==================== uart_cmd_ctrl
Fig. 1: uart_cmd_ctrl, cells colored by class
Bar = 20 um.
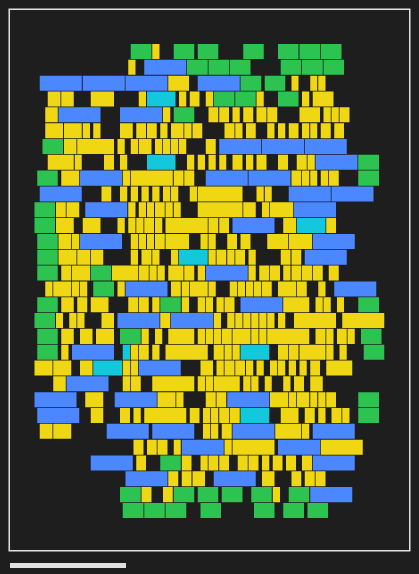

`src/rtl/uart_cmd_ctrl.sv`:
```
// Packet-framed command sequencer between uart_rx/uart_tx and the camera config register port.
// Optional inter-byte timeout is compiled in when UART_CMD_TIMEOUT_EN is defined.
module uart_cmd_ctrl #(
   parameter logic [7:0]  SYNC_BYTE   = 8'hA5,
   parameter logic [15:0] TIMEOUT_MAX = 16'd21700,
   parameter logic [7:0]  ACK_BYTE    = 8'h06,
   parameter logic [7:0]  NAK_BYTE    = 8'h15
) (
   input  logic       clk,
   input  logic       rst,
   input  logic       rx_ready,
   input  logic [7:0] rx_data,
   output logic       reg_wr_req,
   output logic       reg_rd_req,
   output logic [7:0] reg_addr,
   output logic [7:0] reg_wdata,
   input  logic       reg_ack,
   input  logic [7:0] reg_rdata,
   output logic       tx_start,
   output logic [7:0] tx_data,
   input  logic       tx_busy,
   output logic [7:0] err_cnt
);

   localparam logic [7:0] CMD_WRITE = 8'h01;
   localparam logic [7:0] CMD_READ  = 8'h02;

   typedef enum logic [2:0] {
      S_IDLE,
      S_CMD,
      S_ADDR,
      S_DATA,
      S_SUM,
      S_EXEC,
      S_RESP
   } state_t;

   state_t     state;
   logic       rx_prev;
   logic       byte_ev;
   logic [7:0] cmd_byte;
   logic [7:0] sum_calc;
   logic [7:0] err_next;
   logic       parsing;
   logic       tmo_hit;

   // one event per strobe, however long rx_ready stays high
   assign byte_ev  = rx_ready & ~rx_prev;
   assign sum_calc = cmd_byte + reg_addr + reg_wdata;
   assign err_next = (err_cnt == 8'hFF) ? err_cnt : err_cnt + 8'd1;
   assign parsing  = (state == S_CMD) || (state == S_ADDR) ||
                     (state == S_DATA) || (state == S_SUM);

`ifdef UART_CMD_TIMEOUT_EN
   logic [15:0] tmo_cnt;

   always_ff @(posedge clk) begin
      if (rst || byte_ev || !parsing) begin
         tmo_cnt <= '0;
      end else begin
         tmo_cnt <= tmo_cnt + 16'd1;
      end
   end

   assign tmo_hit = parsing && !byte_ev && (tmo_cnt == TIMEOUT_MAX);
`else
   // without the timeout the parser waits forever; TIMEOUT_MAX is kept only for a uniform parameter list
   assign tmo_hit = 1'b0 & (TIMEOUT_MAX != 16'd0);
`endif

   always_ff @(posedge clk) begin
      if (rst) begin
         state      <= S_IDLE;
         rx_prev    <= 1'b0;
         cmd_byte   <= '0;
         reg_wr_req <= 1'b0;
         reg_rd_req <= 1'b0;
         reg_addr   <= '0;
         reg_wdata  <= '0;
         tx_start   <= 1'b0;
         tx_data    <= '0;
         err_cnt    <= '0;
      end else begin
         rx_prev  <= rx_ready;
         tx_start <= 1'b0;

         if (tmo_hit) begin
            state   <= S_IDLE;
            err_cnt <= err_next;
         end else begin
            case (state)
               S_IDLE: begin
                  if (byte_ev && (rx_data == SYNC_BYTE)) begin
                     state <= S_CMD;
                  end
               end

               S_CMD: begin
                  if (byte_ev) begin
                     cmd_byte <= rx_data;
                     state    <= S_ADDR;
                  end
               end

               S_ADDR: begin
                  if (byte_ev) begin
                     reg_addr <= rx_data;
                     state    <= S_DATA;
                  end
               end

               S_DATA: begin
                  if (byte_ev) begin
                     reg_wdata <= rx_data;
                     state     <= S_SUM;
                  end
               end

               S_SUM: begin
                  if (byte_ev) begin
                     if (rx_data != sum_calc) begin
                        tx_data <= NAK_BYTE;
                        err_cnt <= err_next;
                        state   <= S_RESP;
                     end else if (cmd_byte == CMD_WRITE) begin
                        reg_wr_req <= 1'b1;
                        state      <= S_EXEC;
                     end else if (cmd_byte == CMD_READ) begin
                        reg_rd_req <= 1'b1;
                        state      <= S_EXEC;
                     end else begin
                        tx_data <= NAK_BYTE;
                        err_cnt <= err_next;
                        state   <= S_RESP;
                     end
                  end
               end

               S_EXEC: begin
                  if (reg_ack) begin
                     reg_wr_req <= 1'b0;
                     reg_rd_req <= 1'b0;
                     tx_data    <= reg_wr_req ? ACK_BYTE : reg_rdata;
                     state      <= S_RESP;
                  end
               end

               S_RESP: begin
                  if (!tx_busy) begin
                     tx_start <= 1'b1;
                     state    <= S_IDLE;
                  end
               end

               default: state <= S_IDLE;
            endcase
         end
      end
   end

endmodule
```
`config.mk`:
```
export PLATFORM = sky130hd
export DESIGN_NAME = uart_cmd_ctrl
export DESIGN_NICKNAME = d
export VERILOG_FILES = /design/src/rtl/uart_cmd_ctrl.sv
export SDC_FILE = /design/constraint.sdc
export NUM_CORES = 1
export LEC_CHECK = 0
export ABC_AREA = 1
export CAP_MARGIN = 20
export CORE_ASPECT_RATIO = 1.4
export CORE_MARGIN = 4
export CORE_UTILIZATION = 56
export CTS_CLUSTER_SIZE = 40
export DETAILED_ROUTE_END_ITERATION = 16
export GPL_ROUTABILITY_DRIVEN = 0
export PLACE_DENSITY = 0.9
export RECOVER_POWER = 25
export SETUP_SLACK_MARGIN = 0.5
export SLEW_MARGIN = 10
export SYNTH_ARGS = -nofsm -noshare
export SYNTH_HDL_FRONTEND = slang
export SYNTH_SLANG_ARGS = --single-unit
export TNS_END_PERCENT = 1
```
`constraint.sdc`:
```
create_clock -name clk -period 7.2 [get_ports clk]
set_input_delay 0.72 -clock clk [delete_from_list [all_inputs] [get_ports clk]]
set_output_delay 0.72 -clock clk [all_outputs]
set_load 0.02 [all_outputs]
```
==================== decode_imm_ctrl
[config.mk]
export PLATFORM = sky130hd
export DESIGN_NAME = decode_imm_ctrl
export DESIGN_NICKNAME = d
export VERILOG_FILES = /design/src/rtl/decode_imm_ctrl.sv
export SDC_FILE = /design/constraint.sdc
export NUM_CORES = 1
export LEC_CHECK = 0
export CAP_MARGIN = 20
export CORE_AREA = 2 2 129 131
export DETAILED_ROUTE_END_ITERATION = 8
export DIE_AREA = 0 0 131 133
export PLACE_DENSITY = 0.75
export SLEW_MARGIN = 20
export SYNTH_ARGS = -nofsm -noshare
export SYNTH_HDL_FRONTEND = slang
export SYNTH_SLANG_ARGS = --single-unit
[constraint.sdc]
create_clock -name clk -period 13.5 [get_ports clk]
set_clock_uncertainty 0.1 [all_clocks]
set_input_delay 2.025 -clock clk [delete_from_list [all_inputs] [get_ports clk]]
set_output_delay 2.025 -clock clk [all_outputs]
set_load 0.02 [all_outputs]
[src/rtl/decode_imm_ctrl.sv]
// Decode-stage front end: 2-entry skid FIFO for fetched instructions, opcode
// classification of the head entry, redirect flush and a saturating stall counter.
module decode_imm_ctrl #(
    parameter int N     = 32,
    parameter int PC_W  = 32,
    parameter int CNT_W = 16
) (
    input  logic             clk,
    input  logic             rst,
    input  logic             flush,
    input  logic             in_valid,
    output logic             in_ready,
    input  logic [N-1:0]     in_instr,
    input  logic [PC_W-1:0]  in_pc,
    output logic             out_valid,
    input  logic             out_ready,
    output logic [N-1:0]     out_instr,
    output logic [PC_W-1:0]  out_pc,
    output logic [1:0]       imm_sel,
    output logic             is_jal,
    output logic             is_rtype,
    output logic             illegal,
    output logic [CNT_W-1:0] stall_cnt
);

    localparam logic [6:0] OPC_LOAD   = 7'b0000011;
    localparam logic [6:0] OPC_OP_IMM = 7'b0010011;
    localparam logic [6:0] OPC_JALR   = 7'b1100111;
    localparam logic [6:0] OPC_SYSTEM = 7'b1110011;
    localparam logic [6:0] OPC_STORE  = 7'b0100011;
    localparam logic [6:0] OPC_BRANCH = 7'b1100011;
    localparam logic [6:0] OPC_LUI    = 7'b0110111;
    localparam logic [6:0] OPC_AUIPC  = 7'b0010111;
    localparam logic [6:0] OPC_JAL    = 7'b1101111;
    localparam logic [6:0] OPC_OP     = 7'b0110011;

    logic [N-1:0]     instr_mem [2];
    logic [PC_W-1:0]  pc_mem    [2];
    logic             wr_ptr_reg;
    logic             rd_ptr_reg;
    logic [1:0]       count_reg;
    logic [1:0]       count_next;
    logic             in_ready_reg;
    logic [CNT_W-1:0] stall_cnt_reg;
    logic             push;
    logic             pop;

    assign out_valid = (count_reg != 2'd0);
    assign in_ready  = in_ready_reg;
    assign push      = in_valid & in_ready_reg & ~flush;
    assign pop       = out_valid & out_ready & ~flush;
    assign out_instr = instr_mem[rd_ptr_reg];
    assign out_pc    = pc_mem[rd_ptr_reg];
    assign stall_cnt = stall_cnt_reg;

    always_comb begin
        count_next = count_reg;
        if (flush) begin
            count_next = 2'd0;
        end else if (push && !pop) begin
            count_next = count_reg + 2'd1;
        end else if (pop && !push) begin
            count_next = count_reg - 2'd1;
        end
    end

    // Entries are cleared on reset so the head reads as zero after power-up.
    generate
        for (genvar gi = 0; gi < 2; gi++) begin : g_entry
            always_ff @(posedge clk) begin
                if (rst) begin
                    instr_mem[gi] <= '0;
                    pc_mem[gi]    <= '0;
                end else if (push && (wr_ptr_reg == 1'(gi))) begin
                    instr_mem[gi] <= in_instr;
                    pc_mem[gi]    <= in_pc;
                end
            end
        end
    endgenerate

    always_ff @(posedge clk) begin
        if (rst) begin
            wr_ptr_reg   <= 1'b0;
            rd_ptr_reg   <= 1'b0;
            count_reg    <= 2'd0;
            in_ready_reg <= 1'b1;
        end else begin
            count_reg    <= count_next;
            // Registered ready: depends only on the next occupancy, never on out_ready directly.
            in_ready_reg <= (count_next < 2'd2);
            if (flush) begin
                wr_ptr_reg <= 1'b0;
                rd_ptr_reg <= 1'b0;
            end else begin
                if (push) wr_ptr_reg <= ~wr_ptr_reg;
                if (pop)  rd_ptr_reg <= ~rd_ptr_reg;
            end
        end
    end

    always_ff @(posedge clk) begin
        if (rst) begin
            stall_cnt_reg <= '0;
        end else if (out_valid && !out_ready && !flush && (stall_cnt_reg != {CNT_W{1'b1}})) begin
            stall_cnt_reg <= stall_cnt_reg + 1'b1;
        end
    end

    always_comb begin
        imm_sel  = 2'd0;
        is_jal   = 1'b0;
        is_rtype = 1'b0;
        illegal  = 1'b0;
        if (out_valid) begin
            case (out_instr[6:0])
                OPC_LOAD, OPC_OP_IMM, OPC_JALR, OPC_SYSTEM: imm_sel = 2'd0;
                OPC_STORE:                                  imm_sel = 2'd1;
                OPC_BRANCH:                                 imm_sel = 2'd2;
                OPC_LUI, OPC_AUIPC:                         imm_sel = 2'd3;
                OPC_JAL:                                    is_jal   = 1'b1;
                OPC_OP:                                     is_rtype = 1'b1;
                default:                                    illegal  = 1'b1;
            endcase
        end
    end

endmodule

==================== entry_guard_ctrl
**src/rtl/entry_guard_ctrl.sv**
```systemverilog
// entry_guard_ctrl: gates keypad events to the password decider, enforcing entry timeout,
// wrong-verdict lockout with a seconds countdown, and a latched alarm after repeated lockouts.
module entry_guard_ctrl #(
    parameter int TICK_CYCLES = 50000000,
    parameter int IDLE_SEC    = 10,
    parameter int LOCK_SEC    = 30,
    parameter int MAX_WRONG   = 3,
    parameter int ALARM_LIMIT = 2
) (
    input  logic       clk,
    input  logic       rst_n,
    input  logic       key_valid,
    input  logic [3:0] key_code,
    input  logic       verify_done,
    input  logic       verify_ok,
    input  logic       clear_alarm,
    output logic       key_out_valid,
    output logic [3:0] key_out_code,
    output logic       entry_abort,
    output logic       lockout,
    output logic       alarm,
    output logic [7:0] countdown_sec,
    output logic [3:0] wrong_cnt
);
    localparam logic [1:0] S_IDLE   = 2'd0;
    localparam logic [1:0] S_ENTRY  = 2'd1;
    localparam logic [1:0] S_LOCKED = 2'd2;
    localparam logic [1:0] S_ALARM  = 2'd3;
    localparam int PW = $clog2(TICK_CYCLES + 1);
    localparam logic [PW-1:0] TICK_MAX = PW'(TICK_CYCLES - 1);

    logic [1:0]    state, state_n;
    logic [PW-1:0] presc;
    logic [7:0]    idle_t, idle_n, cd_n;
    logic [3:0]    lock_cnt, lock_n, wrong_n, wrong_inc, lock_inc;
    logic          tick, open, fwd, verdict, abort_n, presc_clr;

    assign tick      = presc == TICK_MAX;
    assign open      = state == S_IDLE || state == S_ENTRY;
    assign verdict   = verify_done && open;
    assign fwd       = key_valid && !verify_done && open;
    assign wrong_inc = wrong_cnt == 4'hf ? wrong_cnt : wrong_cnt + 4'd1;
    assign lock_inc  = lock_cnt == 4'hf ? lock_cnt : lock_cnt + 4'd1;
    assign presc_clr = tick || fwd || (state_n == S_LOCKED && state != S_LOCKED);

    always_comb begin
        state_n = state;
        idle_n  = idle_t;
        cd_n    = countdown_sec;
        wrong_n = wrong_cnt;
        lock_n  = lock_cnt;
        abort_n = 1'b0;
        if (verdict) begin
            state_n = S_IDLE;
            if (verify_ok) begin
                wrong_n = 4'd0;
                lock_n  = 4'd0;
            end else if (wrong_inc == 4'(MAX_WRONG)) begin
                wrong_n = 4'd0;
                lock_n  = lock_inc;
                state_n = lock_inc == 4'(ALARM_LIMIT) ? S_ALARM : S_LOCKED;
                cd_n    = lock_inc == 4'(ALARM_LIMIT) ? 8'd0 : 8'(LOCK_SEC);
            end else begin
                wrong_n = wrong_inc;
            end
        end else if (fwd) begin
            idle_n  = 8'd0;
            state_n = S_ENTRY;
        end else if (state == S_ENTRY && tick) begin
            idle_n  = idle_t + 8'd1;
            abort_n = idle_n == 8'(IDLE_SEC);
            state_n = abort_n ? S_IDLE : S_ENTRY;
        end else if (state == S_LOCKED && tick) begin
            cd_n    = countdown_sec - 8'd1;
            state_n = countdown_sec == 8'd1 ? S_IDLE : S_LOCKED;
        end else if (state == S_ALARM && clear_alarm) begin
            wrong_n = 4'd0;
            lock_n  = 4'd0;
            state_n = S_IDLE;
        end
    end

    always_ff @(posedge clk or negedge rst_n) begin
        if (!rst_n) begin
            state         <= S_IDLE;
            presc         <= '0;
            idle_t        <= 8'd0;
            lock_cnt      <= 4'd0;
            key_out_valid <= 1'b0;
            key_out_code  <= 4'd0;
            entry_abort   <= 1'b0;
            lockout       <= 1'b0;
            alarm         <= 1'b0;
            countdown_sec <= 8'd0;
            wrong_cnt     <= 4'd0;
        end else begin
            state         <= state_n;
            presc         <= presc_clr ? '0 : presc + PW'(1);
            idle_t        <= idle_n;
            lock_cnt      <= lock_n;
            key_out_valid <= fwd;
            key_out_code  <= fwd ? key_code : key_out_code;
            entry_abort   <= abort_n;
            lockout       <= state_n == S_LOCKED;
            alarm         <= state_n == S_ALARM;
            countdown_sec <= cd_n;
            wrong_cnt     <= wrong_n;
        end
    end
endmodule

```
**config.mk**
```make
export PLATFORM = sky130hd
export DESIGN_NAME = entry_guard_ctrl
export DESIGN_NICKNAME = d
export VERILOG_FILES = /design/src/rtl/entry_guard_ctrl.sv
export SDC_FILE = /design/constraint.sdc
export NUM_CORES = 1
export LEC_CHECK = 0
export ABC_CLOCK_PERIOD_IN_PS = 3900
export CAP_MARGIN = 20
export CORE_ASPECT_RATIO = 1.4
export CORE_MARGIN = 10
export CORE_UTILIZATION = 55
export CTS_CLUSTER_SIZE = 14
export DETAILED_ROUTE_END_ITERATION = 6
export DONT_BUFFER_PORTS = 1
export PLACE_DENSITY_LB_ADDON = 0.2
export SLEW_MARGIN = 40
export SYNTH_ARGS = -nofsm -noshare
export SYNTH_HDL_FRONTEND = slang
export SYNTH_SLANG_ARGS = --single-unit
```
**constraint.sdc**
```tcl
create_clock -name clk -period 3.9 [get_ports clk]
set_input_delay 0.78 -clock clk [delete_from_list [all_inputs] [get_ports clk]]
set_output_delay 0.78 -clock clk [all_outputs]
set_load 0.1 [all_outputs]
```
==================== iter_mult_unit
==> config.mk <==
export PLATFORM = sky130hd
export DESIGN_NAME = iter_mult_unit
export DESIGN_NICKNAME = d
export VERILOG_FILES = /design/src/rtl/iter_mult_unit.sv
export SDC_FILE = /design/constraint.sdc
export NUM_CORES = 1
export LEC_CHECK = 0
export CAP_MARGIN = 20
export CORE_ASPECT_RATIO = 0.6
export CORE_MARGIN = 4
export CORE_UTILIZATION = 30
export DETAILED_ROUTE_END_ITERATION = 16
export SKIP_CTS_REPAIR_TIMING = 1
export SLEW_MARGIN = 10
export SYNTH_ARGS = -nofsm -noshare
export SYNTH_HDL_FRONTEND = slang
export SYNTH_SLANG_ARGS = --single-unit
export TNS_END_PERCENT = 5
==> constraint.sdc <==
create_clock -name clk -period 4.6 [get_ports clk]
set_input_delay 0.46 -clock clk [delete_from_list [all_inputs] [get_ports clk]]
set_output_delay 0.46 -clock clk [all_outputs]
set_load 0.005 [all_outputs]
==> src/rtl/iter_mult_unit.sv <==
// iter_mult_unit: multi-cycle radix-2^BITS_PER_CYCLE shift-add multiplier for
// the EX stage. Returns the low DATA_W bits of op_a*op_b together with the
// latched destination register and a register-file write strobe.
module iter_mult_unit #(
    parameter int unsigned DATA_W         = 16,
    parameter int unsigned BITS_PER_CYCLE = 4
) (
    input  logic              clk,
    input  logic              arst_n,
    input  logic              start,
    input  logic              flush,
    input  logic [DATA_W-1:0] op_a,
    input  logic [DATA_W-1:0] op_b,
    input  logic [4:0]        waddr_in,
    output logic              busy,
    output logic              valid,
    output logic [DATA_W-1:0] result,
    output logic [4:0]        waddr_out,
    output logic              reg_write_out
);

    localparam int unsigned N_ITER = DATA_W / BITS_PER_CYCLE;
    localparam int unsigned CNT_W  = (N_ITER > 1) ? $clog2(N_ITER) : 1;

    typedef enum logic [1:0] {
        S_IDLE,
        S_BUSY,
        S_DONE
    } state_t;

    state_t              r_state;
    state_t              w_state_nxt;

    logic [DATA_W-1:0]   r_mcand;
    logic [DATA_W-1:0]   r_mplier;
    logic [DATA_W-1:0]   r_acc;
    logic [CNT_W-1:0]    r_count;
    logic [4:0]          r_waddr_pend;
    logic [DATA_W-1:0]   r_result;
    logic [4:0]          r_waddr_out;

    logic                w_accept;
    logic                w_last;
    logic [DATA_W-1:0]   w_pp;
    logic [DATA_W-1:0]   w_acc_nxt;

    // A new multiply is taken only from IDLE or DONE; flush blocks it.
    assign w_accept  = start && !flush && ((r_state == S_IDLE) || (r_state == S_DONE));
    assign w_last    = (r_count == CNT_W'(N_ITER - 1));
    assign w_pp      = r_mcand * DATA_W'(r_mplier[BITS_PER_CYCLE-1:0]);
    assign w_acc_nxt = r_acc + w_pp;

    // State register.
    always_ff @(posedge clk or negedge arst_n) begin
        if (!arst_n) begin
            r_state <= S_IDLE;
        end else begin
            r_state <= w_state_nxt;
        end
    end

    // Next-state decode; flush returns to IDLE from any state.
    always_comb begin
        w_state_nxt = r_state;
        case (r_state)
            S_IDLE: begin
                if (w_accept) w_state_nxt = S_BUSY;
            end
            S_BUSY: begin
                if (flush)       w_state_nxt = S_IDLE;
                else if (w_last) w_state_nxt = S_DONE;
            end
            S_DONE: begin
                if (w_accept) w_state_nxt = S_BUSY;
                else          w_state_nxt = S_IDLE;
            end
            default: w_state_nxt = S_IDLE;
        endcase
    end

    // Operand capture, shift-add iteration and result/destination hold.
    // The destination is kept in a pending register until completion so that
    // waddr_out stays paired with result across a flushed or in-flight op.
    always_ff @(posedge clk or negedge arst_n) begin
        if (!arst_n) begin
            r_mcand      <= '0;
            r_mplier     <= '0;
            r_acc        <= '0;
            r_count      <= '0;
            r_waddr_pend <= '0;
            r_result     <= '0;
            r_waddr_out  <= '0;
        end else if (w_accept) begin
            r_mcand      <= op_a;
            r_mplier     <= op_b;
            r_waddr_pend <= waddr_in;
            r_acc        <= '0;
            r_count      <= '0;
        end else if ((r_state == S_BUSY) && !flush) begin
            r_acc    <= w_acc_nxt;
            r_mcand  <= r_mcand << BITS_PER_CYCLE;
            r_mplier <= r_mplier >> BITS_PER_CYCLE;
            r_count  <= r_count + CNT_W'(1);
            if (w_last) begin
                r_result    <= w_acc_nxt;
                r_waddr_out <= r_waddr_pend;
            end
        end
    end

    assign busy          = (r_state == S_BUSY);
    assign valid         = (r_state == S_DONE);
    assign result        = r_result;
    assign waddr_out     = r_waddr_out;
    assign reg_write_out = valid && (r_waddr_out != 5'd0);

endmodule

==================== alu_exec_stage
===== config.mk =====
export PLATFORM = sky130hd
export DESIGN_NAME = alu_exec_stage
export DESIGN_NICKNAME = d
export VERILOG_FILES = /design/src/rtl/alu_exec_stage.sv
export SDC_FILE = /design/constraint.sdc
export NUM_CORES = 1
export LEC_CHECK = 0
export ABC_AREA = 1
export CORE_MARGIN = 2
export CORE_UTILIZATION = 40
export CTS_CLUSTER_SIZE = 24
export DETAILED_ROUTE_END_ITERATION = 6
export GPL_ROUTABILITY_DRIVEN = 0
export PLACE_DENSITY_LB_ADDON = 0.2
export SYNTH_ARGS = -nofsm -noshare
export SYNTH_HDL_FRONTEND = slang
export SYNTH_SLANG_ARGS = --single-unit

===== constraint.sdc =====
create_clock -name clk -period 5.7 [get_ports clk]
set_input_delay 1.14 -clock clk [delete_from_list [all_inputs] [get_ports clk]]
set_output_delay 1.14 -clock clk [all_outputs]
set_load 0.01 [all_outputs]

===== src/rtl/alu_exec_stage.sv =====
// ============================================================================
// alu_exec_stage: registered ALU execute stage with {C,V,N,Z} flags and a
// W-cycle shift-and-add MUL. Optional macro ALU_EXEC_SAT_EN: saturating ADD/SUB/ADC.
// Revision: 1.0
// ============================================================================
`default_nettype none

module alu_exec_stage #(
  parameter int W = 8
) (
  input  logic         clk,
  input  logic         rst_n,
  input  logic         in_valid,
  output logic         in_ready,
  input  logic [2:0]   op,
  input  logic [W-1:0] a,
  input  logic [W-1:0] b,
  output logic         out_valid,
  input  logic         out_ready,
  output logic [W-1:0] result,
  output logic [3:0]   flags,
  output logic         busy
);

  localparam logic [2:0] OP_ADD = 3'b000;
  localparam logic [2:0] OP_SUB = 3'b001;
  localparam logic [2:0] OP_ADC = 3'b010;
  localparam logic [2:0] OP_XOR = 3'b011;
  localparam logic [2:0] OP_OR  = 3'b100;
  localparam logic [2:0] OP_AND = 3'b101;
  localparam logic [2:0] OP_MUL = 3'b110;
  localparam logic [2:0] OP_NOP = 3'b111;

  localparam int              CW   = (W > 2) ? $clog2(W) : 1;
  localparam logic [CW-1:0]   LAST = CW'(W - 1);

  typedef enum logic [0:0] {
    IDLE = 1'b0,
    MULT = 1'b1
  } state_t;

  state_t        state;
  state_t        state_nxt;
  logic [CW-1:0] count;
  logic [W-1:0]  mul_a;
  logic [W-1:0]  acc_hi;
  logic [W-1:0]  mul_lo;

  logic          accept;
  logic          mul_done;
  logic [W-1:0]  b_eff;
  logic          cin;
  logic [W-1:0]  add_x;
  logic [W-1:0]  add_y;
  logic [W:0]    carry;
  logic [W-1:0]  sum;
  logic          arith_v;
  logic [W-1:0]  alu_res;
  logic          alu_c;
  logic          alu_v;
  logic [3:0]    alu_flags;
  logic [W-1:0]  mul_hi_nxt;
  logic [W-1:0]  mul_lo_nxt;

  assign in_ready = (state == IDLE) && (!out_valid || out_ready);
  assign accept   = in_valid && in_ready;
  assign busy     = (state == MULT);
  assign mul_done = (state == MULT) && (count == LAST);

  always_comb begin
    b_eff = b;
    cin   = 1'b0;
    case (op)
      OP_SUB: begin
        b_eff = ~b;
        cin   = 1'b1;
      end
      OP_ADC:  cin = flags[3];
      default: ;
    endcase
  end

  // One ripple adder serves both the single-cycle arithmetic and each MUL step.
  assign add_x    = busy ? acc_hi : a;
  assign add_y    = busy ? (mul_lo[0] ? mul_a : '0) : b_eff;
  assign carry[0] = busy ? 1'b0 : cin;

  for (genvar i = 0; i < W; i++) begin : g_ripple
    assign sum[i]     = add_x[i] ^ add_y[i] ^ carry[i];
    assign carry[i+1] = (add_x[i] & add_y[i]) | (carry[i] & (add_x[i] ^ add_y[i]));
  end

  assign arith_v = carry[W] ^ carry[W-1];

  // Right-shifting multiply: {acc_hi, mul_lo} holds the partial 2W-bit product.
  assign mul_hi_nxt = {carry[W], sum[W-1:1]};
  assign mul_lo_nxt = {sum[0], mul_lo[W-1:1]};

  always_comb begin
    alu_res = sum;
    alu_c   = carry[W];
    alu_v   = arith_v;
    case (op)
      OP_XOR: begin
        alu_res = a ^ b;
        alu_c   = 1'b0;
        alu_v   = 1'b0;
      end
      OP_OR: begin
        alu_res = a | b;
        alu_c   = 1'b0;
        alu_v   = 1'b0;
      end
      OP_AND: begin
        alu_res = a & b;
        alu_c   = 1'b0;
        alu_v   = 1'b0;
      end
      default: ;
    endcase
`ifdef ALU_EXEC_SAT_EN
    if (((op == OP_ADD) || (op == OP_SUB) || (op == OP_ADC)) && arith_v) begin
      alu_res = a[W-1] ? {1'b1, {(W-1){1'b0}}} : {1'b0, {(W-1){1'b1}}};
    end
`endif
    alu_flags = {alu_c, alu_v, alu_res[W-1], (alu_res == '0)};
  end

  always_comb begin
    state_nxt = state;
    case (state)
      IDLE:    if (accept && (op == OP_MUL)) state_nxt = MULT;
      MULT:    if (count == LAST) state_nxt = IDLE;
      default: state_nxt = IDLE;
    endcase
  end

  always_ff @(posedge clk or negedge rst_n) begin
    if (!rst_n) state <= IDLE;
    else        state <= state_nxt;
  end

  always_ff @(posedge clk or negedge rst_n) begin
    if (!rst_n) begin
      count     <= '0;
      mul_a     <= '0;
      acc_hi    <= '0;
      mul_lo    <= '0;
      out_valid <= 1'b0;
      result    <= '0;
      flags     <= 4'b0000;
    end else begin
      if (state == MULT) begin
        acc_hi <= mul_hi_nxt;
        mul_lo <= mul_lo_nxt;
        count  <= mul_done ? '0 : count + 1'b1;
      end
      if (accept && (op == OP_MUL)) begin
        mul_a  <= a;
        mul_lo <= b;
        acc_hi <= '0;
        count  <= '0;
      end

      if (accept && (op != OP_MUL)) begin
        out_valid <= 1'b1;
        if (op == OP_NOP) begin
          result <= a;
        end else begin
          result <= alu_res;
          flags  <= alu_flags;
        end
      end else if (mul_done) begin
        out_valid <= 1'b1;
        result    <= mul_lo_nxt;
        flags     <= {(|mul_hi_nxt), 1'b0, mul_lo_nxt[W-1], (mul_lo_nxt == '0)};
      end else if (out_ready) begin
        out_valid <= 1'b0;
      end
    end
  end

endmodule

`default_nettype wire



==> screenshots <==
The metal 1 layer.
Supply wires on this layer in gray.
(a)
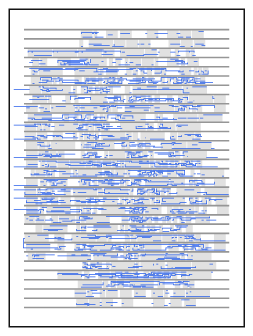
(b)
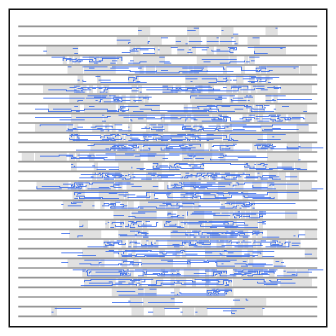
(c)
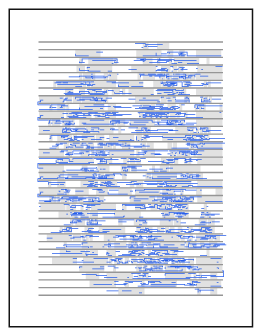
(d)
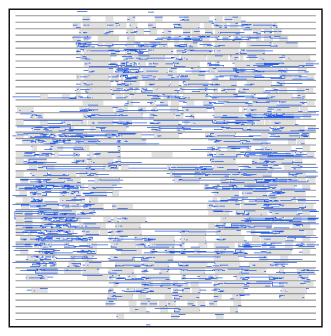
(e)
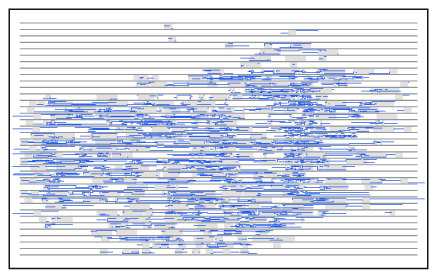
- decode_imm_ctrl = (d)
- entry_guard_ctrl = (c)
- uart_cmd_ctrl = (a)
- iter_mult_unit = (e)
- alu_exec_stage = (b)

Fig. 2: iter_mult_unit, clock network drawn from the DEF
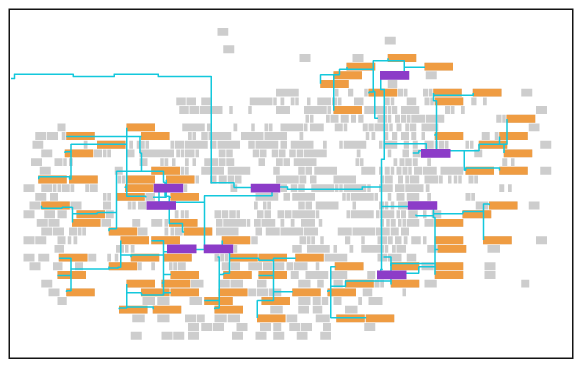
Purple marks cells driving clock nets, count 9. Orange marks flip-flops, count 78. Cyan marks clock wires, length 1060 um.
There are 10 routed clock nets.
Clock Power: 0.728 mW
clk ins delay skew pair: 0.34 ns
clock network power share: 0.187
clk_skew: 0.00849 ns

==> impl_metrics.tcl, iter_mult_unit <==
# yosys + openroad results
set metrics [dict create \
    synth.cellmix.compoundShare 0.127 \
    crit_chain "and2_1, fa_1, fa_1, inv_1, fa_1, inv_1, ha_1, or4_4, o21ai_4, o21ai_1, xnor2_1, o21ai_1" \
    vias 3681 \
    grt_usage 0.135 \
    clock_area_frac 0.0482 \
    flops 78 \
    num-clock-buffers 9 \
    timing.final.ws_setup_ns 0.567 \
    largest_area_cell "dfrtp_1" \
    simple_gate_share 0.154 \
    cts_made_buffers 9 \
    seq_area_frac 0.311 \
    status "complete, no violations" \
    crit_slowest_cell "fa_1" \
    die_w_um 176 \
    r2r-start "r_mplier[1]$_DFFE_PN0P_" \
    synthTopCellsByCount "nand2_1 (88), dfrtp_1 (78), inv_1 (65)" \
    utilization 0.382 \
    hold_violations 0 \
    synth_seq_share 0.384 \
    die_area_mm2 0.0192 \
    postRouteAntennaNets 0 \
    diodes 0 \
    ys_async_sr_fraction 1.00 \
    dr_wl_met3_um 952 \
    path_clk_slew_ns 0.07 \
]
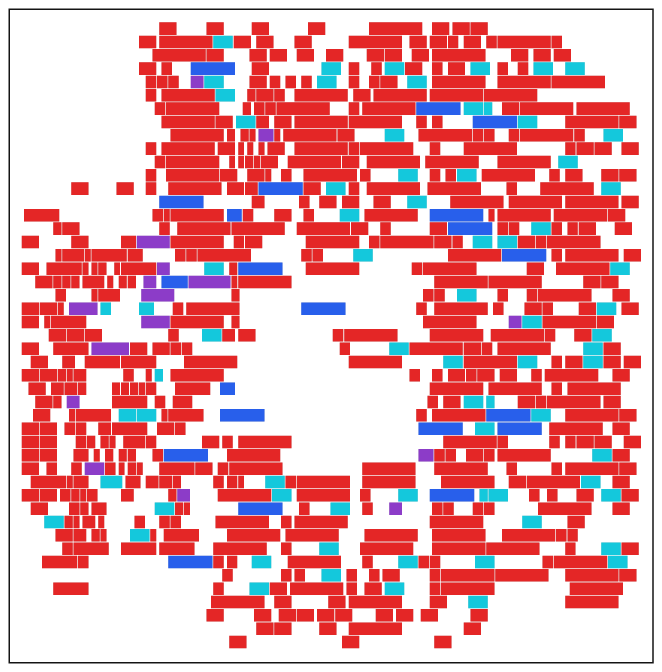
Fig. 3. Cells by drive strength (decode_imm_ctrl).
Cyan marks drive 2, cells 72, share 11%. Purple marks drive 3 to 4, cells 16, share 2.4%. Blue marks drive 6 and up, cells 21, share 3.1%. Red marks drive 1 or less, cells 559, share 84%.
setup ws final: 8.03 ns
bufs w/o clock: 161
final non-filler cell area: 0.00910 mm^2
Area Growth Syn to Fin: 34.9%

==> impl_metrics.tcl, decode_imm_ctrl <==
# yosys + openroad results
set metrics [dict create \
    grt_overflow_total 0 \
    fin_tns_setup_ns 0 \
    met1_usage 0.185 \
    drt_iter0_drc 277 \
    p_seq_frac 0.499 \
    utilization 0.563 \
    maxCapViolCount 0 \
    cts_hold_buf 0 \
    leakage_nw 3.32 \
    syn_area_per_cell_um2 13.5 \
    io_buffers 155 \
    p_clk_mw 0.428 \
    met1_length_um 5790 \
    status "complete, no violations" \
    largest_area_cell "edfxtp_1" \
    cts_made_buffers 17 \
    grt_pass1_vias 4555 \
    r2r_end "stall_cnt[6]$_SDFFE_PP0P_" \
    ys_sh_xor 0.00259 \
    worstPathArrival_ns 3.35 \
    largest_class "registers" \
    hold_violations 0 \
    ff2ff_path_depth 6 \
    intPower_mw 0.829 \
    vdd_ir_drop_max_uv 83.3 \
    yosys_warnings 0 \
    swShare 0.220 \
    netlist_area_mm2 0.00675 \
    worstPathRequired_ns 11.38 \
    flops 150 \
    finalClockPeriodUsage 0.405 \
    synth.cellmix.compoundShare 0.0232 \
    synthCells 499 \
    postRouteAntennaNets 0 \
]
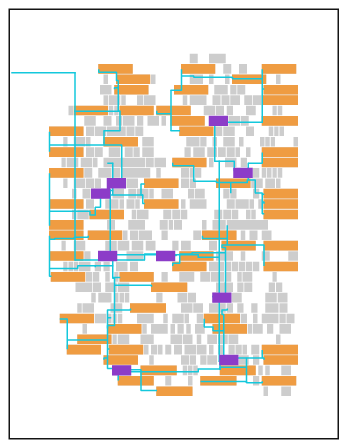
Fig. 4. Clock network drawn from the DEF (entry_guard_ctrl).
Cyan marks clock wires, length 783 um. Orange marks flip-flops, count 60. Purple marks cells driving clock nets, count 9.
Position of the flops: spread over the die.
Clock Power: 0.616 mW
clk ins delay skew pair: 0.34 ns
clock network power share: 0.286
clk_skew: 0.00583 ns

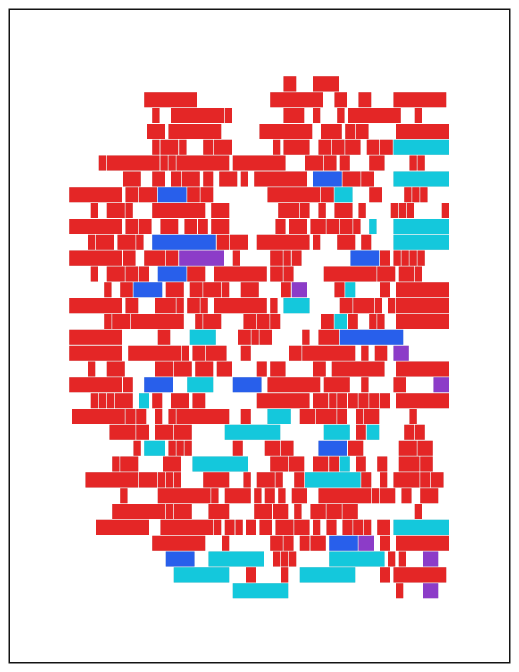
Fig. 5. Cells by drive strength (entry_guard_ctrl).
Blue marks drive 6 and up, cells 12, share 3.2%. Red marks drive 1 or less, cells 329, share 88%. Cyan marks drive 2, cells 26, share 7.0%. Purple marks drive 3 to 4, cells 7, share 1.9%.
setup ws final: 1.48 ns
Area Growth Syn to Fin: 10.5%
bufs w/o clock: 7
final non-filler cell area: 0.00367 mm^2

==> impl_metrics.tcl, entry_guard_ctrl <==
# yosys + openroad results
set metrics [dict create \
    ios 30 \
    fin_tns_setup_ns 0 \
    whs_ns 0.130 \
    r2r-start "presc[0]$_DFF_PN0_" \
    synthDistinctLibCells 53 \
    area_leaders "dfrtp_1 (45%), xor2_1 (5.3%), nor2_1 (5.0%)" \
    seq_area_mm2 0.00152 \
    floorplan.nets 378 \
    crit_chain "ha_1, nand2_1, or4_1, or4_1, a31oi_1, o21ba_1" \
    grt_pass1_vias 2649 \
    netlist.area_leader.share 0.452 \
    final_max_slew_viol_count 0 \
    n_tap_cell 70 \
    worst_pin_slew_ns 0.894 \
    critPathKind "flip-flop to flip-flop" \
    yosysChipArea_mm2 0.00332 \
    drt_iter0_drc 153 \
    layout_top_cells "dfrtp_1 (47), nor2_1 (44), nand2_1 (38)" \
    max_stage_delay_ns 0.57 \
    regMostFlops "presc" \
    fp.dieH_um 112 \
    ys_async_sr_fraction 1.00 \
    dp_cells 428 \
    status "complete, no violations" \
    nets 386 \
    drtPass1Iterations 4 \
    synth_seq_share 0.452 \
    utilization 0.626 \
    setup-violations-final 0 \
    io_buffers 0 \
    combinationalPowerShare 0.191 \
    comb_power_mw 0.411 \
    clock_area_frac 0.0590 \
]
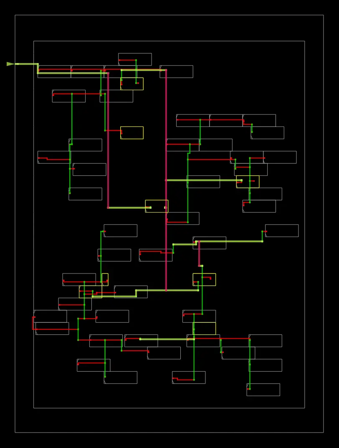
Fig. 6. Clock wiring as the flow saved it (uart_cmd_ctrl).
CTS Sinks: 47
clk_skew: 0.0123 ns
Flops: 47

## Picture notes: Fig. 1
Cyan marks clock drivers and dummy loads, cells 8, share of their area 2.9%. Blue marks flip-flops, cells 47, share of their area 27%. Yellow marks all other logic, cells 330, share of their area 54%. Green marks other buffers and delay cells, cells 55, share of their area 16%.
core box area: 0.00492 mm^2
Seq/total area: 0.266
row count: 30

==> impl_metrics.tcl, uart_cmd_ctrl <==
# yosys + openroad results
set metrics [dict create \
    antenna_found_initial 0 \
    highest_layer "met4" \
    drc 0 \
    status "complete, no violations" \
    nets 475 \
    worstSetupPathDepth 14 \
    hold_path_end "tx_data[7]$_SDFFE_PP0P_" \
    timing.final.ws_setup_ns 4.32 \
    fin_area_mm2 0.00354 \
    dr_wl_met3_um 407 \
    netlist.area_leader.share 0.327 \
    worstPathArrival_ns 3.11 \
    syn_to_final_growth_pct 23.0 \
    setup-violations-final 0 \
    path_clk_slew_ns 0.09 \
    simple_gate_share 0.298 \
    clock-root-buffer "clkbuf_8" \
    clock_path_buffers 2 \
    endpoint "state[0]$_SDFFE_PP0P_" \
    fa_ha_area_frac 0.0861 \
    period_needed_ns 2.88 \
    post_drt_via_cell_ratio 5.45 \
]
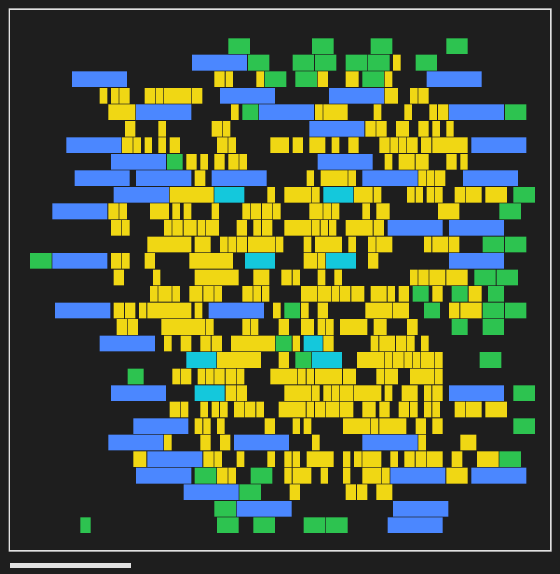
Fig. 7. Cells colored by class (alu_exec_stage).
Bar = 20 um.
Yellow marks all other logic, cells 311, share of their area 53%. Cyan marks clock drivers and dummy loads, cells 8, share of their area 3.1%. Green marks other buffers and delay cells, cells 48, share of their area 13%. Blue marks flip-flops, cells 41, share of their area 30%.
row count: 30
final non-filler cell area: 0.00350 mm^2
final core utilization: 0.509
Seq/total area: 0.293

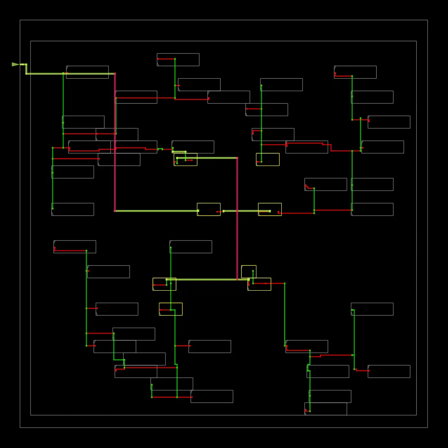
Fig. 8. Clock wiring as the flow saved it (alu_exec_stage).
clk_skew: 0.00858 ns
clkbuf count: 7
CTS Sinks: 41
Flops: 41

==> impl_metrics.tcl, alu_exec_stage <==
# yosys + openroad results
set metrics [dict create \
    floorplan.nets 415 \
    buffer_area_frac 0.128 \
    combinationalPowerShare 0.576 \
    critical_path_peak_fanout 4 \
    fa_ha_area_frac 0.134 \
    r2r_end "flags[0]$_DFFE_PN0P_" \
    p_clk_mw 0.221 \
    grt_pass1_wl_um 13200 \
    worstSetupPathDepth 24 \
    postRouteAntennaNets 0 \
    status "complete, no violations" \
    slew_headroom 0.366 \
    critical_path_buf_inv_count 7 \
    coreArea_mm2 0.00687 \
    n_tap_cell 96 \
    synth-edff-count 0 \
    top_logic_kind "simple AND/OR/NAND/NOR gates" \
    drive_gt1_frac 0.0858 \
    die_w_um 88.9 \
    r2r-start "busy$_DFF_PN0_" \
    nets 456 \
    clock_latency_ns 0.30 \
    ys.flops 41 \
    syn_area_per_cell_um2 7.88 \
    highest_layer "met4" \
    worstPathRequired_ns 5.93 \
    hold_violations 0 \
    ys_sh_mux 0.0208 \
]

==================== branch_unit
**src/rtl/branch_unit.sv**
```systemverilog
// Program-counter and branch controller for the simplex8 core: condition
// evaluation, jump/call/return sequencing and a small hardware return stack.
module branch_unit #(
   parameter int unsigned ADDR_W      = 8,
   parameter int unsigned STACK_DEPTH = 4,
   localparam int unsigned DW         = $clog2(STACK_DEPTH + 1)
) (
   input  logic              CLK,
   input  logic              RESET_N,
   input  logic              STALL,
   input  logic              JUMP,
   input  logic              CALL,
   input  logic              RET,
   input  logic [2:0]        COND,
   input  logic              NEG,
   input  logic [ADDR_W-1:0] TARGET,
   input  logic [7:0]        FLAGS,
   output logic [ADDR_W-1:0] PC,
   output logic              TAKEN,
   output logic [DW-1:0]     DEPTH,
   output logic              STACK_ERR
);

   localparam int unsigned IW   = (STACK_DEPTH > 1) ? $clog2(STACK_DEPTH) : 1;
   localparam logic [DW-1:0] FULL = DW'(STACK_DEPTH);

   logic [ADDR_W-1:0] stack [STACK_DEPTH];

   logic              cond;
   logic [ADDR_W-1:0] pc_inc;
   logic [ADDR_W-1:0] pc_next;
   logic [DW-1:0]     depth_next;
   logic              taken_next;
   logic              err_next;
   logic              push;
   logic [IW-1:0]     top_idx;
   logic [IW-1:0]     push_idx;

   assign cond     = FLAGS[COND] ^ NEG;
   assign pc_inc   = PC + ADDR_W'(1);
   // Entry DEPTH-1 is the top of stack; a push writes entry DEPTH.
   assign top_idx  = IW'(DEPTH - DW'(1));
   assign push_idx = IW'(DEPTH);

   always_comb begin
      pc_next    = pc_inc;
      depth_next = DEPTH;
      taken_next = 1'b0;
      err_next   = STACK_ERR;
      push       = 1'b0;
      if (STALL) begin
         pc_next = PC;
      end else if (RET && cond) begin
         if (DEPTH != '0) begin
            pc_next    = stack[top_idx];
            depth_next = DEPTH - DW'(1);
            taken_next = 1'b1;
         end else begin
            err_next = 1'b1;
         end
      end else if (CALL && cond) begin
         if (DEPTH != FULL) begin
            push       = 1'b1;
            pc_next    = TARGET;
            depth_next = DEPTH + DW'(1);
            taken_next = 1'b1;
         end else begin
            err_next = 1'b1;
         end
      end else if (JUMP && cond) begin
         pc_next    = TARGET;
         taken_next = 1'b1;
      end
   end

   always_ff @(posedge CLK or negedge RESET_N) begin
      if (!RESET_N) begin
         PC        <= '0;
         TAKEN     <= 1'b0;
         DEPTH     <= '0;
         STACK_ERR <= 1'b0;
      end else begin
         PC        <= pc_next;
         TAKEN     <= taken_next;
         DEPTH     <= depth_next;
         STACK_ERR <= err_next;
      end
   end

   // Stack contents are don't-care after reset, so no reset is applied here.
   always_ff @(posedge CLK) begin
      if (push) begin
         stack[push_idx] <= pc_inc;
      end
   end

endmodule

```
**config.mk**
```make
export PLATFORM = sky130hd
export DESIGN_NAME = branch_unit
export DESIGN_NICKNAME = d
export VERILOG_FILES = /design/src/rtl/branch_unit.sv
export SDC_FILE = /design/constraint.sdc
export NUM_CORES = 1
export LEC_CHECK = 0
export CORE_ASPECT_RATIO = 1.5
export CORE_MARGIN = 1.5
export CORE_UTILIZATION = 55
export CTS_BUF_LIST = sky130_fd_sc_hd__clkbuf_8 sky130_fd_sc_hd__clkbuf_16
export DETAILED_ROUTE_END_ITERATION = 10
export GPL_TIMING_DRIVEN = 0
export PLACE_DENSITY_LB_ADDON = 0.25
export SYNTH_ARGS = -nofsm -noshare
export SYNTH_HDL_FRONTEND = slang
export SYNTH_SLANG_ARGS = --single-unit
```
**constraint.sdc**
```tcl
create_clock -name CLK -period 5.7 [get_ports CLK]
set_input_delay 0.57 -clock CLK [delete_from_list [all_inputs] [get_ports CLK]]
set_output_delay 0.57 -clock CLK [all_outputs]
set_load 0.01 [all_outputs]
```
==================== mem_arbiter
### src/rtl/mem_arbiter.sv
// Round-robin arbiter/sequencer that shares one registered-read memory between
// an instruction-fetch port and a data port, one access every three cycles.
module mem_arbiter #(
  parameter int MEM_WORDS = 1024
) (
  input  logic        clk,
  input  logic        rst_n,
  input  logic        if_req,
  input  logic [31:0] if_addr,
  output logic        if_gnt,
  output logic        if_done,
  output logic        if_err,
  output logic [31:0] if_rdata,
  input  logic        d_req,
  input  logic        d_we,
  input  logic [31:0] d_addr,
  input  logic [31:0] d_wdata,
  output logic        d_gnt,
  output logic        d_done,
  output logic        d_err,
  output logic [31:0] d_rdata,
  output logic        mem_read,
  output logic        mem_write,
  output logic [31:0] mem_addr,
  output logic [31:0] mem_wdata,
  input  logic [31:0] mem_rdata,
  output logic        busy
);

  typedef enum logic [1:0] {IDLE, ISSUE, WAIT} state_t;

  state_t      state, state_nxt;
  logic        last_d, last_d_nxt;
  logic        win_d, win_d_nxt;
  logic        we_r, we_nxt;
  logic        err_r, err_nxt;
  logic        pick_d;
  logic [31:0] sel_addr;
  logic        sel_we;
  logic        if_gnt_nxt, if_done_nxt, if_err_nxt;
  logic        d_gnt_nxt, d_done_nxt, d_err_nxt;
  logic        read_nxt, write_nxt, busy_nxt;
  logic [31:0] addr_nxt, wdata_nxt, if_rdata_nxt, d_rdata_nxt;

  function automatic logic in_range(input logic [31:0] a);
    return a < 32'(MEM_WORDS);
  endfunction

  always_comb begin
    // On a tie the port that was not granted last wins.
    pick_d       = d_req & (~if_req | ~last_d);
    sel_addr     = pick_d ? d_addr : if_addr;
    sel_we       = pick_d & d_we;
    state_nxt    = state;
    last_d_nxt   = last_d;
    win_d_nxt    = win_d;
    we_nxt       = we_r;
    err_nxt      = err_r;
    addr_nxt     = mem_addr;
    wdata_nxt    = mem_wdata;
    if_rdata_nxt = if_rdata;
    d_rdata_nxt  = d_rdata;
    if_gnt_nxt   = 1'b0;
    if_done_nxt  = 1'b0;
    if_err_nxt   = 1'b0;
    d_gnt_nxt    = 1'b0;
    d_done_nxt   = 1'b0;
    d_err_nxt    = 1'b0;
    read_nxt     = 1'b0;
    write_nxt    = 1'b0;
    unique case (state)
      IDLE: begin
        if (if_req || d_req) begin
          win_d_nxt  = pick_d;
          last_d_nxt = pick_d;
          we_nxt     = sel_we;
          err_nxt    = !in_range(sel_addr);
          addr_nxt   = sel_addr;
          wdata_nxt  = pick_d ? d_wdata : '0;
          read_nxt   = !sel_we && in_range(sel_addr);
          write_nxt  = sel_we && in_range(sel_addr);
          d_gnt_nxt  = pick_d;
          if_gnt_nxt = !pick_d;
          state_nxt  = ISSUE;
        end
      end
      ISSUE: state_nxt = WAIT;
      WAIT: begin
        state_nxt = IDLE;
        // Errors load zero; writes leave the port's read data untouched.
        if (win_d) begin
          d_done_nxt = 1'b1;
          d_err_nxt  = err_r;
          if (err_r)      d_rdata_nxt = '0;
          else if (!we_r) d_rdata_nxt = mem_rdata;
        end else begin
          if_done_nxt = 1'b1;
          if_err_nxt  = err_r;
          if (err_r)      if_rdata_nxt = '0;
          else if (!we_r) if_rdata_nxt = mem_rdata;
        end
      end
      default: state_nxt = IDLE;
    endcase
    busy_nxt = (state_nxt != IDLE);
  end

  always_ff @(posedge clk or negedge rst_n) begin
    if (!rst_n) begin
      state     <= IDLE;
      last_d    <= 1'b1;
      win_d     <= 1'b0;
      we_r      <= 1'b0;
      err_r     <= 1'b0;
      if_gnt    <= 1'b0;
      if_done   <= 1'b0;
      if_err    <= 1'b0;
      if_rdata  <= '0;
      d_gnt     <= 1'b0;
      d_done    <= 1'b0;
      d_err     <= 1'b0;
      d_rdata   <= '0;
      mem_read  <= 1'b0;
      mem_write <= 1'b0;
      mem_addr  <= '0;
      mem_wdata <= '0;
      busy      <= 1'b0;
    end else begin
      state     <= state_nxt;
      last_d    <= last_d_nxt;
      win_d     <= win_d_nxt;
      we_r      <= we_nxt;
      err_r     <= err_nxt;
      if_gnt    <= if_gnt_nxt;
      if_done   <= if_done_nxt;
      if_err    <= if_err_nxt;
      if_rdata  <= if_rdata_nxt;
      d_gnt     <= d_gnt_nxt;
      d_done    <= d_done_nxt;
      d_err     <= d_err_nxt;
      d_rdata   <= d_rdata_nxt;
      mem_read  <= read_nxt;
      mem_write <= write_nxt;
      mem_addr  <= addr_nxt;
      mem_wdata <= wdata_nxt;
      busy      <= busy_nxt;
    end
  end

endmodule

### config.mk
export PLATFORM = sky130hd
export DESIGN_NAME = mem_arbiter
export DESIGN_NICKNAME = d
export VERILOG_FILES = /design/src/rtl/mem_arbiter.sv
export SDC_FILE = /design/constraint.sdc
export NUM_CORES = 1
export LEC_CHECK = 0
export CAP_MARGIN = 10
export CORE_MARGIN = 4
export CORE_UTILIZATION = 30
export DETAILED_ROUTE_END_ITERATION = 10
export GPL_TIMING_DRIVEN = 0
export MAX_ROUTING_LAYER = met4
export SLEW_MARGIN = 15
export SYNTH_ARGS = -nofsm -noshare
export SYNTH_HDL_FRONTEND = slang
export SYNTH_SLANG_ARGS = --single-unit
### constraint.sdc
create_clock -name clk -period 3.28 [get_ports clk]
set_clock_uncertainty 0.1 [all_clocks]
set_input_delay 0.492 -clock clk [delete_from_list [all_inputs] [get_ports clk]]
set_output_delay 0.492 -clock clk [all_outputs]
set_load 0.01 [all_outputs]
==================== instr_prefetcher_flat
<file path="src/rtl/instr_prefetcher_pkg.sv">
// Shared defaults for the instruction prefetch stage: memory widths, buffer depth, reset PC.
package instr_prefetcher_pkg;

  localparam int IMEM_ADDR_WIDTH = 16;
  localparam int IMEM_DATA_WIDTH = 16;
  localparam int PF_DEPTH        = 4;
  localparam logic [IMEM_ADDR_WIDTH-1:0] PF_RESET_PC = '0;

endpackage

</file>
<file path="src/rtl/instr_prefetcher_if.sv">
// Bus bundle of the prefetcher: fetch handshake to instruction memory, valid/ready to the CPU, redirect.
interface instr_prefetcher_if
  import instr_prefetcher_pkg::*;
#(
  parameter int ADDR_WIDTH = IMEM_ADDR_WIDTH,
  parameter int DATA_WIDTH = IMEM_DATA_WIDTH
);

  logic                  mem_req;
  logic [ADDR_WIDTH-1:0] mem_addr;
  logic                  mem_ack;
  logic [DATA_WIDTH-1:0] mem_rdata;
  logic                  instr_valid;
  logic                  instr_ready;
  logic [DATA_WIDTH-1:0] instr;
  logic [ADDR_WIDTH-1:0] instr_pc;
  logic                  redirect;
  logic [ADDR_WIDTH-1:0] redirect_pc;

  modport master (
    output mem_req, mem_addr, instr_valid, instr, instr_pc,
    input  mem_ack, mem_rdata, instr_ready, redirect, redirect_pc
  );

  modport slave (
    input  mem_req, mem_addr, instr_valid, instr, instr_pc,
    output mem_ack, mem_rdata, instr_ready, redirect, redirect_pc
  );

endinterface

</file>
<file path="src/rtl/instr_prefetcher_fifo.sv">
// Synchronous FIFO holding {pc, word} entries; flush empties it in one cycle.
module prefetch_fifo #(
  parameter int WIDTH = 32,
  parameter int DEPTH = 4
) (
  input  logic                     clock,
  input  logic                     nreset,
  input  logic                     flush_i,
  input  logic                     push_i,
  input  logic [WIDTH-1:0]         data_i,
  input  logic                     pop_i,
  output logic [WIDTH-1:0]         data_o,
  output logic [$clog2(DEPTH):0]   count_o,
  output logic                     empty_o,
  output logic                     full_o
);

  localparam int PTR_W = $clog2(DEPTH);

  logic [WIDTH-1:0] mem_q [DEPTH];
  logic [PTR_W-1:0] wr_ptr_q, rd_ptr_q;
  logic [PTR_W:0]   count_q;
  logic             do_push, do_pop;

  // A push into a full FIFO is only legal when the head leaves in the same cycle.
  assign do_push = push_i & (~full_o | pop_i);
  assign do_pop  = pop_i & ~empty_o;

  always_ff @(posedge clock or negedge nreset) begin
    if (!nreset) begin
      wr_ptr_q <= '0;
      rd_ptr_q <= '0;
      count_q  <= '0;
    end else if (flush_i) begin
      wr_ptr_q <= '0;
      rd_ptr_q <= '0;
      count_q  <= '0;
    end else begin
      if (do_push) wr_ptr_q <= wr_ptr_q + PTR_W'(1);
      if (do_pop)  rd_ptr_q <= rd_ptr_q + PTR_W'(1);
      count_q <= count_q + (PTR_W+1)'(do_push) - (PTR_W+1)'(do_pop);
    end
  end

  always_ff @(posedge clock) begin
    if (do_push && !flush_i) mem_q[wr_ptr_q] <= data_i;
  end

  assign data_o  = mem_q[rd_ptr_q];
  assign count_o = count_q;
  assign empty_o = (count_q == '0);
  assign full_o  = (count_q == (PTR_W+1)'(DEPTH));

endmodule

</file>
<file path="src/rtl/instr_prefetcher.sv">
// Sequential instruction prefetcher: credit-limited fetch requests, {pc,word} buffer, redirect flush.
module instr_prefetcher
  import instr_prefetcher_pkg::*;
#(
  parameter int ADDR_WIDTH = IMEM_ADDR_WIDTH,
  parameter int DATA_WIDTH = IMEM_DATA_WIDTH,
  parameter int DEPTH      = PF_DEPTH,
  parameter logic [ADDR_WIDTH-1:0] RESET_PC = ADDR_WIDTH'(PF_RESET_PC)
) (
  input logic                clock,
  input logic                nreset,
  instr_prefetcher_if.master bus
);

  localparam int CNT_W = $clog2(DEPTH) + 1;

  logic                             req_q, req_d;
  logic [ADDR_WIDTH-1:0]            addr_q, addr_d;
  logic [ADDR_WIDTH-1:0]            fetch_pc_q, fetch_pc_d;
  logic                             discard_q, discard_d;
  logic                             ack, push, pop, room, issue;
  logic [CNT_W-1:0]                 count, count_after;
  logic                             empty, full;
  logic [ADDR_WIDTH+DATA_WIDTH-1:0] head;

  assign ack  = bus.mem_ack & req_q;
  assign push = ack & ~discard_q & ~bus.redirect;
  assign pop  = ~empty & bus.instr_ready & ~bus.redirect;

  // Only one request is in flight, so a new one may go out once the current one completes
  // and the buffer still has a free slot to reserve for its response.
  assign count_after = count + CNT_W'(push) - CNT_W'(pop);
  assign room        = full ? pop : (count_after < CNT_W'(DEPTH));
  assign issue       = (~req_q | ack) & ~bus.redirect & room;

  always_comb begin
    req_d      = req_q;
    addr_d     = addr_q;
    fetch_pc_d = fetch_pc_q;
    discard_d  = discard_q;
    if (ack) req_d = 1'b0;
    if (issue) begin
      req_d      = 1'b1;
      addr_d     = fetch_pc_q;
      fetch_pc_d = fetch_pc_q + ADDR_WIDTH'(1);
    end
    // An unacked request cannot be withdrawn; its response is marked for dropping instead.
    if (bus.redirect) begin
      fetch_pc_d = bus.redirect_pc;
      discard_d  = req_q & ~bus.mem_ack;
    end else if (ack) begin
      discard_d  = 1'b0;
    end
  end

  always_ff @(posedge clock or negedge nreset) begin
    if (!nreset) begin
      req_q      <= 1'b0;
      addr_q     <= RESET_PC;
      fetch_pc_q <= RESET_PC;
      discard_q  <= 1'b0;
    end else begin
      req_q      <= req_d;
      addr_q     <= addr_d;
      fetch_pc_q <= fetch_pc_d;
      discard_q  <= discard_d;
    end
  end

  prefetch_fifo #(
    .WIDTH (ADDR_WIDTH + DATA_WIDTH),
    .DEPTH (DEPTH)
  ) u_fifo (
    .clock   (clock),
    .nreset  (nreset),
    .flush_i (bus.redirect),
    .push_i  (push),
    .data_i  ({addr_q, bus.mem_rdata}),
    .pop_i   (pop),
    .data_o  (head),
    .count_o (count),
    .empty_o (empty),
    .full_o  (full)
  );

  assign bus.mem_req     = req_q;
  assign bus.mem_addr    = addr_q;
  assign bus.instr_valid = ~empty;
  assign bus.instr       = empty ? '0 : head[DATA_WIDTH-1:0];
  assign bus.instr_pc    = empty ? '0 : head[ADDR_WIDTH+DATA_WIDTH-1:DATA_WIDTH];

endmodule
</file>
<file path="src/flat_wrapper.sv">
// flat-port wrapper written by rule: the top's interface ports become plain ports
module instr_prefetcher_flat import instr_prefetcher_pkg::*;
#(
  parameter int ADDR_WIDTH = IMEM_ADDR_WIDTH,
  parameter int DATA_WIDTH = IMEM_DATA_WIDTH,
  parameter int DEPTH      = PF_DEPTH,
  parameter logic [ADDR_WIDTH-1:0] RESET_PC = ADDR_WIDTH'(PF_RESET_PC)
)
  (clock, nreset, bus_mem_req, bus_mem_addr, bus_instr_valid, bus_instr, bus_instr_pc, bus_mem_ack, bus_mem_rdata, bus_instr_ready, bus_redirect, bus_redirect_pc);
  instr_prefetcher_if #(.ADDR_WIDTH(ADDR_WIDTH), .DATA_WIDTH(DATA_WIDTH)) bus_i ();
  input logic clock;
  input logic nreset;
  output wire logic [$bits(bus_i.mem_req)-1:0] bus_mem_req;
  output wire logic [$bits(bus_i.mem_addr)-1:0] bus_mem_addr;
  output wire logic [$bits(bus_i.instr_valid)-1:0] bus_instr_valid;
  output wire logic [$bits(bus_i.instr)-1:0] bus_instr;
  output wire logic [$bits(bus_i.instr_pc)-1:0] bus_instr_pc;
  input wire logic [$bits(bus_i.mem_ack)-1:0] bus_mem_ack;
  input wire logic [$bits(bus_i.mem_rdata)-1:0] bus_mem_rdata;
  input wire logic [$bits(bus_i.instr_ready)-1:0] bus_instr_ready;
  input wire logic [$bits(bus_i.redirect)-1:0] bus_redirect;
  input wire logic [$bits(bus_i.redirect_pc)-1:0] bus_redirect_pc;
  assign bus_mem_req = bus_i.mem_req;
  assign bus_mem_addr = bus_i.mem_addr;
  assign bus_instr_valid = bus_i.instr_valid;
  assign bus_instr = bus_i.instr;
  assign bus_instr_pc = bus_i.instr_pc;
  assign bus_i.mem_ack = bus_mem_ack;
  assign bus_i.mem_rdata = bus_mem_rdata;
  assign bus_i.instr_ready = bus_instr_ready;
  assign bus_i.redirect = bus_redirect;
  assign bus_i.redirect_pc = bus_redirect_pc;
  instr_prefetcher #(.ADDR_WIDTH(ADDR_WIDTH), .DATA_WIDTH(DATA_WIDTH), .DEPTH(DEPTH), .RESET_PC(RESET_PC)) u_core (.clock(clock), .nreset(nreset), .bus(bus_i));
endmodule
</file>
<file path="config.mk">
export PLATFORM = sky130hd
export DESIGN_NAME = instr_prefetcher_flat
export DESIGN_NICKNAME = d
export VERILOG_FILES = /design/src/rtl/instr_prefetcher_pkg.sv /design/src/rtl/instr_prefetcher_if.sv /design/src/rtl/instr_prefetcher_fifo.sv /design/src/rtl/instr_prefetcher.sv /design/src/flat_wrapper.sv
export SDC_FILE = /design/constraint.sdc
export NUM_CORES = 1
export LEC_CHECK = 0
export CORE_UTILIZATION = 47
export DETAILED_ROUTE_END_ITERATION = 7
export HOLD_SLACK_MARGIN = 0.02
export PLACE_DENSITY = 0.69
export SETUP_SLACK_MARGIN = 0.1
export SLEW_MARGIN = 10
export SYNTH_ARGS = -nofsm -noshare
export SYNTH_HDL_FRONTEND = slang
export SYNTH_SLANG_ARGS = --single-unit
</file>
<file path="constraint.sdc">
create_clock -name clock -period 3.67 [get_ports clock]
set_input_delay 0.734 -clock clock [delete_from_list [all_inputs] [get_ports clock]]
set_output_delay 0.734 -clock clock [all_outputs]
set_load 0.01 [all_outputs]
</file>
==================== dma_reg_responder
### config.mk
export PLATFORM = sky130hd
export DESIGN_NAME = dma_reg_responder
export DESIGN_NICKNAME = d
export VERILOG_FILES = /design/src/rtl/dma_reg_pkg.sv /design/src/rtl/dma_xfer_engine.sv /design/src/rtl/dma_reg_responder.sv
export SDC_FILE = /design/constraint.sdc
export NUM_CORES = 1
export LEC_CHECK = 0
export CAP_MARGIN = 20
export CORE_MARGIN = 1.5
export CORE_UTILIZATION = 60
export DETAILED_ROUTE_END_ITERATION = 6
export PLACE_DENSITY = 0.87
export SYNTH_ARGS = -nofsm -noshare
export SYNTH_HDL_FRONTEND = slang
export SYNTH_SLANG_ARGS = --single-unit
### constraint.sdc
create_clock -name clk -period 4.2 [get_ports clk]
set_input_delay 0.63 -clock clk [delete_from_list [all_inputs] [get_ports clk]]
set_output_delay 0.63 -clock clk [all_outputs]
set_load 0.01 [all_outputs]
### src/rtl/dma_reg_pkg.sv
// Purpose: shared register offsets, CTRL/STATUS bit positions and transfer FSM states.
// Latency: n/a (declarations only).
// Backpressure: n/a.
package dma_reg_pkg;

  // Word offsets (byte address bits [5:2]) inside the 64-byte register window
  localparam logic [3:0] OFF_CTRL      = 4'h0;
  localparam logic [3:0] OFF_SRC       = 4'h1;
  localparam logic [3:0] OFF_DST       = 4'h2;
  localparam logic [3:0] OFF_LEN       = 4'h3;
  localparam logic [3:0] OFF_STATUS    = 4'h4;
  localparam logic [3:0] OFF_XFER_CNT  = 4'h5;
  localparam logic [3:0] OFF_CUR_ADDR  = 4'h6;
  localparam logic [3:0] OFF_CYCLE_CNT = 4'h7;

  localparam int CTRL_START  = 0;
  localparam int CTRL_IRQ_EN = 1;
  localparam int CTRL_ABORT  = 2;

  localparam int STAT_BUSY = 0;
  localparam int STAT_DONE = 1;
  localparam int STAT_ERR  = 2;

  localparam logic [31:0] UNMAPPED_RDATA = 32'h0000_0000;

  typedef enum logic [1:0] {
    IDLE = 2'd0,
    RUN  = 2'd1,
    DONE = 2'd2
  } xfer_state_e;

endpackage

### src/rtl/dma_xfer_engine.sv
// Purpose: descriptor-less transfer sequencer; counts words at BEAT_CYCLES per word (CYCLE_CNT when DMA_PERF_CNT_EN).
// Latency: start accepted at the edge it is sampled; one-cycle DONE state precedes return to IDLE.
// Backpressure: none; start is ignored unless IDLE, abort only acts in RUN.
module dma_xfer_engine
  import dma_reg_pkg::*;
#(
  parameter int LEN_W       = 16,
  parameter int BEAT_CYCLES = 1
) (
  input  logic             clk,
  input  logic             reset,
  input  logic             start,
  input  logic             abort,
  input  logic [LEN_W-1:0] len,
  output logic             busy,
  output logic             done_set,
  output logic             abort_hit,
  output logic [LEN_W-1:0] xfer_cnt
`ifdef DMA_PERF_CNT_EN
  ,
  output logic [31:0]      cycle_cnt
`endif
);

  localparam logic [3:0] BEAT_RELOAD = 4'(BEAT_CYCLES - 1);

  xfer_state_e      state_q, state_d;
  logic [3:0]       beat_q, beat_d;
  logic [LEN_W-1:0] cnt_q, cnt_d, cnt_inc;
  logic             busy_q, busy_d;
`ifdef DMA_PERF_CNT_EN
  logic [31:0]      cyc_q, cyc_d;
`endif

  assign cnt_inc = cnt_q + LEN_W'(1);

  // Next-state: IDLE -> RUN (or straight to DONE on zero length) -> DONE -> IDLE
  always_comb begin
    state_d = state_q;
    beat_d  = beat_q;
    cnt_d   = cnt_q;
`ifdef DMA_PERF_CNT_EN
    cyc_d   = cyc_q;
`endif
    case (state_q)
      IDLE: begin
        if (start) begin
          cnt_d   = '0;
          beat_d  = BEAT_RELOAD;
          state_d = (len == '0) ? DONE : RUN;
`ifdef DMA_PERF_CNT_EN
          cyc_d   = 32'd0;
`endif
        end
      end
      RUN: begin
`ifdef DMA_PERF_CNT_EN
        cyc_d = cyc_q + 32'd1;
`endif
        if (abort) begin
          // Count is frozen where the abort landed
          state_d = IDLE;
        end else if (beat_q == 4'd0) begin
          cnt_d  = cnt_inc;
          beat_d = BEAT_RELOAD;
          if (cnt_inc == len) state_d = DONE;
        end else begin
          beat_d = beat_q - 4'd1;
        end
      end
      DONE:    state_d = IDLE;
      default: state_d = IDLE;
    endcase
    busy_d = (state_d != IDLE);
  end

  // State, counters and the registered busy flag
  always_ff @(posedge clk or negedge reset) begin
    if (!reset) begin
      state_q <= IDLE;
      beat_q  <= 4'd0;
      cnt_q   <= '0;
      busy_q  <= 1'b0;
`ifdef DMA_PERF_CNT_EN
      cyc_q   <= 32'd0;
`endif
    end else begin
      state_q <= state_d;
      beat_q  <= beat_d;
      cnt_q   <= cnt_d;
      busy_q  <= busy_d;
`ifdef DMA_PERF_CNT_EN
      cyc_q   <= cyc_d;
`endif
    end
  end

  assign busy      = busy_q;
  assign done_set  = (state_q == DONE);
  assign abort_hit = (state_q == RUN) && abort;
  assign xfer_cnt  = cnt_q;
`ifdef DMA_PERF_CNT_EN
  assign cycle_cnt = cyc_q;
`endif

endmodule

### src/rtl/dma_reg_responder.sv
// Purpose: DMA register-bus target: decode, CTRL/SRC/DST/LEN/STATUS bank, irq; 0x1C CYCLE_CNT when DMA_PERF_CNT_EN.
// Latency: reads return registered rdata one cycle after the request; writes take effect at the sampling edge.
// Backpressure: none; every request is accepted, out-of-window requests are ignored.
module dma_reg_responder
  import dma_reg_pkg::*;
#(
  parameter logic [31:0] BASE_ADDR   = 32'h0000_0000,
  parameter int          LEN_W       = 16,
  parameter int          BEAT_CYCLES = 1
) (
  input  logic        clk,
  input  logic        reset,
  input  logic [31:0] addr,
  input  logic        wr_en,
  input  logic        valid,
  input  logic [31:0] wdata,
  output logic [31:0] rdata,
  output logic        irq,
  output logic        busy
);

  logic             in_win, wr_acc, rd_acc, mapped;
  logic [3:0]       off;
  logic             start_req, start_go, abort_req, err_evt;
  logic             eng_busy, done_set, abort_hit;
  logic [LEN_W-1:0] xfer_cnt;
  logic [31:0]      cur_addr, rd_val;
  logic             unused_addr_bits;
`ifdef DMA_PERF_CNT_EN
  logic [31:0]      cycle_cnt;
`endif

  logic             irq_en_q, irq_en_d;
  logic [31:0]      src_q, src_d, dst_q, dst_d;
  logic [LEN_W-1:0] len_q, len_d;
  logic             done_q, done_d, err_q, err_d;
  logic [31:0]      rdata_q, rdata_d;
  logic             irq_q, irq_d;

  // Byte-lane bits carry no meaning on a word-only bus
  assign unused_addr_bits = ^addr[1:0];

  assign in_win = valid && (addr[31:6] == BASE_ADDR[31:6]);
  assign off    = addr[5:2];
  assign wr_acc = in_win && wr_en;
  assign rd_acc = in_win && !wr_en;
`ifdef DMA_PERF_CNT_EN
  assign mapped = (off <= OFF_CYCLE_CNT);
`else
  assign mapped = (off <= OFF_CUR_ADDR);
`endif

  assign start_req = wr_acc && (off == OFF_CTRL) && wdata[CTRL_START];
  assign abort_req = wr_acc && (off == OFF_CTRL) && wdata[CTRL_ABORT];
  assign start_go  = start_req && !eng_busy;
  assign cur_addr  = src_q + (32'(xfer_cnt) << 2);

  // Error sources: unmapped access, start or config write while busy, abort of a running transfer
  assign err_evt = (in_win && !mapped)
                || (start_req && eng_busy)
                || (wr_acc && eng_busy && ((off == OFF_SRC) || (off == OFF_DST) || (off == OFF_LEN)))
                || abort_hit;

  dma_xfer_engine #(
    .LEN_W       (LEN_W),
    .BEAT_CYCLES (BEAT_CYCLES)
  ) u_engine (
    .clk       (clk),
    .reset     (reset),
    .start     (start_go),
    .abort     (abort_req),
    .len       (len_q),
    .busy      (eng_busy),
    .done_set  (done_set),
    .abort_hit (abort_hit),
    .xfer_cnt  (xfer_cnt)
`ifdef DMA_PERF_CNT_EN
    ,
    .cycle_cnt (cycle_cnt)
`endif
  );

  // Read mux over pre-edge register contents; pulse bits of CTRL read as 0
  always_comb begin
    rd_val = UNMAPPED_RDATA;
    case (off)
      OFF_CTRL:      rd_val[CTRL_IRQ_EN] = irq_en_q;
      OFF_SRC:       rd_val = src_q;
      OFF_DST:       rd_val = dst_q;
      OFF_LEN:       rd_val = 32'(len_q);
      OFF_STATUS:    rd_val = {29'd0, err_q, done_q, eng_busy};
      OFF_XFER_CNT:  rd_val = 32'(xfer_cnt);
      OFF_CUR_ADDR:  rd_val = cur_addr;
`ifdef DMA_PERF_CNT_EN
      OFF_CYCLE_CNT: rd_val = cycle_cnt;
`endif
      default:       rd_val = UNMAPPED_RDATA;
    endcase
  end

  // Register bank update; engine set events override W1C clears
  always_comb begin
    irq_en_d = irq_en_q;
    src_d    = src_q;
    dst_d    = dst_q;
    len_d    = len_q;
    done_d   = done_q;
    err_d    = err_q;
    rdata_d  = rdata_q;
    irq_d    = done_q && irq_en_q;
    if (wr_acc) begin
      case (off)
        OFF_CTRL: irq_en_d = wdata[CTRL_IRQ_EN];
        OFF_SRC:  if (!eng_busy) src_d = {wdata[31:2], 2'b00};
        OFF_DST:  if (!eng_busy) dst_d = {wdata[31:2], 2'b00};
        OFF_LEN:  if (!eng_busy) len_d = wdata[LEN_W-1:0];
        OFF_STATUS: begin
          if (wdata[STAT_DONE]) done_d = 1'b0;
          if (wdata[STAT_ERR])  err_d  = 1'b0;
        end
        default: ;
      endcase
    end
    if (rd_acc)   rdata_d = rd_val;
    if (start_go) done_d  = 1'b0;
    if (done_set) done_d  = 1'b1;
    if (err_evt)  err_d   = 1'b1;
  end

  // Register bank and registered outputs
  always_ff @(posedge clk or negedge reset) begin
    if (!reset) begin
      irq_en_q <= 1'b0;
      src_q    <= 32'd0;
      dst_q    <= 32'd0;
      len_q    <= '0;
      done_q   <= 1'b0;
      err_q    <= 1'b0;
      rdata_q  <= 32'd0;
      irq_q    <= 1'b0;
    end else begin
      irq_en_q <= irq_en_d;
      src_q    <= src_d;
      dst_q    <= dst_d;
      len_q    <= len_d;
      done_q   <= done_d;
      err_q    <= err_d;
      rdata_q  <= rdata_d;
      irq_q    <= irq_d;
    end
  end

  assign rdata = rdata_q;
  assign irq   = irq_q;
  assign busy  = eng_busy;

endmodule

Fig. 9: instr_prefetcher_flat, cells colored by class
Bar = 20 um.
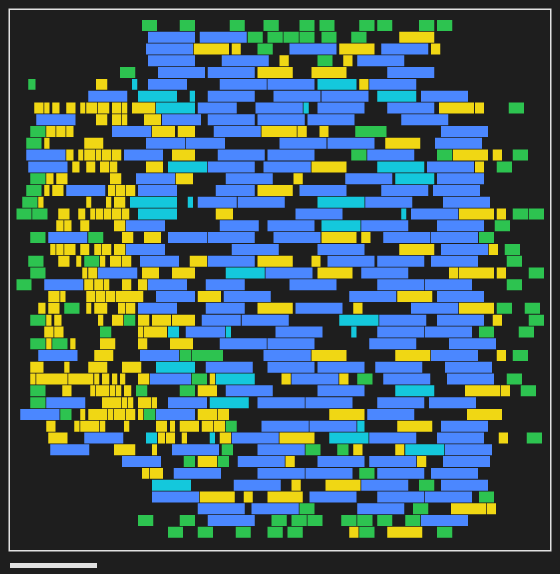
Cyan marks clock drivers and dummy loads, cells 31, share of their area 6.6%. Blue marks flip-flops, cells 169, share of their area 57%. Green marks other buffers and delay cells, cells 99, share of their area 11%. Yellow marks all other logic, cells 230, share of their area 25%.
final non-filler cell area: 0.00875 mm^2
final core utilization: 0.600
Seq/total area: 0.557
row count: 44

==> impl_metrics.tcl, instr_prefetcher_flat <==
# yosys + openroad results
set metrics [dict create \
    status "complete, no violations" \
    nNonClkInverters 13 \
    gp_congestion 0.771 \
    worstPathRequired_ns 3.97 \
    grtUsageMet2 0.302 \
    fillers 1092 \
    p_seq_frac 0.414 \
    yosysChipArea_mm2 0.00706 \
    drt_iter0_drc 285 \
    worstSetupPathDepth 10 \
    clockPowerShare 0.272 \
    grt_pass1_wl_um 21200 \
    power_leader "sequential cells" \
    grt_max_degree 42 \
    simple_gate_share 0.0935 \
    fa_ha_area_frac 0.0188 \
    netlist.area_leader.share 0.544 \
    synthCells 419 \
    intPower_mw 4.52 \
    post_drt_via_cell_ratio 5.45 \
    maxCapViolCount 0 \
    critPathKind "primary input to flip-flop" \
    placed_cell_area_mm2 0.00818 \
    leakage_nw 3.03 \
    total_power_mw 6.33 \
    clock_area_frac 0.0646 \
    area_leaders "edfxtp_1 (54%), dfrtp_1 (15%), mux4_2 (10%)" \
    netlist_area_mm2 0.00706 \
    synth_seq_share 0.689 \
    drtPass1Iterations 6 \
    whs_ns 0.441 \
    final_max_slew_viol_count 0 \
    cts_tree "yes" \
    layout_top_cells "edfxtp_1 (128), clkdlybuf4s50_1 (85), dfrtp_1 (40)" \
    met1_length_um 5820 \
]
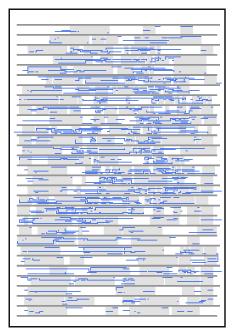
Fig. 10. The metal 1 layer (branch_unit).
Supply wires on this layer in gray.
The longest straight run is 29.9 um. The wires run mostly horizontal.
Post-Route WL: 5470 um
vias: 1737
global routing met1 resource utilization: 0.285

==> impl_metrics.tcl, branch_unit <==
# yosys + openroad results
set metrics [dict create \
    endpoint "stack[0][3]$_DFFE_PP_" \
    synth.cellmix.compoundShare 0.141 \
    path_clk_slew_ns 0.08 \
    postRouteAntennaNets 0 \
    status "finished with violations" \
    io_buffers 37 \
    pg_seq_mw 0.511 \
    drc 6 \
    cts_hold_buf 0 \
    cts_tree "yes" \
    fin_tns_setup_ns 0 \
    whs_ns 0.468 \
    swShare 0.361 \
    busiest_layer "met2" \
    yosys_warnings 0 \
    top_logic_kind "multiplexers" \
    flops 45 \
    post_cts_resize_count 0 \
    combinationalPowerShare 0.470 \
    nets 268 \
    top_cell "edfxtp_1" \
    synthCells 192 \
    violations "design-rule violations" \
    yosysChipArea_mm2 0.00250 \
]
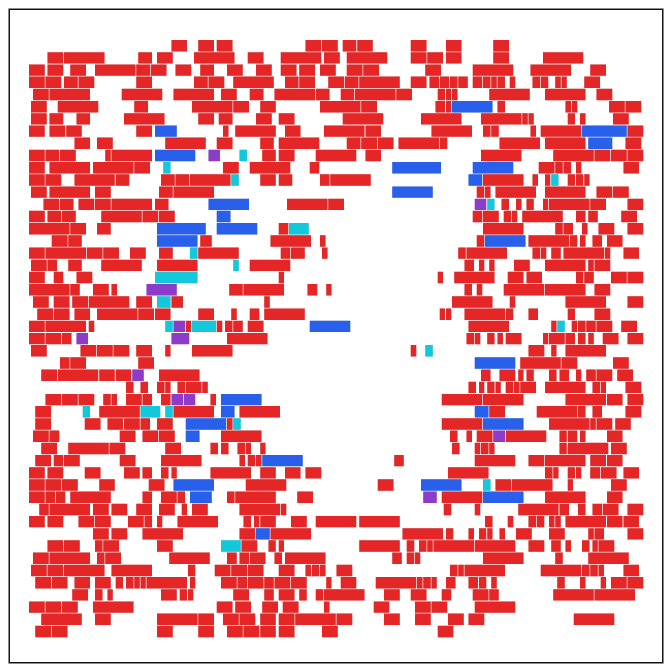
Fig. 11. Cells by drive strength (mem_arbiter).
Blue marks drive 6 and up, cells 29, share 3.6%. Red marks drive 1 or less, cells 741, share 93%. Cyan marks drive 2, cells 20, share 2.5%. Purple marks drive 3 to 4, cells 11, share 1.4%.
setup ws final: 1.29 ns
Area Growth Syn to Fin: 64.1%
final non-filler cell area: 0.00928 mm^2
bufs w/o clock: 305

==> impl_metrics.tcl, mem_arbiter <==
# yosys + openroad results
set metrics [dict create \
    p_switching_mw 2.58 \
    crit_slowest_cell "clkdlybuf4s50_1" \
    p_seq_frac 0.355 \
    crit_chain "clkdlybuf4s50_1" \
    worstSetupPathDepth 1 \
    comb_area_mm2 0.00191 \
    clock_latency_ns 0.42 \
    placed_cell_area_mm2 0.00867 \
    yosysChipArea_mm2 0.00566 \
    finalClockPeriodUsage 0.606 \
    swShare 0.332 \
    cts_tree "yes" \
    drc 0 \
    grt_usage 0.187 \
    status "complete, no violations" \
    drtPass1Iterations 4 \
    critPathKind "flip-flop to primary output" \
    ios 270 \
    seq_area_frac 0.386 \
    comb_power_mw 3.05 \
]
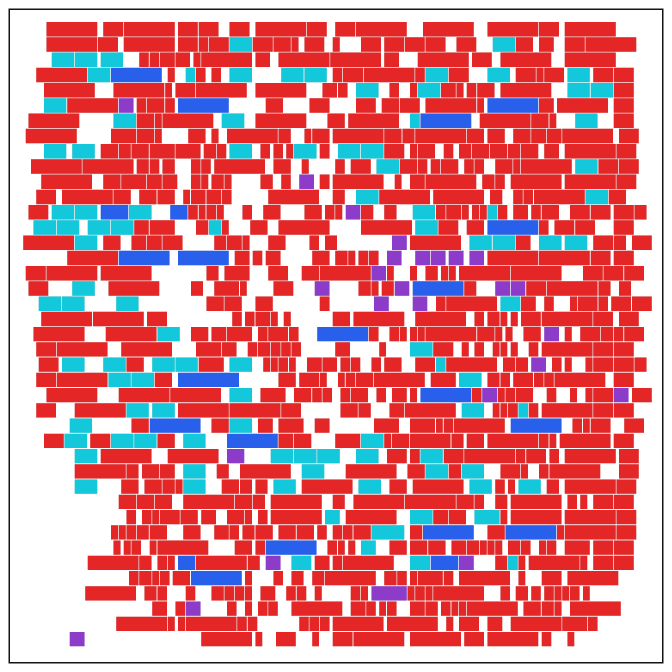
Fig. 12. Cells by drive strength (dma_reg_responder).
Red marks drive 1 or less, cells 723, share 83%. Purple marks drive 3 to 4, cells 26, share 3.0%. Cyan marks drive 2, cells 100, share 11%. Blue marks drive 6 and up, cells 22, share 2.5%.
Area Growth Syn to Fin: 22.6%
setup ws final: 0.718 ns
bufs w/o clock: 120
final non-filler cell area: 0.00945 mm^2

==> impl_metrics.tcl, dma_reg_responder <==
# yosys + openroad results
set metrics [dict create \
    status "complete, no violations" \
    largest_class "multi-input combinational cells" \
    layout.cells.non_filler 1043 \
    busiest_layer "met2" \
    grt_util_met3 0.0643 \
    skew_ns 0.00480 \
    layout_top_cells "dfrtp_1 (135), clkdlybuf4s50_1 (98), mux2_2 (86)" \
    utilization 0.752 \
    power_leader "the clock network" \
    path_clk_slew_ns 0.06 \
    wl_per_cell_um 21.7 \
    slew_headroom 0.258 \
    synthDistinctLibCells 66 \
    hold_violations 0 \
    leakage_nw 4.07 \
    grtUsageMet2 0.545 \
    drtPass1Iterations 7 \
    grt_max_degree 74 \
    worstSetupPathDepth 8 \
    grt_usage 0.342 \
    critical_path_buf_inv_count 0 \
    nNonClkInverters 9 \
    fmax_mhz 287 \
    seq_area_mm2 0.00338 \
    synth_seq_share 0.439 \
    place_hpwl_um 16000 \
    clock_latency_ns 0.43 \
    largest_area_cell "dfrtp_1" \
    ff2ff_path_depth 8 \
    clockPowerShare 0.493 \
    cts_sinks 135 \
    drt_iter0_drc 671 \
    p_per_area_mw_per_mm2 303 \
]

==================== ring_buff_loop_reader
Fig. 13: ring_buff_loop_reader, cells colored by class
Bar = 20 um.
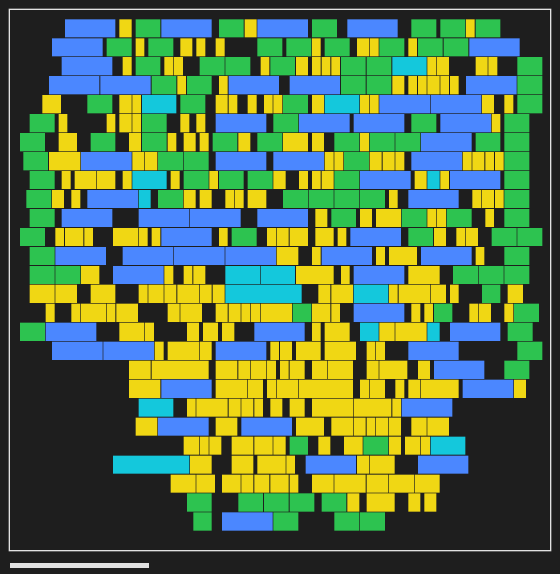

<file path="src/rtl/ring_buff_loop_reader.sv">
// ============================================================================
// Module   : ring_buff_loop_reader
// Function : Read-side sequencer for the ring buffer with hardware loop replay
// Revision : 1.0 - initial release
// ============================================================================
`default_nettype none

module ring_buff_loop_reader #(
  parameter int NUM_ENTRY = 16,
  parameter int DATA_W    = 32,
  parameter int CNT_W     = 8,
  localparam int AW       = $clog2(NUM_ENTRY)
) (
  input  logic              clock,
  input  logic              reset,
  input  logic              I_Enable,
  input  logic              I_Empty,
  input  logic [AW-1:0]     I_RAddr,
  input  logic [DATA_W-1:0] I_RData,
  output logic              O_Re,
  output logic              O_Update,
  output logic [AW-1:0]     O_UpdateLen,
  input  logic              I_LoopReq,
  input  logic [AW-1:0]     I_LoopLen,
  input  logic [CNT_W-1:0]  I_LoopCnt,
  output logic              O_LoopAck,
  output logic              O_LoopDone,
  output logic              O_Busy,
  output logic              O_Valid,
  output logic [DATA_W-1:0] O_Data,
  input  logic              I_Ready
);

  typedef enum logic [1:0] {
    ST_IDLE = 2'd0,
    ST_RUN  = 2'd1,
    ST_LOOP = 2'd2
  } state_t;

  state_t           state;
  logic [AW-1:0]    body_len;
  logic [AW-1:0]    body_idx;
  logic [CNT_W-1:0] iter_left;

  logic slot_free;
  logic issue;
  logic body_end;

  assign slot_free = ~O_Valid | I_Ready;
  assign issue     = I_Enable & ~I_Empty & slot_free & (state != ST_IDLE);
  assign body_end  = (state == ST_LOOP) && (body_idx == body_len - AW'(1));

  // The rewind rides on the read of the last body entry, so it never appears alone.
  assign O_Re     = issue;
  assign O_Update = issue & body_end & (iter_left != '0);

  always_ff @(posedge clock) begin
    if (reset) begin
      state       <= ST_IDLE;
      body_len    <= '0;
      body_idx    <= '0;
      iter_left   <= '0;
      O_UpdateLen <= '0;
      O_LoopAck   <= 1'b0;
      O_LoopDone  <= 1'b0;
      O_Busy      <= 1'b0;
      O_Valid     <= 1'b0;
      O_Data      <= '0;
    end else begin
      O_LoopAck  <= 1'b0;
      O_LoopDone <= 1'b0;

      if (issue) begin
        O_Data  <= I_RData;
        O_Valid <= 1'b1;
      end else if (I_Ready) begin
        O_Valid <= 1'b0;
      end

      case (state)
        ST_IDLE: begin
          if (I_Enable) state <= ST_RUN;
        end
        ST_RUN: begin
          if (I_LoopReq) begin
            O_LoopAck <= 1'b1;
            if (I_LoopLen == '0 || I_LoopCnt == '0) begin
              O_LoopDone <= 1'b1;
            end else begin
              state       <= ST_LOOP;
              O_Busy      <= 1'b1;
              // Controller loads UpdateLen+1, so S-1 (AW-bit wrap) lands back on S.
              O_UpdateLen <= I_RAddr - AW'(1);
              body_len    <= I_LoopLen;
              iter_left   <= I_LoopCnt - CNT_W'(1);
              body_idx    <= '0;
            end
          end
        end
        ST_LOOP: begin
          if (issue) begin
            if (body_end) begin
              body_idx <= '0;
              if (iter_left != '0) begin
                iter_left <= iter_left - CNT_W'(1);
              end else begin
                state      <= ST_RUN;
                O_Busy     <= 1'b0;
                O_LoopDone <= 1'b1;
              end
            end else begin
              body_idx <= body_idx + AW'(1);
            end
          end
        end
        default: state <= ST_IDLE;
      endcase
    end
  end

endmodule

`default_nettype wire

</file>
<file path="config.mk">
export PLATFORM = sky130hd
export DESIGN_NAME = ring_buff_loop_reader
export DESIGN_NICKNAME = d
export VERILOG_FILES = /design/src/rtl/ring_buff_loop_reader.sv
export SDC_FILE = /design/constraint.sdc
export NUM_CORES = 1
export LEC_CHECK = 0
export CAP_MARGIN = 10
export CORE_UTILIZATION = 49
export DETAILED_ROUTE_END_ITERATION = 10
export PLACE_DENSITY = 0.95
export SLEW_MARGIN = 25
export SYNTH_ARGS = -nofsm -noshare
export SYNTH_HDL_FRONTEND = slang
export SYNTH_SLANG_ARGS = --single-unit
export TNS_END_PERCENT = 100
</file>
<file path="constraint.sdc">
create_clock -name clock -period 7.17 [get_ports clock]
set_input_delay 1.434 -clock clock [delete_from_list [all_inputs] [get_ports clock]]
set_output_delay 1.434 -clock clock [all_outputs]
set_load 0.05 [all_outputs]
</file>
==================== nn_layer_sequencer
## config.mk

```make
export PLATFORM = sky130hd
export DESIGN_NAME = nn_layer_sequencer
export DESIGN_NICKNAME = d
export VERILOG_FILES = /design/src/rtl/nn_seq_pkg.sv /design/src/rtl/nn_seq_perf_cnt.sv /design/src/rtl/nn_layer_sequencer.sv
export SDC_FILE = /design/constraint.sdc
export NUM_CORES = 1
export LEC_CHECK = 0
export CAP_MARGIN = 20
export CORE_ASPECT_RATIO = 0.7
export CORE_MARGIN = 8
export CORE_UTILIZATION = 40
export DETAILED_ROUTE_END_ITERATION = 10
export PLACE_DENSITY = 0.71
export SKIP_CTS_REPAIR_TIMING = 1
export SYNTH_ARGS = -nofsm -noshare
export SYNTH_HDL_FRONTEND = slang
export SYNTH_SLANG_ARGS = --single-unit
```

## constraint.sdc

```tcl
create_clock -name clk -period 8.1 [get_ports clk]
set_input_delay 2.025 -clock clk [delete_from_list [all_inputs] [get_ports clk]]
set_output_delay 2.025 -clock clk [all_outputs]
set_load 0.01 [all_outputs]
```

## src/rtl/nn_seq_pkg.sv

```systemverilog
// Shared types and constants for the NN layer sequencer and its optional
// performance counters.
package nn_seq_pkg;

    localparam int NUM_NEURONS = 4;
    localparam int MAX_LAYERS  = 8;
    localparam int BURST_LEN   = 4;
    localparam int CFG_FIELD_W = 3;
    localparam int WORD_W      = 16;

    // Q9.6 datapath word as seen by the MAC
    typedef logic [WORD_W-1:0] q9_6_t;

    typedef enum logic [2:0] {
        ST_IDLE,
        ST_WAIT_RDY,
        ST_ISSUE,
        ST_DRAIN,
        ST_ACT,
        ST_FINISH
    } seq_state_t;

    // Index of the last input of a layer; a field of 0 means one input and
    // anything above the neuron count is capped there.
    function automatic logic [1:0] last_input_idx(input logic [CFG_FIELD_W-1:0] field);
        logic [1:0] idx;
        if (field == 3'd0) begin
            idx = 2'd0;
        end else if (field > 3'(NUM_NEURONS)) begin
            idx = 2'(NUM_NEURONS - 1);
        end else begin
            idx = 2'(field - 3'd1);
        end
        return idx;
    endfunction

endpackage

```

## src/rtl/nn_seq_perf_cnt.sv

```systemverilog
// Saturating run-length and stall-cycle counters for the layer sequencer.
module nn_seq_perf_cnt (
    input  logic        clk,
    input  logic        rst_n,
    input  logic        clear,
    input  logic        busy,
    input  logic        stall,
    output logic [15:0] cyc_count,
    output logic [15:0] stall_count
);

    // Both counters hold at all-ones instead of wrapping
    always_ff @(posedge clk) begin
        if (!rst_n) begin
            cyc_count   <= 16'd0;
            stall_count <= 16'd0;
        end else if (clear) begin
            cyc_count   <= 16'd0;
            stall_count <= 16'd0;
        end else begin
            if (busy && (cyc_count != 16'hFFFF)) begin
                cyc_count <= cyc_count + 16'd1;
            end
            if (stall && (stall_count != 16'hFFFF)) begin
                stall_count <= stall_count + 16'd1;
            end
        end
    end

endmodule

```

## src/rtl/nn_layer_sequencer.sv

```systemverilog
// Walks the CORDIC NN through its layers in 4-word weight bursts and hands
// each finished layer to the activation unit. NN_SEQ_PERF_CNT_EN adds perf counters.
module nn_layer_sequencer
    import nn_seq_pkg::*;
(
    input  logic        clk,
    input  logic        rst_n,
    input  logic        start,
    input  logic [3:0]  num_layers,
    input  logic [23:0] cfg_inputs,
    input  logic        mac_ready,
    input  logic        act_ack,
    output logic        weight_en,
    output logic        bias_en,
    output logic [5:0]  n,
    output logic [5:0]  i,
    output logic        mac_valid,
    output logic [1:0]  mac_k,
    output logic        mac_first,
    output logic        mac_last,
    output logic        act_req,
    output logic        busy,
    output logic        done
`ifdef NN_SEQ_PERF_CNT_EN
    ,
    output logic [15:0] cyc_count,
    output logic [15:0] stall_count
`endif
);

    seq_state_t  state_r, state_nxt_s;
    logic [2:0]  layer_r, layer_nxt_s;
    logic [1:0]  inp_r, inp_nxt_s;
    logic [1:0]  beat_r, beat_nxt_s;
    logic [3:0]  nl_r, nl_nxt_s;
    logic [23:0] cfg_r, cfg_nxt_s;
    logic [4:0]  fld_lsb_s;
    logic [1:0]  last_inp_s;
    logic        last_layer_s;
    logic        accept_s;

    // a start coinciding with the done pulse is dropped
    assign accept_s     = (state_r == ST_IDLE) && start && !done;
    assign fld_lsb_s    = 5'(layer_r) * 5'd3;
    assign last_inp_s   = last_input_idx(cfg_r[fld_lsb_s +: CFG_FIELD_W]);
    assign last_layer_s = ({1'b0, layer_r} == (nl_r - 4'd1));
    assign n            = {3'b000, layer_r};
    assign i            = {4'b0000, inp_r};

    // Next-state and counter update
    always_comb begin
        state_nxt_s = state_r;
        layer_nxt_s = layer_r;
        inp_nxt_s   = inp_r;
        beat_nxt_s  = beat_r;
        nl_nxt_s    = nl_r;
        cfg_nxt_s   = cfg_r;
        case (state_r)
            ST_IDLE: begin
                if (accept_s) begin
                    nl_nxt_s    = (num_layers > 4'(MAX_LAYERS)) ? 4'(MAX_LAYERS) : num_layers;
                    cfg_nxt_s   = cfg_inputs;
                    layer_nxt_s = 3'd0;
                    inp_nxt_s   = 2'd0;
                    beat_nxt_s  = 2'd0;
                    state_nxt_s = (num_layers == 4'd0) ? ST_FINISH : ST_WAIT_RDY;
                end else begin
                    state_nxt_s = ST_IDLE;
                end
            end
            ST_WAIT_RDY: begin
                if (mac_ready) begin
                    beat_nxt_s  = 2'd0;
                    state_nxt_s = ST_ISSUE;
                end else begin
                    state_nxt_s = ST_WAIT_RDY;
                end
            end
            ST_ISSUE: begin
                // the memory's k counter advances on its own, so a burst always runs to the end
                if (beat_r == 2'(BURST_LEN - 1)) begin
                    beat_nxt_s = 2'd0;
                    if (inp_r != last_inp_s) begin
                        inp_nxt_s   = inp_r + 2'd1;
                        state_nxt_s = mac_ready ? ST_ISSUE : ST_WAIT_RDY;
                    end else begin
                        state_nxt_s = ST_DRAIN;
                    end
                end else begin
                    beat_nxt_s = beat_r + 2'd1;
                end
            end
            ST_DRAIN: begin
                state_nxt_s = ST_ACT;
            end
            ST_ACT: begin
                if (act_ack) begin
                    if (last_layer_s) begin
                        state_nxt_s = ST_FINISH;
                    end else begin
                        layer_nxt_s = layer_r + 3'd1;
                        inp_nxt_s   = 2'd0;
                        state_nxt_s = ST_WAIT_RDY;
                    end
                end else begin
                    state_nxt_s = ST_ACT;
                end
            end
            ST_FINISH: begin
                state_nxt_s = ST_IDLE;
            end
            default: begin
                state_nxt_s = ST_IDLE;
            end
        endcase
    end

    // State, counters and registered outputs; MAC tags trail weight_en by the memory latency
    always_ff @(posedge clk) begin
        if (!rst_n) begin
            state_r   <= ST_IDLE;
            layer_r   <= 3'd0;
            inp_r     <= 2'd0;
            beat_r    <= 2'd0;
            nl_r      <= 4'd0;
            cfg_r     <= 24'd0;
            weight_en <= 1'b0;
            bias_en   <= 1'b0;
            mac_valid <= 1'b0;
            mac_k     <= 2'd0;
            mac_first <= 1'b0;
            mac_last  <= 1'b0;
            act_req   <= 1'b0;
            busy      <= 1'b0;
            done      <= 1'b0;
        end else begin
            state_r   <= state_nxt_s;
            layer_r   <= layer_nxt_s;
            inp_r     <= inp_nxt_s;
            beat_r    <= beat_nxt_s;
            nl_r      <= nl_nxt_s;
            cfg_r     <= cfg_nxt_s;
            weight_en <= (state_nxt_s == ST_ISSUE);
            bias_en   <= (state_nxt_s == ST_ISSUE) && (inp_nxt_s == 2'd0);
            mac_valid <= weight_en;
            mac_k     <= weight_en ? beat_r : 2'd0;
            mac_first <= weight_en && (inp_r == 2'd0);
            mac_last  <= weight_en && (inp_r == last_inp_s);
            act_req   <= (state_nxt_s == ST_ACT);
            busy      <= (state_nxt_s != ST_IDLE);
            done      <= (state_r == ST_FINISH);
        end
    end

`ifdef NN_SEQ_PERF_CNT_EN
    nn_seq_perf_cnt u_perf_cnt (
        .clk         (clk),
        .rst_n       (rst_n),
        .clear       (accept_s),
        .busy        (busy),
        .stall       ((state_r == ST_WAIT_RDY) || (state_r == ST_ACT)),
        .cyc_count   (cyc_count),
        .stall_count (stall_count)
    );
`endif

endmodule

```

==================== text_lcd_writer
[config.mk]
export PLATFORM = sky130hd
export DESIGN_NAME = text_lcd_writer
export DESIGN_NICKNAME = d
export VERILOG_FILES = /design/src/rtl/text_lcd_writer_pkg.sv /design/src/rtl/lcd_byte_writer.sv /design/src/rtl/text_lcd_writer.sv
export SDC_FILE = /design/constraint.sdc
export NUM_CORES = 1
export LEC_CHECK = 0
export ABC_CLOCK_PERIOD_IN_PS = 6500
export CAP_MARGIN = 5
export CORE_ASPECT_RATIO = 1.2
export CORE_MARGIN = 4
export CORE_UTILIZATION = 59
export CTS_BUF_LIST = sky130_fd_sc_hd__clkbuf_2
export CTS_CLUSTER_DIAMETER = 100
export DETAILED_ROUTE_END_ITERATION = 10
export PLACE_DENSITY_LB_ADDON = 0.05
export RECOVER_POWER = 50
export SLEW_MARGIN = 25
export SYNTH_ARGS = -nofsm -noshare
export SYNTH_HDL_FRONTEND = slang
export SYNTH_SLANG_ARGS = --single-unit
[constraint.sdc]
create_clock -name i_clk -period 6.5 [get_ports i_clk]
set_input_delay 1.3 -clock i_clk [delete_from_list [all_inputs] [get_ports i_clk]]
set_output_delay 1.3 -clock i_clk [all_outputs]
set_load 0.02 [all_outputs]
[src/rtl/text_lcd_writer_pkg.sv]
// rtl/text_lcd_writer_pkg.sv - shared LCD command codes, character codes, state encodings and helpers
package text_lcd_writer_pkg;

  localparam logic [7:0] LCD_FUNC_SET = 8'h38;
  localparam logic [7:0] LCD_DISP_ON  = 8'h0C;
  localparam logic [7:0] LCD_ENTRY    = 8'h06;
  localparam logic [7:0] LCD_CLEAR    = 8'h01;
  localparam logic [7:0] LCD_ADDR1    = 8'h80;
  localparam logic [7:0] LCD_ADDR2    = 8'hC0;

  localparam logic [7:0] CHAR_SPACE   = 8'h20;

  localparam int CNT_W = 20;

  typedef enum logic [2:0] {
    ST_PWRUP,
    ST_INIT,
    ST_ADDR1,
    ST_ROW1,
    ST_ADDR2,
    ST_ROW2
  } lcd_state_t;

  typedef enum logic [1:0] {
    PH_IDLE,
    PH_SETUP,
    PH_EHIGH,
    PH_WAIT
  } byte_phase_t;

  function automatic logic [7:0] init_cmd(input logic [1:0] k);
    case (k)
      2'd0:    return LCD_FUNC_SET;
      2'd1:    return LCD_DISP_ON;
      2'd2:    return LCD_ENTRY;
      default: return LCD_CLEAR;
    endcase
  endfunction

  // Byte k of a row, leftmost character (bits 127:120) is k = 0.
  function automatic logic [7:0] char_at(input logic [127:0] line, input logic [3:0] k);
    logic [127:0] shifted;
    shifted = line << {k, 3'b000};
    return shifted[127:120];
  endfunction

endpackage

[src/rtl/lcd_byte_writer.sv]
// rtl/lcd_byte_writer.sv - one LCD bus transfer per start: setup cycle, enable pulse, post-byte wait
module lcd_byte_writer
  import text_lcd_writer_pkg::*;
#(
  parameter int P_E_HIGH   = 12,
  parameter int P_CMD_WAIT = 2500,
  parameter int P_CLR_WAIT = 82000
) (
  input  logic       clk,
  input  logic       rst_n,
  input  logic       start,
  input  logic       rs,
  input  logic [7:0] data,
  output logic       done,
  output logic       setup,
  output logic       lcd_rs,
  output logic       lcd_e,
  output logic [7:0] lcd_data
);

  localparam logic [CNT_W-1:0] E_LOAD   = CNT_W'(P_E_HIGH - 1);
  localparam logic [CNT_W-1:0] CMD_LOAD = CNT_W'(P_CMD_WAIT - 1);
  localparam logic [CNT_W-1:0] CLR_LOAD = CNT_W'(P_CLR_WAIT - 1);

  byte_phase_t      phase, phase_nxt;
  logic [CNT_W-1:0] cnt, cnt_nxt;
  logic             load;

  // A start during the final wait cycle chains the next byte with no idle gap.
  assign load  = start && ((phase == PH_IDLE) || done);
  assign lcd_e = (phase == PH_EHIGH);
  assign setup = (phase == PH_SETUP);

  always_comb begin
    phase_nxt = phase;
    cnt_nxt   = cnt;
    done      = 1'b0;
    case (phase)
      PH_IDLE: begin
        if (start) phase_nxt = PH_SETUP;
      end
      PH_SETUP: begin
        phase_nxt = PH_EHIGH;
        cnt_nxt   = E_LOAD;
      end
      PH_EHIGH: begin
        if (cnt == '0) begin
          phase_nxt = PH_WAIT;
          cnt_nxt   = (lcd_data == LCD_CLEAR) ? CLR_LOAD : CMD_LOAD;
        end else begin
          cnt_nxt = cnt - 1'b1;
        end
      end
      PH_WAIT: begin
        if (cnt == '0) begin
          done      = 1'b1;
          phase_nxt = start ? PH_SETUP : PH_IDLE;
        end else begin
          cnt_nxt = cnt - 1'b1;
        end
      end
      default: phase_nxt = PH_IDLE;
    endcase
  end

  always_ff @(posedge clk or negedge rst_n) begin
    if (!rst_n) begin
      phase    <= PH_IDLE;
      cnt      <= '0;
      lcd_rs   <= 1'b0;
      lcd_data <= 8'h00;
    end else begin
      phase <= phase_nxt;
      cnt   <= cnt_nxt;
      if (load) begin
        lcd_rs   <= rs;
        lcd_data <= data;
      end
    end
  end

endmodule

[src/rtl/text_lcd_writer.sv]
// rtl/text_lcd_writer.sv - HD44780-style two-row text refresher: power-up, init, endless frame loop
module text_lcd_writer
  import text_lcd_writer_pkg::*;
#(
  parameter int P_PWRUP    = 750000,
  parameter int P_E_HIGH   = 12,
  parameter int P_CMD_WAIT = 2500,
  parameter int P_CLR_WAIT = 82000
) (
  input  logic         i_clk,
  input  logic         i_rst_n,
  input  logic [127:0] i_line1,
  input  logic [127:0] i_line2,
  output logic         o_lcd_rs,
  output logic         o_lcd_rw,
  output logic         o_lcd_e,
  output logic [7:0]   o_lcd_data,
  output logic         o_init_done,
  output logic         o_frame_done
);

  localparam logic [CNT_W-1:0] PWR_LAST = CNT_W'(P_PWRUP - 1);

  lcd_state_t       state, state_nxt;
  logic [3:0]       idx, idx_nxt;
  logic [CNT_W-1:0] pwr_cnt;
  logic [127:0]     shadow1, shadow2;
  logic             bw_start, bw_rs, bw_done, bw_setup, init_set;
  logic [7:0]       bw_data;

  assign o_lcd_rw = 1'b0;

  lcd_byte_writer #(
    .P_E_HIGH   (P_E_HIGH),
    .P_CMD_WAIT (P_CMD_WAIT),
    .P_CLR_WAIT (P_CLR_WAIT)
  ) u_byte (
    .clk      (i_clk),
    .rst_n    (i_rst_n),
    .start    (bw_start),
    .rs       (bw_rs),
    .data     (bw_data),
    .done     (bw_done),
    .setup    (bw_setup),
    .lcd_rs   (o_lcd_rs),
    .lcd_e    (o_lcd_e),
    .lcd_data (o_lcd_data)
  );

  // Each state issues its successor byte in the last wait cycle of the current one.
  always_comb begin
    state_nxt    = state;
    idx_nxt      = idx;
    bw_start     = 1'b0;
    bw_rs        = 1'b0;
    bw_data      = 8'h00;
    init_set     = 1'b0;
    o_frame_done = 1'b0;
    case (state)
      ST_PWRUP: begin
        if (pwr_cnt == PWR_LAST) begin
          bw_start  = 1'b1;
          bw_data   = init_cmd(2'd0);
          state_nxt = ST_INIT;
          idx_nxt   = 4'd0;
        end
      end
      ST_INIT: begin
        if (bw_done) begin
          bw_start = 1'b1;
          if (idx == 4'd3) begin
            bw_data   = LCD_ADDR1;
            state_nxt = ST_ADDR1;
            idx_nxt   = 4'd0;
            init_set  = 1'b1;
          end else begin
            bw_data = init_cmd(idx[1:0] + 2'd1);
            idx_nxt = idx + 4'd1;
          end
        end
      end
      ST_ADDR1: begin
        if (bw_done) begin
          bw_start  = 1'b1;
          bw_rs     = 1'b1;
          bw_data   = char_at(shadow1, 4'd0);
          state_nxt = ST_ROW1;
        end
      end
      ST_ROW1: begin
        if (bw_done) begin
          bw_start = 1'b1;
          idx_nxt  = idx + 4'd1;
          if (idx == 4'd15) begin
            bw_data   = LCD_ADDR2;
            state_nxt = ST_ADDR2;
          end else begin
            bw_rs   = 1'b1;
            bw_data = char_at(shadow1, idx + 4'd1);
          end
        end
      end
      ST_ADDR2: begin
        if (bw_done) begin
          bw_start  = 1'b1;
          bw_rs     = 1'b1;
          bw_data   = char_at(shadow2, 4'd0);
          state_nxt = ST_ROW2;
        end
      end
      ST_ROW2: begin
        if (bw_done) begin
          bw_start = 1'b1;
          idx_nxt  = idx + 4'd1;
          if (idx == 4'd15) begin
            o_frame_done = 1'b1;
            bw_data      = LCD_ADDR1;
            state_nxt    = ST_ADDR1;
          end else begin
            bw_rs   = 1'b1;
            bw_data = char_at(shadow2, idx + 4'd1);
          end
        end
      end
      default: state_nxt = ST_PWRUP;
    endcase
  end

  always_ff @(posedge i_clk or negedge i_rst_n) begin
    if (!i_rst_n) begin
      state       <= ST_PWRUP;
      idx         <= 4'd0;
      pwr_cnt     <= '0;
      shadow1     <= '0;
      shadow2     <= '0;
      o_init_done <= 1'b0;
    end else begin
      state <= state_nxt;
      idx   <= idx_nxt;
      if ((state == ST_PWRUP) && (pwr_cnt != PWR_LAST)) pwr_cnt <= pwr_cnt + 1'b1;
      if (init_set) o_init_done <= 1'b1;
      // Rows are frozen for the whole frame so a mid-frame update never tears.
      if ((state == ST_ADDR1) && bw_setup) begin
        shadow1 <= i_line1;
        shadow2 <= i_line2;
      end
    end
  end

endmodule

==================== pipe_ctrl
**src/rtl/pipe_ctrl.sv**
```systemverilog
// Lambo registered control unit: decode, LOAD/STORE wait states, halt/start.
// Optional instruction counter enabled by defining LAMBO_CTRL_PERF_EN.

package definitions;

  localparam logic [2:0] _XOR    = 3'd0;
  localparam logic [2:0] _ADD    = 3'd1;
  localparam logic [2:0] _SUB    = 3'd2;
  localparam logic [2:0] _LSHIFT = 3'd3;
  localparam logic [2:0] _CMP    = 3'd4;
  localparam logic [2:0] _BRANCH = 3'd5;
  localparam logic [2:0] _LOAD   = 3'd6;
  localparam logic [2:0] _STORE  = 3'd7;

  typedef struct packed {
    logic imm;
    logic reg_set;
    logic br_en;
    logic cond;
    logic halt;
    logic shift;
    logic rdx;
    logic mem_to_reg;
    logic reg_we;
    logic mem_we;
  } ctrl_t;

endpackage

module pipe_ctrl
  import definitions::*;
#(
  parameter int IW      = 9,
  parameter int MEM_LAT = 2,
  parameter int CNT_W   = 16
) (
  input  logic             Clk,
  input  logic             Reset_n,
  input  logic             Start,
  input  logic             InstrValid,
  input  logic [IW-1:0]    Instruction,
  input  logic             Flush,
  output logic             Stall,
  output logic             DecValid,
  output logic             Immediate,
  output logic             RegSet,
  output logic             BranchEn,
  output logic             ConditionBranch,
  output logic             Halt,
  output logic             Shift,
  output logic             RDX,
  output logic             MemToReg,
  output logic             RegWriteEn,
  output logic             MemWriteEn,
  output logic             Halted,
  output logic [CNT_W-1:0] InstrCount
);

  localparam logic [1:0] HALTED  = 2'd0;
  localparam logic [1:0] RUN     = 2'd1;
  localparam logic [1:0] MEMWAIT = 2'd2;

  localparam logic       MULTI = (MEM_LAT > 1);
  localparam logic [3:0] LAT   = 4'(MEM_LAT);

  logic [1:0] state;
  logic [3:0] cnt;
  ctrl_t      ctrl_q;
  logic       dv_q;

  logic [2:0] op;
  logic       c;
  logic [2:0] f;
  logic       s;
  ctrl_t      dec;
  logic       is_mem;
  logic       halt_q;
  logic       cap;

  assign op = Instruction[IW-1 -: 3];
  assign c  = Instruction[IW-4];
  assign f  = Instruction[IW-4 -: 3];
  assign s  = |Instruction[IW-6:0];

  // Combinational decode of the fetched word into control strobes.
  always_comb begin
    dec    = '0;
    is_mem = 1'b0;
    unique case (1'b1)
      (op == _XOR),
      (op == _ADD),
      (op == _SUB): begin
        dec.reg_we = 1'b1;
      end
      (op == _LSHIFT): begin
        dec.imm     = 1'b1;
        dec.reg_we  = 1'b1;
        dec.reg_set = (f == 3'b111);
        dec.rdx     = (f == 3'b110);
      end
      (op == _CMP): begin
        dec.halt  = c & s;
        dec.shift = ~c & s;
      end
      (op == _BRANCH): begin
        dec.br_en = ~s;
      end
      (op == _LOAD): begin
        dec.mem_to_reg = 1'b1;
        dec.reg_we     = ~MULTI;
        is_mem         = 1'b1;
      end
      (op == _STORE): begin
        dec.mem_we = 1'b1;
        is_mem     = 1'b1;
      end
      default: begin
        dec = '0;
      end
    endcase
    dec.cond = c;
  end

  // A halt on the outputs blocks capture; the next edge parks in HALTED.
  assign halt_q = dv_q & ctrl_q.halt;
  assign cap    = (state == RUN) & ~halt_q & InstrValid & ~Flush;

  // Control FSM and registered decode.
  always_ff @(posedge Clk or negedge Reset_n) begin
    if (!Reset_n) begin
      state  <= HALTED;
      cnt    <= 4'd0;
      ctrl_q <= '0;
      dv_q   <= 1'b0;
    end else begin
      unique case (state)
        HALTED: begin
          ctrl_q <= '0;
          dv_q   <= 1'b0;
          if (Start) begin
            state <= RUN;
          end
        end
        RUN: begin
          if (halt_q) begin
            state  <= HALTED;
            ctrl_q <= '0;
            dv_q   <= 1'b0;
          end else if (cap) begin
            ctrl_q <= dec;
            dv_q   <= 1'b1;
            if (MULTI && is_mem) begin
              state <= MEMWAIT;
              cnt   <= LAT - 4'd1;
            end
          end else begin
            ctrl_q <= '0;
            dv_q   <= 1'b0;
          end
        end
        MEMWAIT: begin
          cnt           <= cnt - 4'd1;
          ctrl_q.mem_we <= 1'b0;
          if (cnt == 4'd1) begin
            state         <= RUN;
            ctrl_q.reg_we <= ctrl_q.mem_to_reg;
          end
        end
        default: begin
          state  <= HALTED;
          ctrl_q <= '0;
          dv_q   <= 1'b0;
        end
      endcase
    end
  end

  assign Stall           = (state != RUN);
  assign Halted          = (state == HALTED);
  assign DecValid        = dv_q;
  assign Immediate       = ctrl_q.imm;
  assign RegSet          = ctrl_q.reg_set;
  assign BranchEn        = ctrl_q.br_en;
  assign ConditionBranch = ctrl_q.cond;
  assign Halt            = ctrl_q.halt;
  assign Shift           = ctrl_q.shift;
  assign RDX             = ctrl_q.rdx;
  assign MemToReg        = ctrl_q.mem_to_reg;
  assign RegWriteEn      = ctrl_q.reg_we;
  assign MemWriteEn      = ctrl_q.mem_we;

`ifdef LAMBO_CTRL_PERF_EN
  logic [CNT_W-1:0] icnt;

  // Saturating count of live captures; cleared when leaving HALTED.
  always_ff @(posedge Clk or negedge Reset_n) begin
    if (!Reset_n) begin
      icnt <= '0;
    end else if ((state == HALTED) && Start) begin
      icnt <= '0;
    end else if (cap && (icnt != '1)) begin
      icnt <= icnt + 1'b1;
    end
  end

  assign InstrCount = icnt;
`else
  assign InstrCount = '0;
`endif

endmodule

```
**config.mk**
```make
export PLATFORM = sky130hd
export DESIGN_NAME = pipe_ctrl
export DESIGN_NICKNAME = d
export VERILOG_FILES = /design/src/rtl/pipe_ctrl.sv
export SDC_FILE = /design/constraint.sdc
export NUM_CORES = 1
export LEC_CHECK = 0
export ABC_CLOCK_PERIOD_IN_PS = 1770
export CORE_UTILIZATION = 30
export DETAILED_ROUTE_END_ITERATION = 8
export PLACE_DENSITY = 0.6
export SLEW_MARGIN = 20
export SYNTH_ARGS = -nofsm -noshare
export SYNTH_HDL_FRONTEND = slang
export SYNTH_SLANG_ARGS = --single-unit
```
**constraint.sdc**
```tcl
create_clock -name Clk -period 1.77 [get_ports Clk]
set_input_delay 0.354 -clock Clk [delete_from_list [all_inputs] [get_ports Clk]]
set_output_delay 0.354 -clock Clk [all_outputs]
set_load 0.05 [all_outputs]
```

==> screenshots <==
Clock wiring as the flow saved it.
Plate I
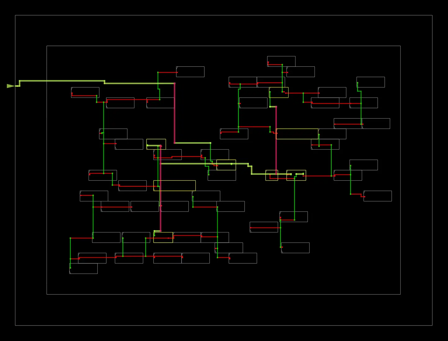
Plate II
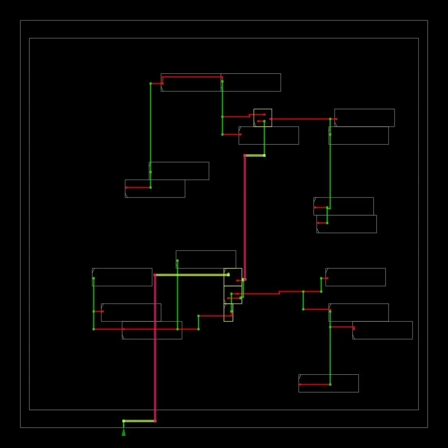
Plate III
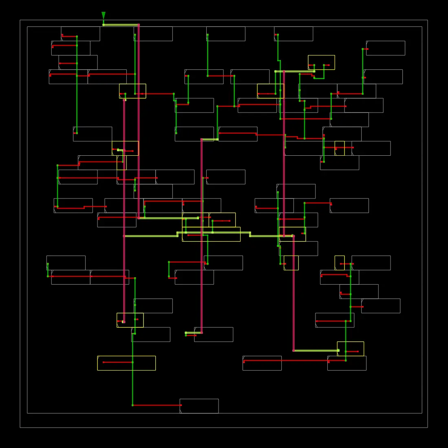
Plate IV
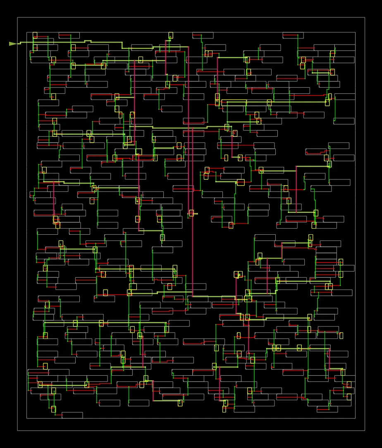
pipe_ctrl is Plate II.
ring_buff_loop_reader is Plate III.
text_lcd_writer is Plate IV.
nn_layer_sequencer is Plate I.
The one with the fewest sequential cells is Plate II.
The one with the most clock buffers is Plate IV.

Fig. 14: pipe_ctrl, cells by drive strength
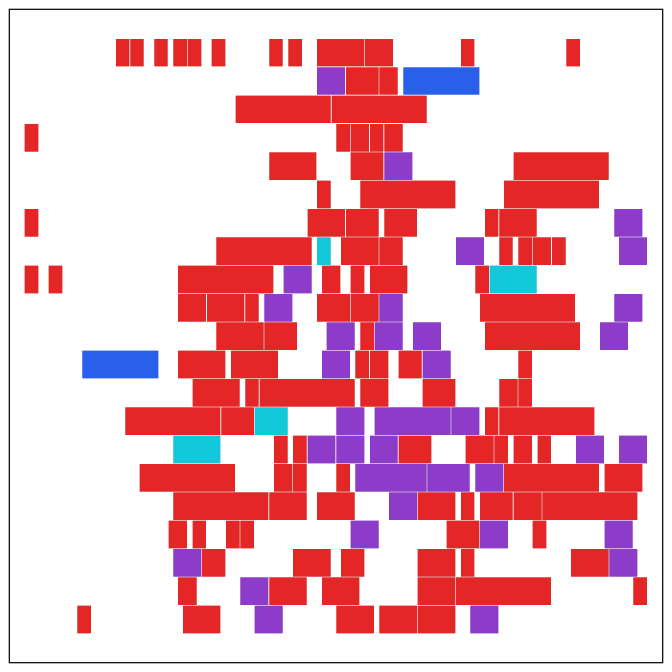
Purple marks drive 3 to 4, cells 35, share 22%. Cyan marks drive 2, cells 4, share 2.5%. Blue marks drive 6 and up, cells 2, share 1.3%. Red marks drive 1 or less, cells 118, share 74%.
final non-filler cell area: 0.00150 mm^2
Area Growth Syn to Fin: 36.4%

==> impl_metrics.tcl, pipe_ctrl <==
# yosys + openroad results
set metrics [dict create \
    fa_ha_area_frac 0.0682 \
    grt_pass1_wl_um 4160 \
    vias 944 \
    path_clk_slew_ns 0.10 \
    synth.cellmix.compoundShare 0.165 \
    ys_sh_mux 0.0273 \
    pg_seq_mw 0.513 \
    crit_slowest_cell "dfrtp_1" \
    clock_latency_ns 0.29 \
    highest_layer "met4" \
    place_ws_ns -0.0287 \
    diodes 0 \
    startpoint_type "flip-flop" \
    drtPass1Iterations 4 \
    wl_met2_um 1310 \
    vdd_ir_drop_max_uv 465 \
    place_hpwl_um 2000 \
    fin_tns_setup_ns 0 \
    grtUsageMet2 0.245 \
    gp_congestion 0.810 \
    largest_reg_flops 4 \
    utilization 0.440 \
    p_switching_mw 0.777 \
    p_clk_mw 0.214 \
    setup-violations-final 0 \
    met1_usage 0.152 \
    wl_per_cell_um 11.8 \
    whs_ns 0.365 \
    netlist_area_mm2 0.00110 \
    regMostFlops "cnt" \
    maxCapViolCount 0 \
    critical_path_peak_fanout 4 \
    path_delay_family "buffers and inverters" \
    r2r-start "cnt[1]$_DFFE_PN0P_" \
    dp_cells 200 \
    synthCells 116 \
    ff2ff_path_depth 6 \
    ys.flops 17 \
    critPathKind "flip-flop to primary output" \
    nNonClkInverters 7 \
    clock_path_buffers 2 \
    final_max_slew_viol_count 0 \
    cp-end-kind "primary output" \
    clockPowerShare 0.121 \
    cts_made_buffers 3 \
    ios 43 \
    synthDistinctLibCells 35 \
    synthTopCellsByCount "dfrtp_1 (17), buf_4 (16), nand2_1 (16)" \
    buffer_area_frac 0.253 \
    grt_util_met3 0.0201 \
    io_buffers 26 \
    p_seq_frac 0.290 \
    largest_area_cell "dfrtp_1" \
    fp.dieH_um 62.6 \
    sh_comb_area 0.388 \
    layout_top_cell "buf_4" \
    hold_violations 0 \
    synth_seq_share 0.386 \
    grt_pass1_vias 951 \
    cts_max_level 1 \
    post_cts_resize_count 1 \
    grt_usage 0.135 \
    drt_iter0_drc 42 \
    yosys-stat-cells 116 \
    reg_top3 "cnt x4, state x2" \
    comb_area_um2 583 \
    cts_sinks 17 \
    die_w_um 62.6 \
    status "complete, no violations" \
    fmax_mhz 589 \
]
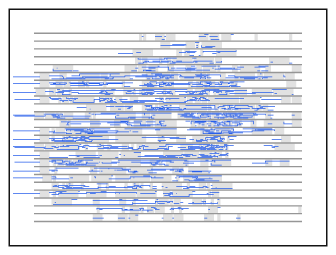
Fig. 15. The metal 1 layer (nn_layer_sequencer).
Supply wires on this layer in gray.
The wires run mostly horizontal. The longest straight run is 31.7 um. 322 nets have wire on it.
global routing met1 resource utilization: 0.176
vias: 2007
Post-Route WL: 5390 um

==> impl_metrics.tcl, nn_layer_sequencer <==
# yosys + openroad results
set metrics [dict create \
    die_area_mm2 0.00893 \
    netlist_area_mm2 0.00245 \
    synth-edff-count 0 \
    p_switching_mw 0.153 \
    grt_max_degree 45 \
    worst_pin_slew_ns 0.561 \
    fmax_mhz 273 \
    worstSetupPathDepth 1 \
    ys.flops 48 \
    top_cell "nand2_1" \
    status "complete, no violations" \
    largest_class "multi-input combinational cells" \
    logic_gates 207 \
    drtPass1Iterations 6 \
    crit_slowest_cell "dfxtp_1" \
    wl_per_cell_um 13.5 \
]
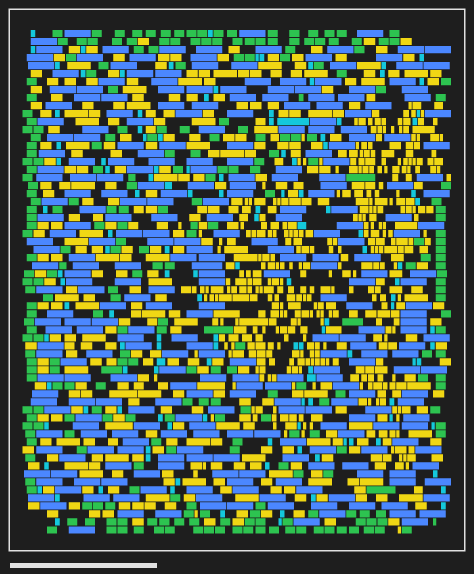
Fig. 16. Cells colored by class (text_lcd_writer).
Bar = 50 um.
Yellow marks all other logic, cells 726, share of their area 38%. Blue marks flip-flops, cells 315, share of their area 43%. Green marks other buffers and delay cells, cells 278, share of their area 16%. Cyan marks clock drivers and dummy loads, cells 129, share of their area 3.7%.
final non-filler cell area: 0.0187 mm^2
Seq/total area: 0.422

==> impl_metrics.tcl, text_lcd_writer <==
# yosys + openroad results
set metrics [dict create \
    hp-class "flip-flop to flip-flop" \
    grt_max_degree 137 \
    dr_wl_met3_um 2900 \
    post_drt_via_cell_ratio 5.92 \
    hold_path_end "pwr_cnt[17]$_DFFE_PN0P_" \
    ff2ff_path_depth 5 \
    cts_sinks 315 \
    netlist.area_leader.share 0.521 \
    area_leaders "dfrtp_1 (52%), mux2_2 (19%), mux4_2 (8.0%)" \
    ys_sh_xor 0.0220 \
    p_switching_mw 0.850 \
    crit_chain "inv_1, ha_1, nor4b_1, and3_1, nand3_2, nor3_1, clkdlybuf4s50_1" \
    fp.dieH_um 183 \
    post_cts_buffers 0 \
    cts_tree "yes" \
    gp_congestion 1.01 \
    wl_per_cell_um 21.5 \
    hold_violations 0 \
    routed_wl_um 38200 \
    coreArea_mm2 0.0250 \
    reg2reg_slack_ns 2.90 \
    fa_ha_area_frac 0.00910 \
    simple_gate_share 0.0707 \
    crit_slowest_cell "clkdlybuf4s50_1" \
    reg_top3 "shadow1 x128, shadow2 x128" \
    ff_type "dfrtp_1" \
    holdPathStages 1 \
    placed_cell_area_mm2 0.0180 \
    r2r_end "shadow1[45]$_DFFE_PN0P_" \
    cts_hold_buf 0 \
    ys_sh_mux 0.295 \
    place_ws_ns 2.60 \
    netlist_area_mm2 0.0151 \
    top_cell "dfrtp_1" \
    swShare 0.247 \
    met1_length_um 15100 \
    pg_seq_mw 1.96 \
    whs_ns 0.485 \
    status "finished with violations" \
    top_logic_kind "multiplexers" \
    drtPass1Iterations 5 \
    busiest_layer "met2" \
    drc 0 \
    grt_pass1_wl_um 59200 \
    ios 271 \
    place_hpwl_um 27300 \
    violations "max-capacitance violations, max-slew violations" \
    comb_area_mm2 0.00682 \
    num-clock-buffers 108 \
    endpoint "o_frame_done" \
    slew_headroom -1.35 \
    cts_max_level 3 \
    antenna_found_initial 8 \
    p_per_area_mw_per_mm2 184 \
    grt_pass1_vias 11000 \
    timing.final.ws_setup_ns 1.59 \
    total_power_mw 3.44 \
    grt_overflow_total 0 \
    die_area_mm2 0.0283 \
    drt_iter0_drc 757 \
    final_max_slew_viol_count 62 \
    maxCapViolCount 1 \
]
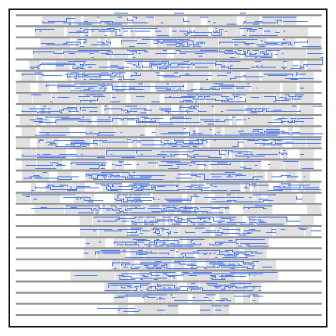
Fig. 17. The metal 1 layer (ring_buff_loop_reader).
Supply wires on this layer in gray.
The layer holds 38% of the routed length. The layer carries 3060 um of wire. The wires run mostly horizontal.
Post-Route WL: 7990 um
global routing met1 resource utilization: 0.289
vias: 2876

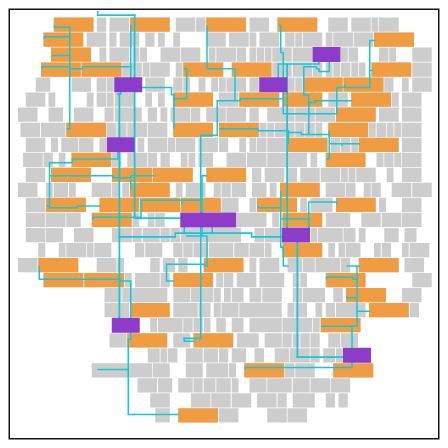
Fig. 18. Clock network drawn from the DEF (ring_buff_loop_reader).
Purple marks cells driving clock nets, count 9. Cyan marks clock wires, length 777 um. Orange marks flip-flops, count 58.
There are 10 routed clock nets.
clock network power share: 0.253
clk_skew: 0.0197 ns

## Picture notes: Fig. 13
Blue marks flip-flops, cells 58, share of their area 30%. Cyan marks clock drivers and dummy loads, cells 15, share of their area 5.3%. Green marks other buffers and delay cells, cells 99, share of their area 25%. Yellow marks all other logic, cells 259, share of their area 40%.
final core utilization: 0.723
core box area: 0.00551 mm^2
final non-filler cell area: 0.00398 mm^2
row count: 27
Seq/total area: 0.292

==> impl_metrics.tcl, ring_buff_loop_reader <==
# yosys + openroad results
set metrics [dict create \
    fa_ha_area_frac 0.0314 \
    reg2reg_slack_ns 4.67 \
    p_seq_frac 0.319 \
    critical_path_peak_fanout 39 \
    worst_pin_slew_ns 0.962 \
    worstSetupPathDepth 6 \
    regMostFlops "O_Data" \
    crit_chain "clkdlybuf4s50_1, nand2b_1, nand3_1, buf_4, inv_1, clkdlybuf4s50_1" \
    largest_area_cell "dfxtp_1" \
    grt_pass1_vias 2753 \
    yosys-stat-cells 337 \
    netlist.area_leader.share 0.417 \
    comb_area_mm2 0.00149 \
    grt_overflow_total 0 \
    synth-edff-count 0 \
    hold_violations 0 \
    syn_to_final_growth_pct 42.9 \
    postRouteAntennaNets 0 \
    synth_seq_share 0.417 \
    grt_max_degree 59 \
    drive_gt1_frac 0.0928 \
    floorplan.nets 398 \
    holdPathStages 2 \
    cts_tree "yes" \
    finalClockPeriodUsage 0.771 \
    hold_path_end "O_Data[7]$_SDFFE_PP0P_" \
    post_drt_via_cell_ratio 5.72 \
    ios 96 \
    comb_power_mw 0.552 \
    period_needed_ns 5.53 \
    ys.flops 58 \
    clock_area_frac 0.0518 \
    fin_tns_setup_ns 0 \
    endpoint "O_Re" \
    min_from "O_Data[7]$_SDFFE_PP0P_" \
    sh_comb_area 0.375 \
    grt_util_met3 0.0400 \
    combinationalPowerShare 0.429 \
    drt_iter0_drc 198 \
    top_logic_kind "simple AND/OR/NAND/NOR gates" \
    gp_congestion 0.870 \
    leakage_nw 1.41 \
    ys_async_sr_fraction 0 \
    n_all_buffers 99 \
    yosysChipArea_mm2 0.00279 \
    fp.dieH_um 77.4 \
    whs_ns 0.456 \
    top_cell "nand2_1" \
    fillers 394 \
    fmax_mhz 181 \
    area_leaders "dfxtp_1 (42%), nand2_1 (11%), a21oi_1 (7.7%)" \
    diodes 0 \
    place_ws_ns 1.67 \
    place_hpwl_um 5420 \
    yosys_warnings 0 \
    syn_area_per_cell_um2 8.27 \
    ys_sh_xor 0.0395 \
    cp-end-kind "primary output" \
    p_per_area_mw_per_mm2 323 \
    critical_path_buf_inv_count 4 \
    wl_met2_um 4060 \
    worstPathArrival_ns 4.09 \
    cts_sinks 58 \
    nets 488 \
    power_leader "combinational logic" \
    cts_max_level 3 \
    slew_headroom 0.358 \
    die_area_mm2 0.00599 \
    status "complete, no violations" \
    swShare 0.397 \
]


==> layout pictures side by side <==
Clock wiring as the flow saved it.
shot_01.png
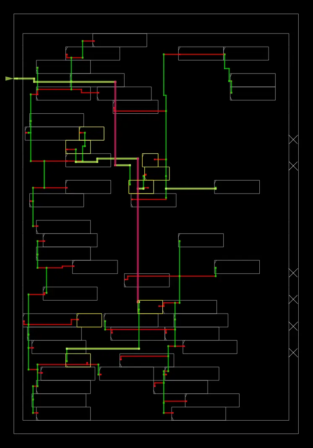
shot_02.png
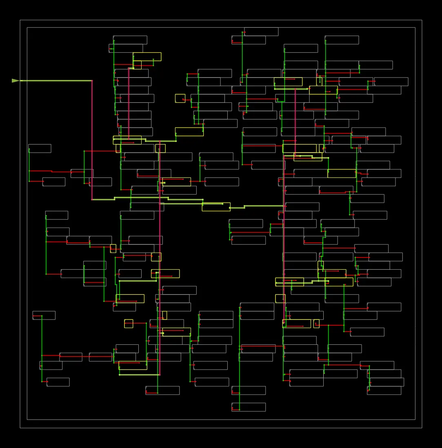
shot_03.png
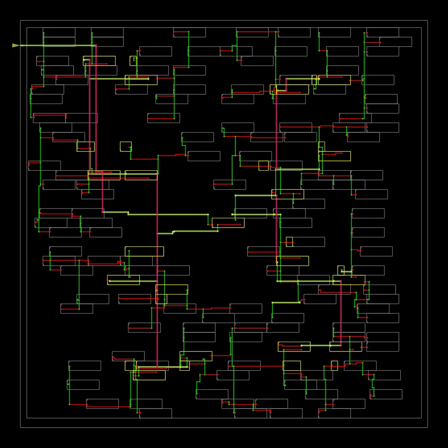
shot_04.png
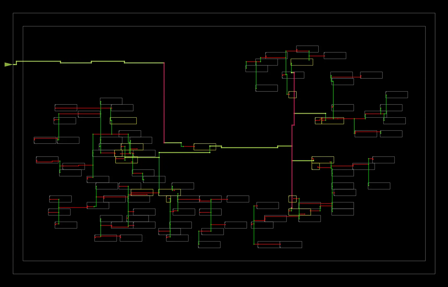
shot_05.png
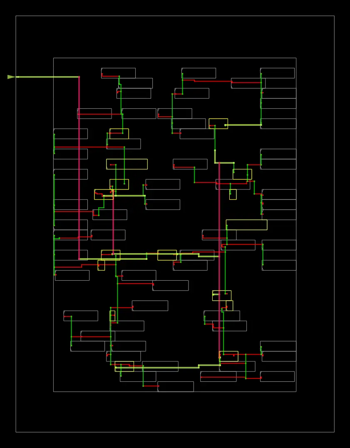
shot_06.png
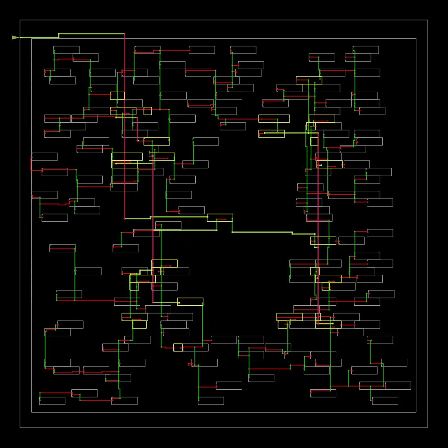
shot_01.png: branch_unit
shot_02.png: decode_imm_ctrl
shot_06.png: mem_arbiter
shot_03.png: dma_reg_responder
shot_05.png: entry_guard_ctrl
shot_04.png: iter_mult_unit


==> layout pictures side by side <==
Cells by drive strength.
image #1
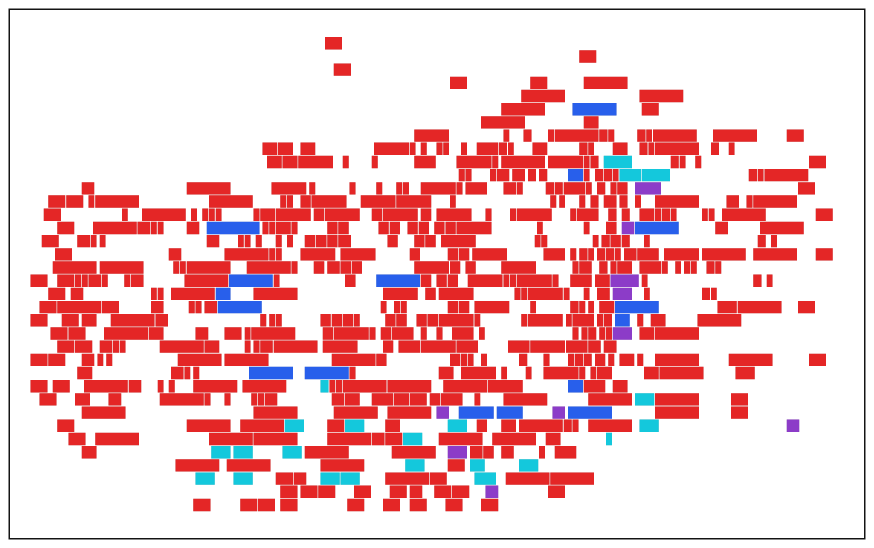
image #2
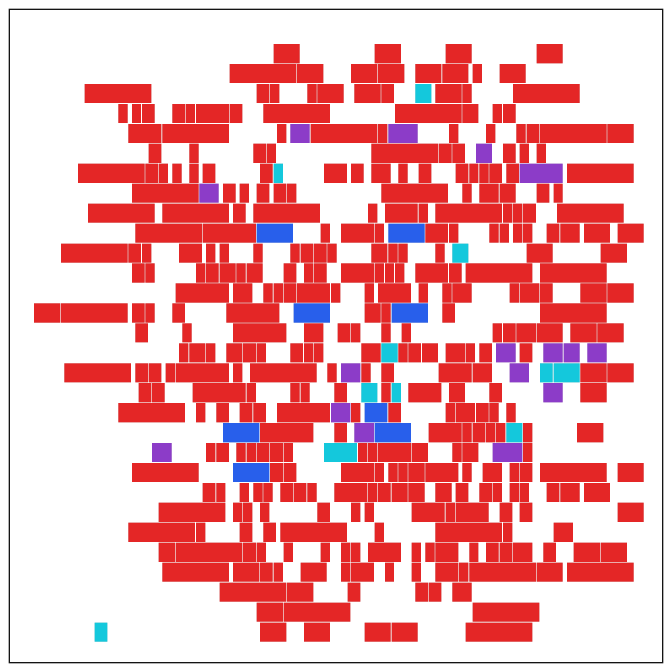
image #3
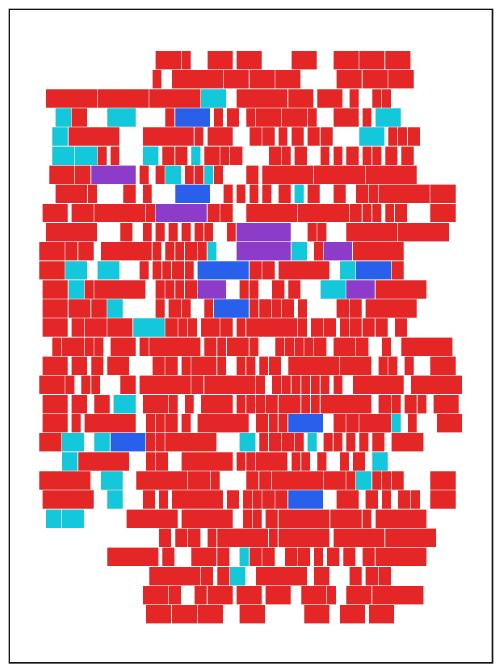
image #4
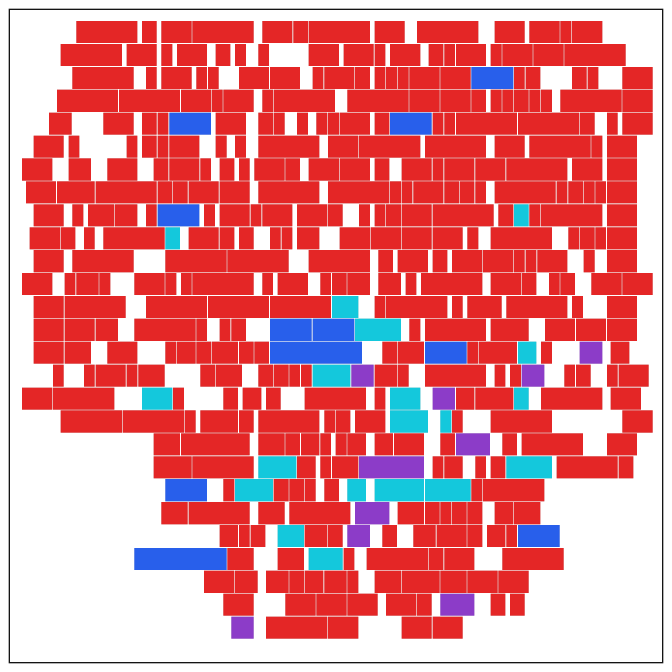
image #5
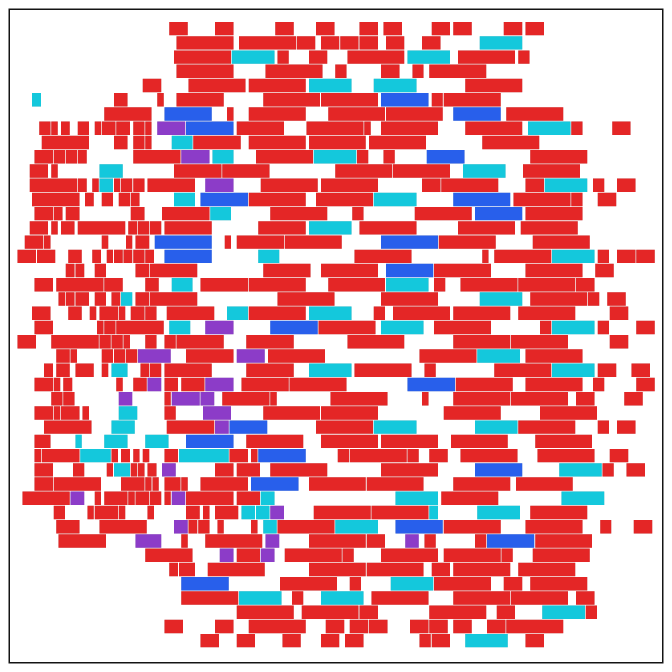
image #6
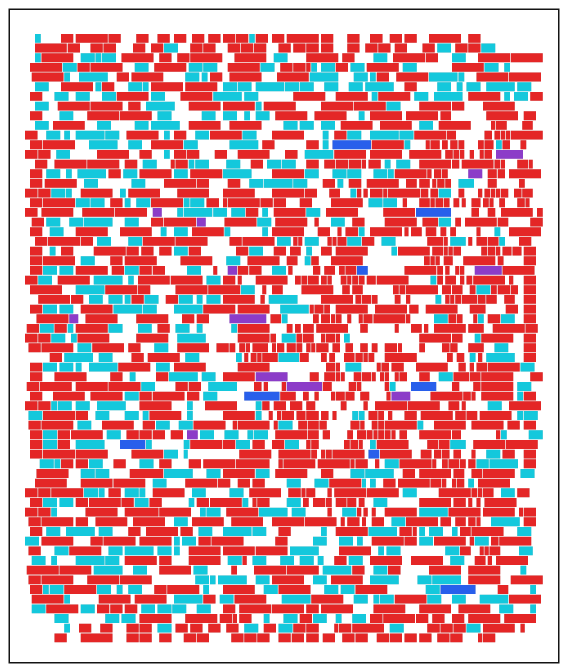
- most cells: image #6
- uart_cmd_ctrl = image #3
- iter_mult_unit = image #1
- text_lcd_writer = image #6
- alu_exec_stage = image #2
- instr_prefetcher_flat = image #5
- ring_buff_loop_reader = image #4

Key to image #4:
Blue marks drive 6 and up, cells 11, share 2.6%. Red marks drive 1 or less, cells 391, share 91%. Purple marks drive 3 to 4, cells 10, share 2.3%. Cyan marks drive 2, cells 19, share 4.4%.

No activity file was given, so power comes from the tool's default toggle rates.
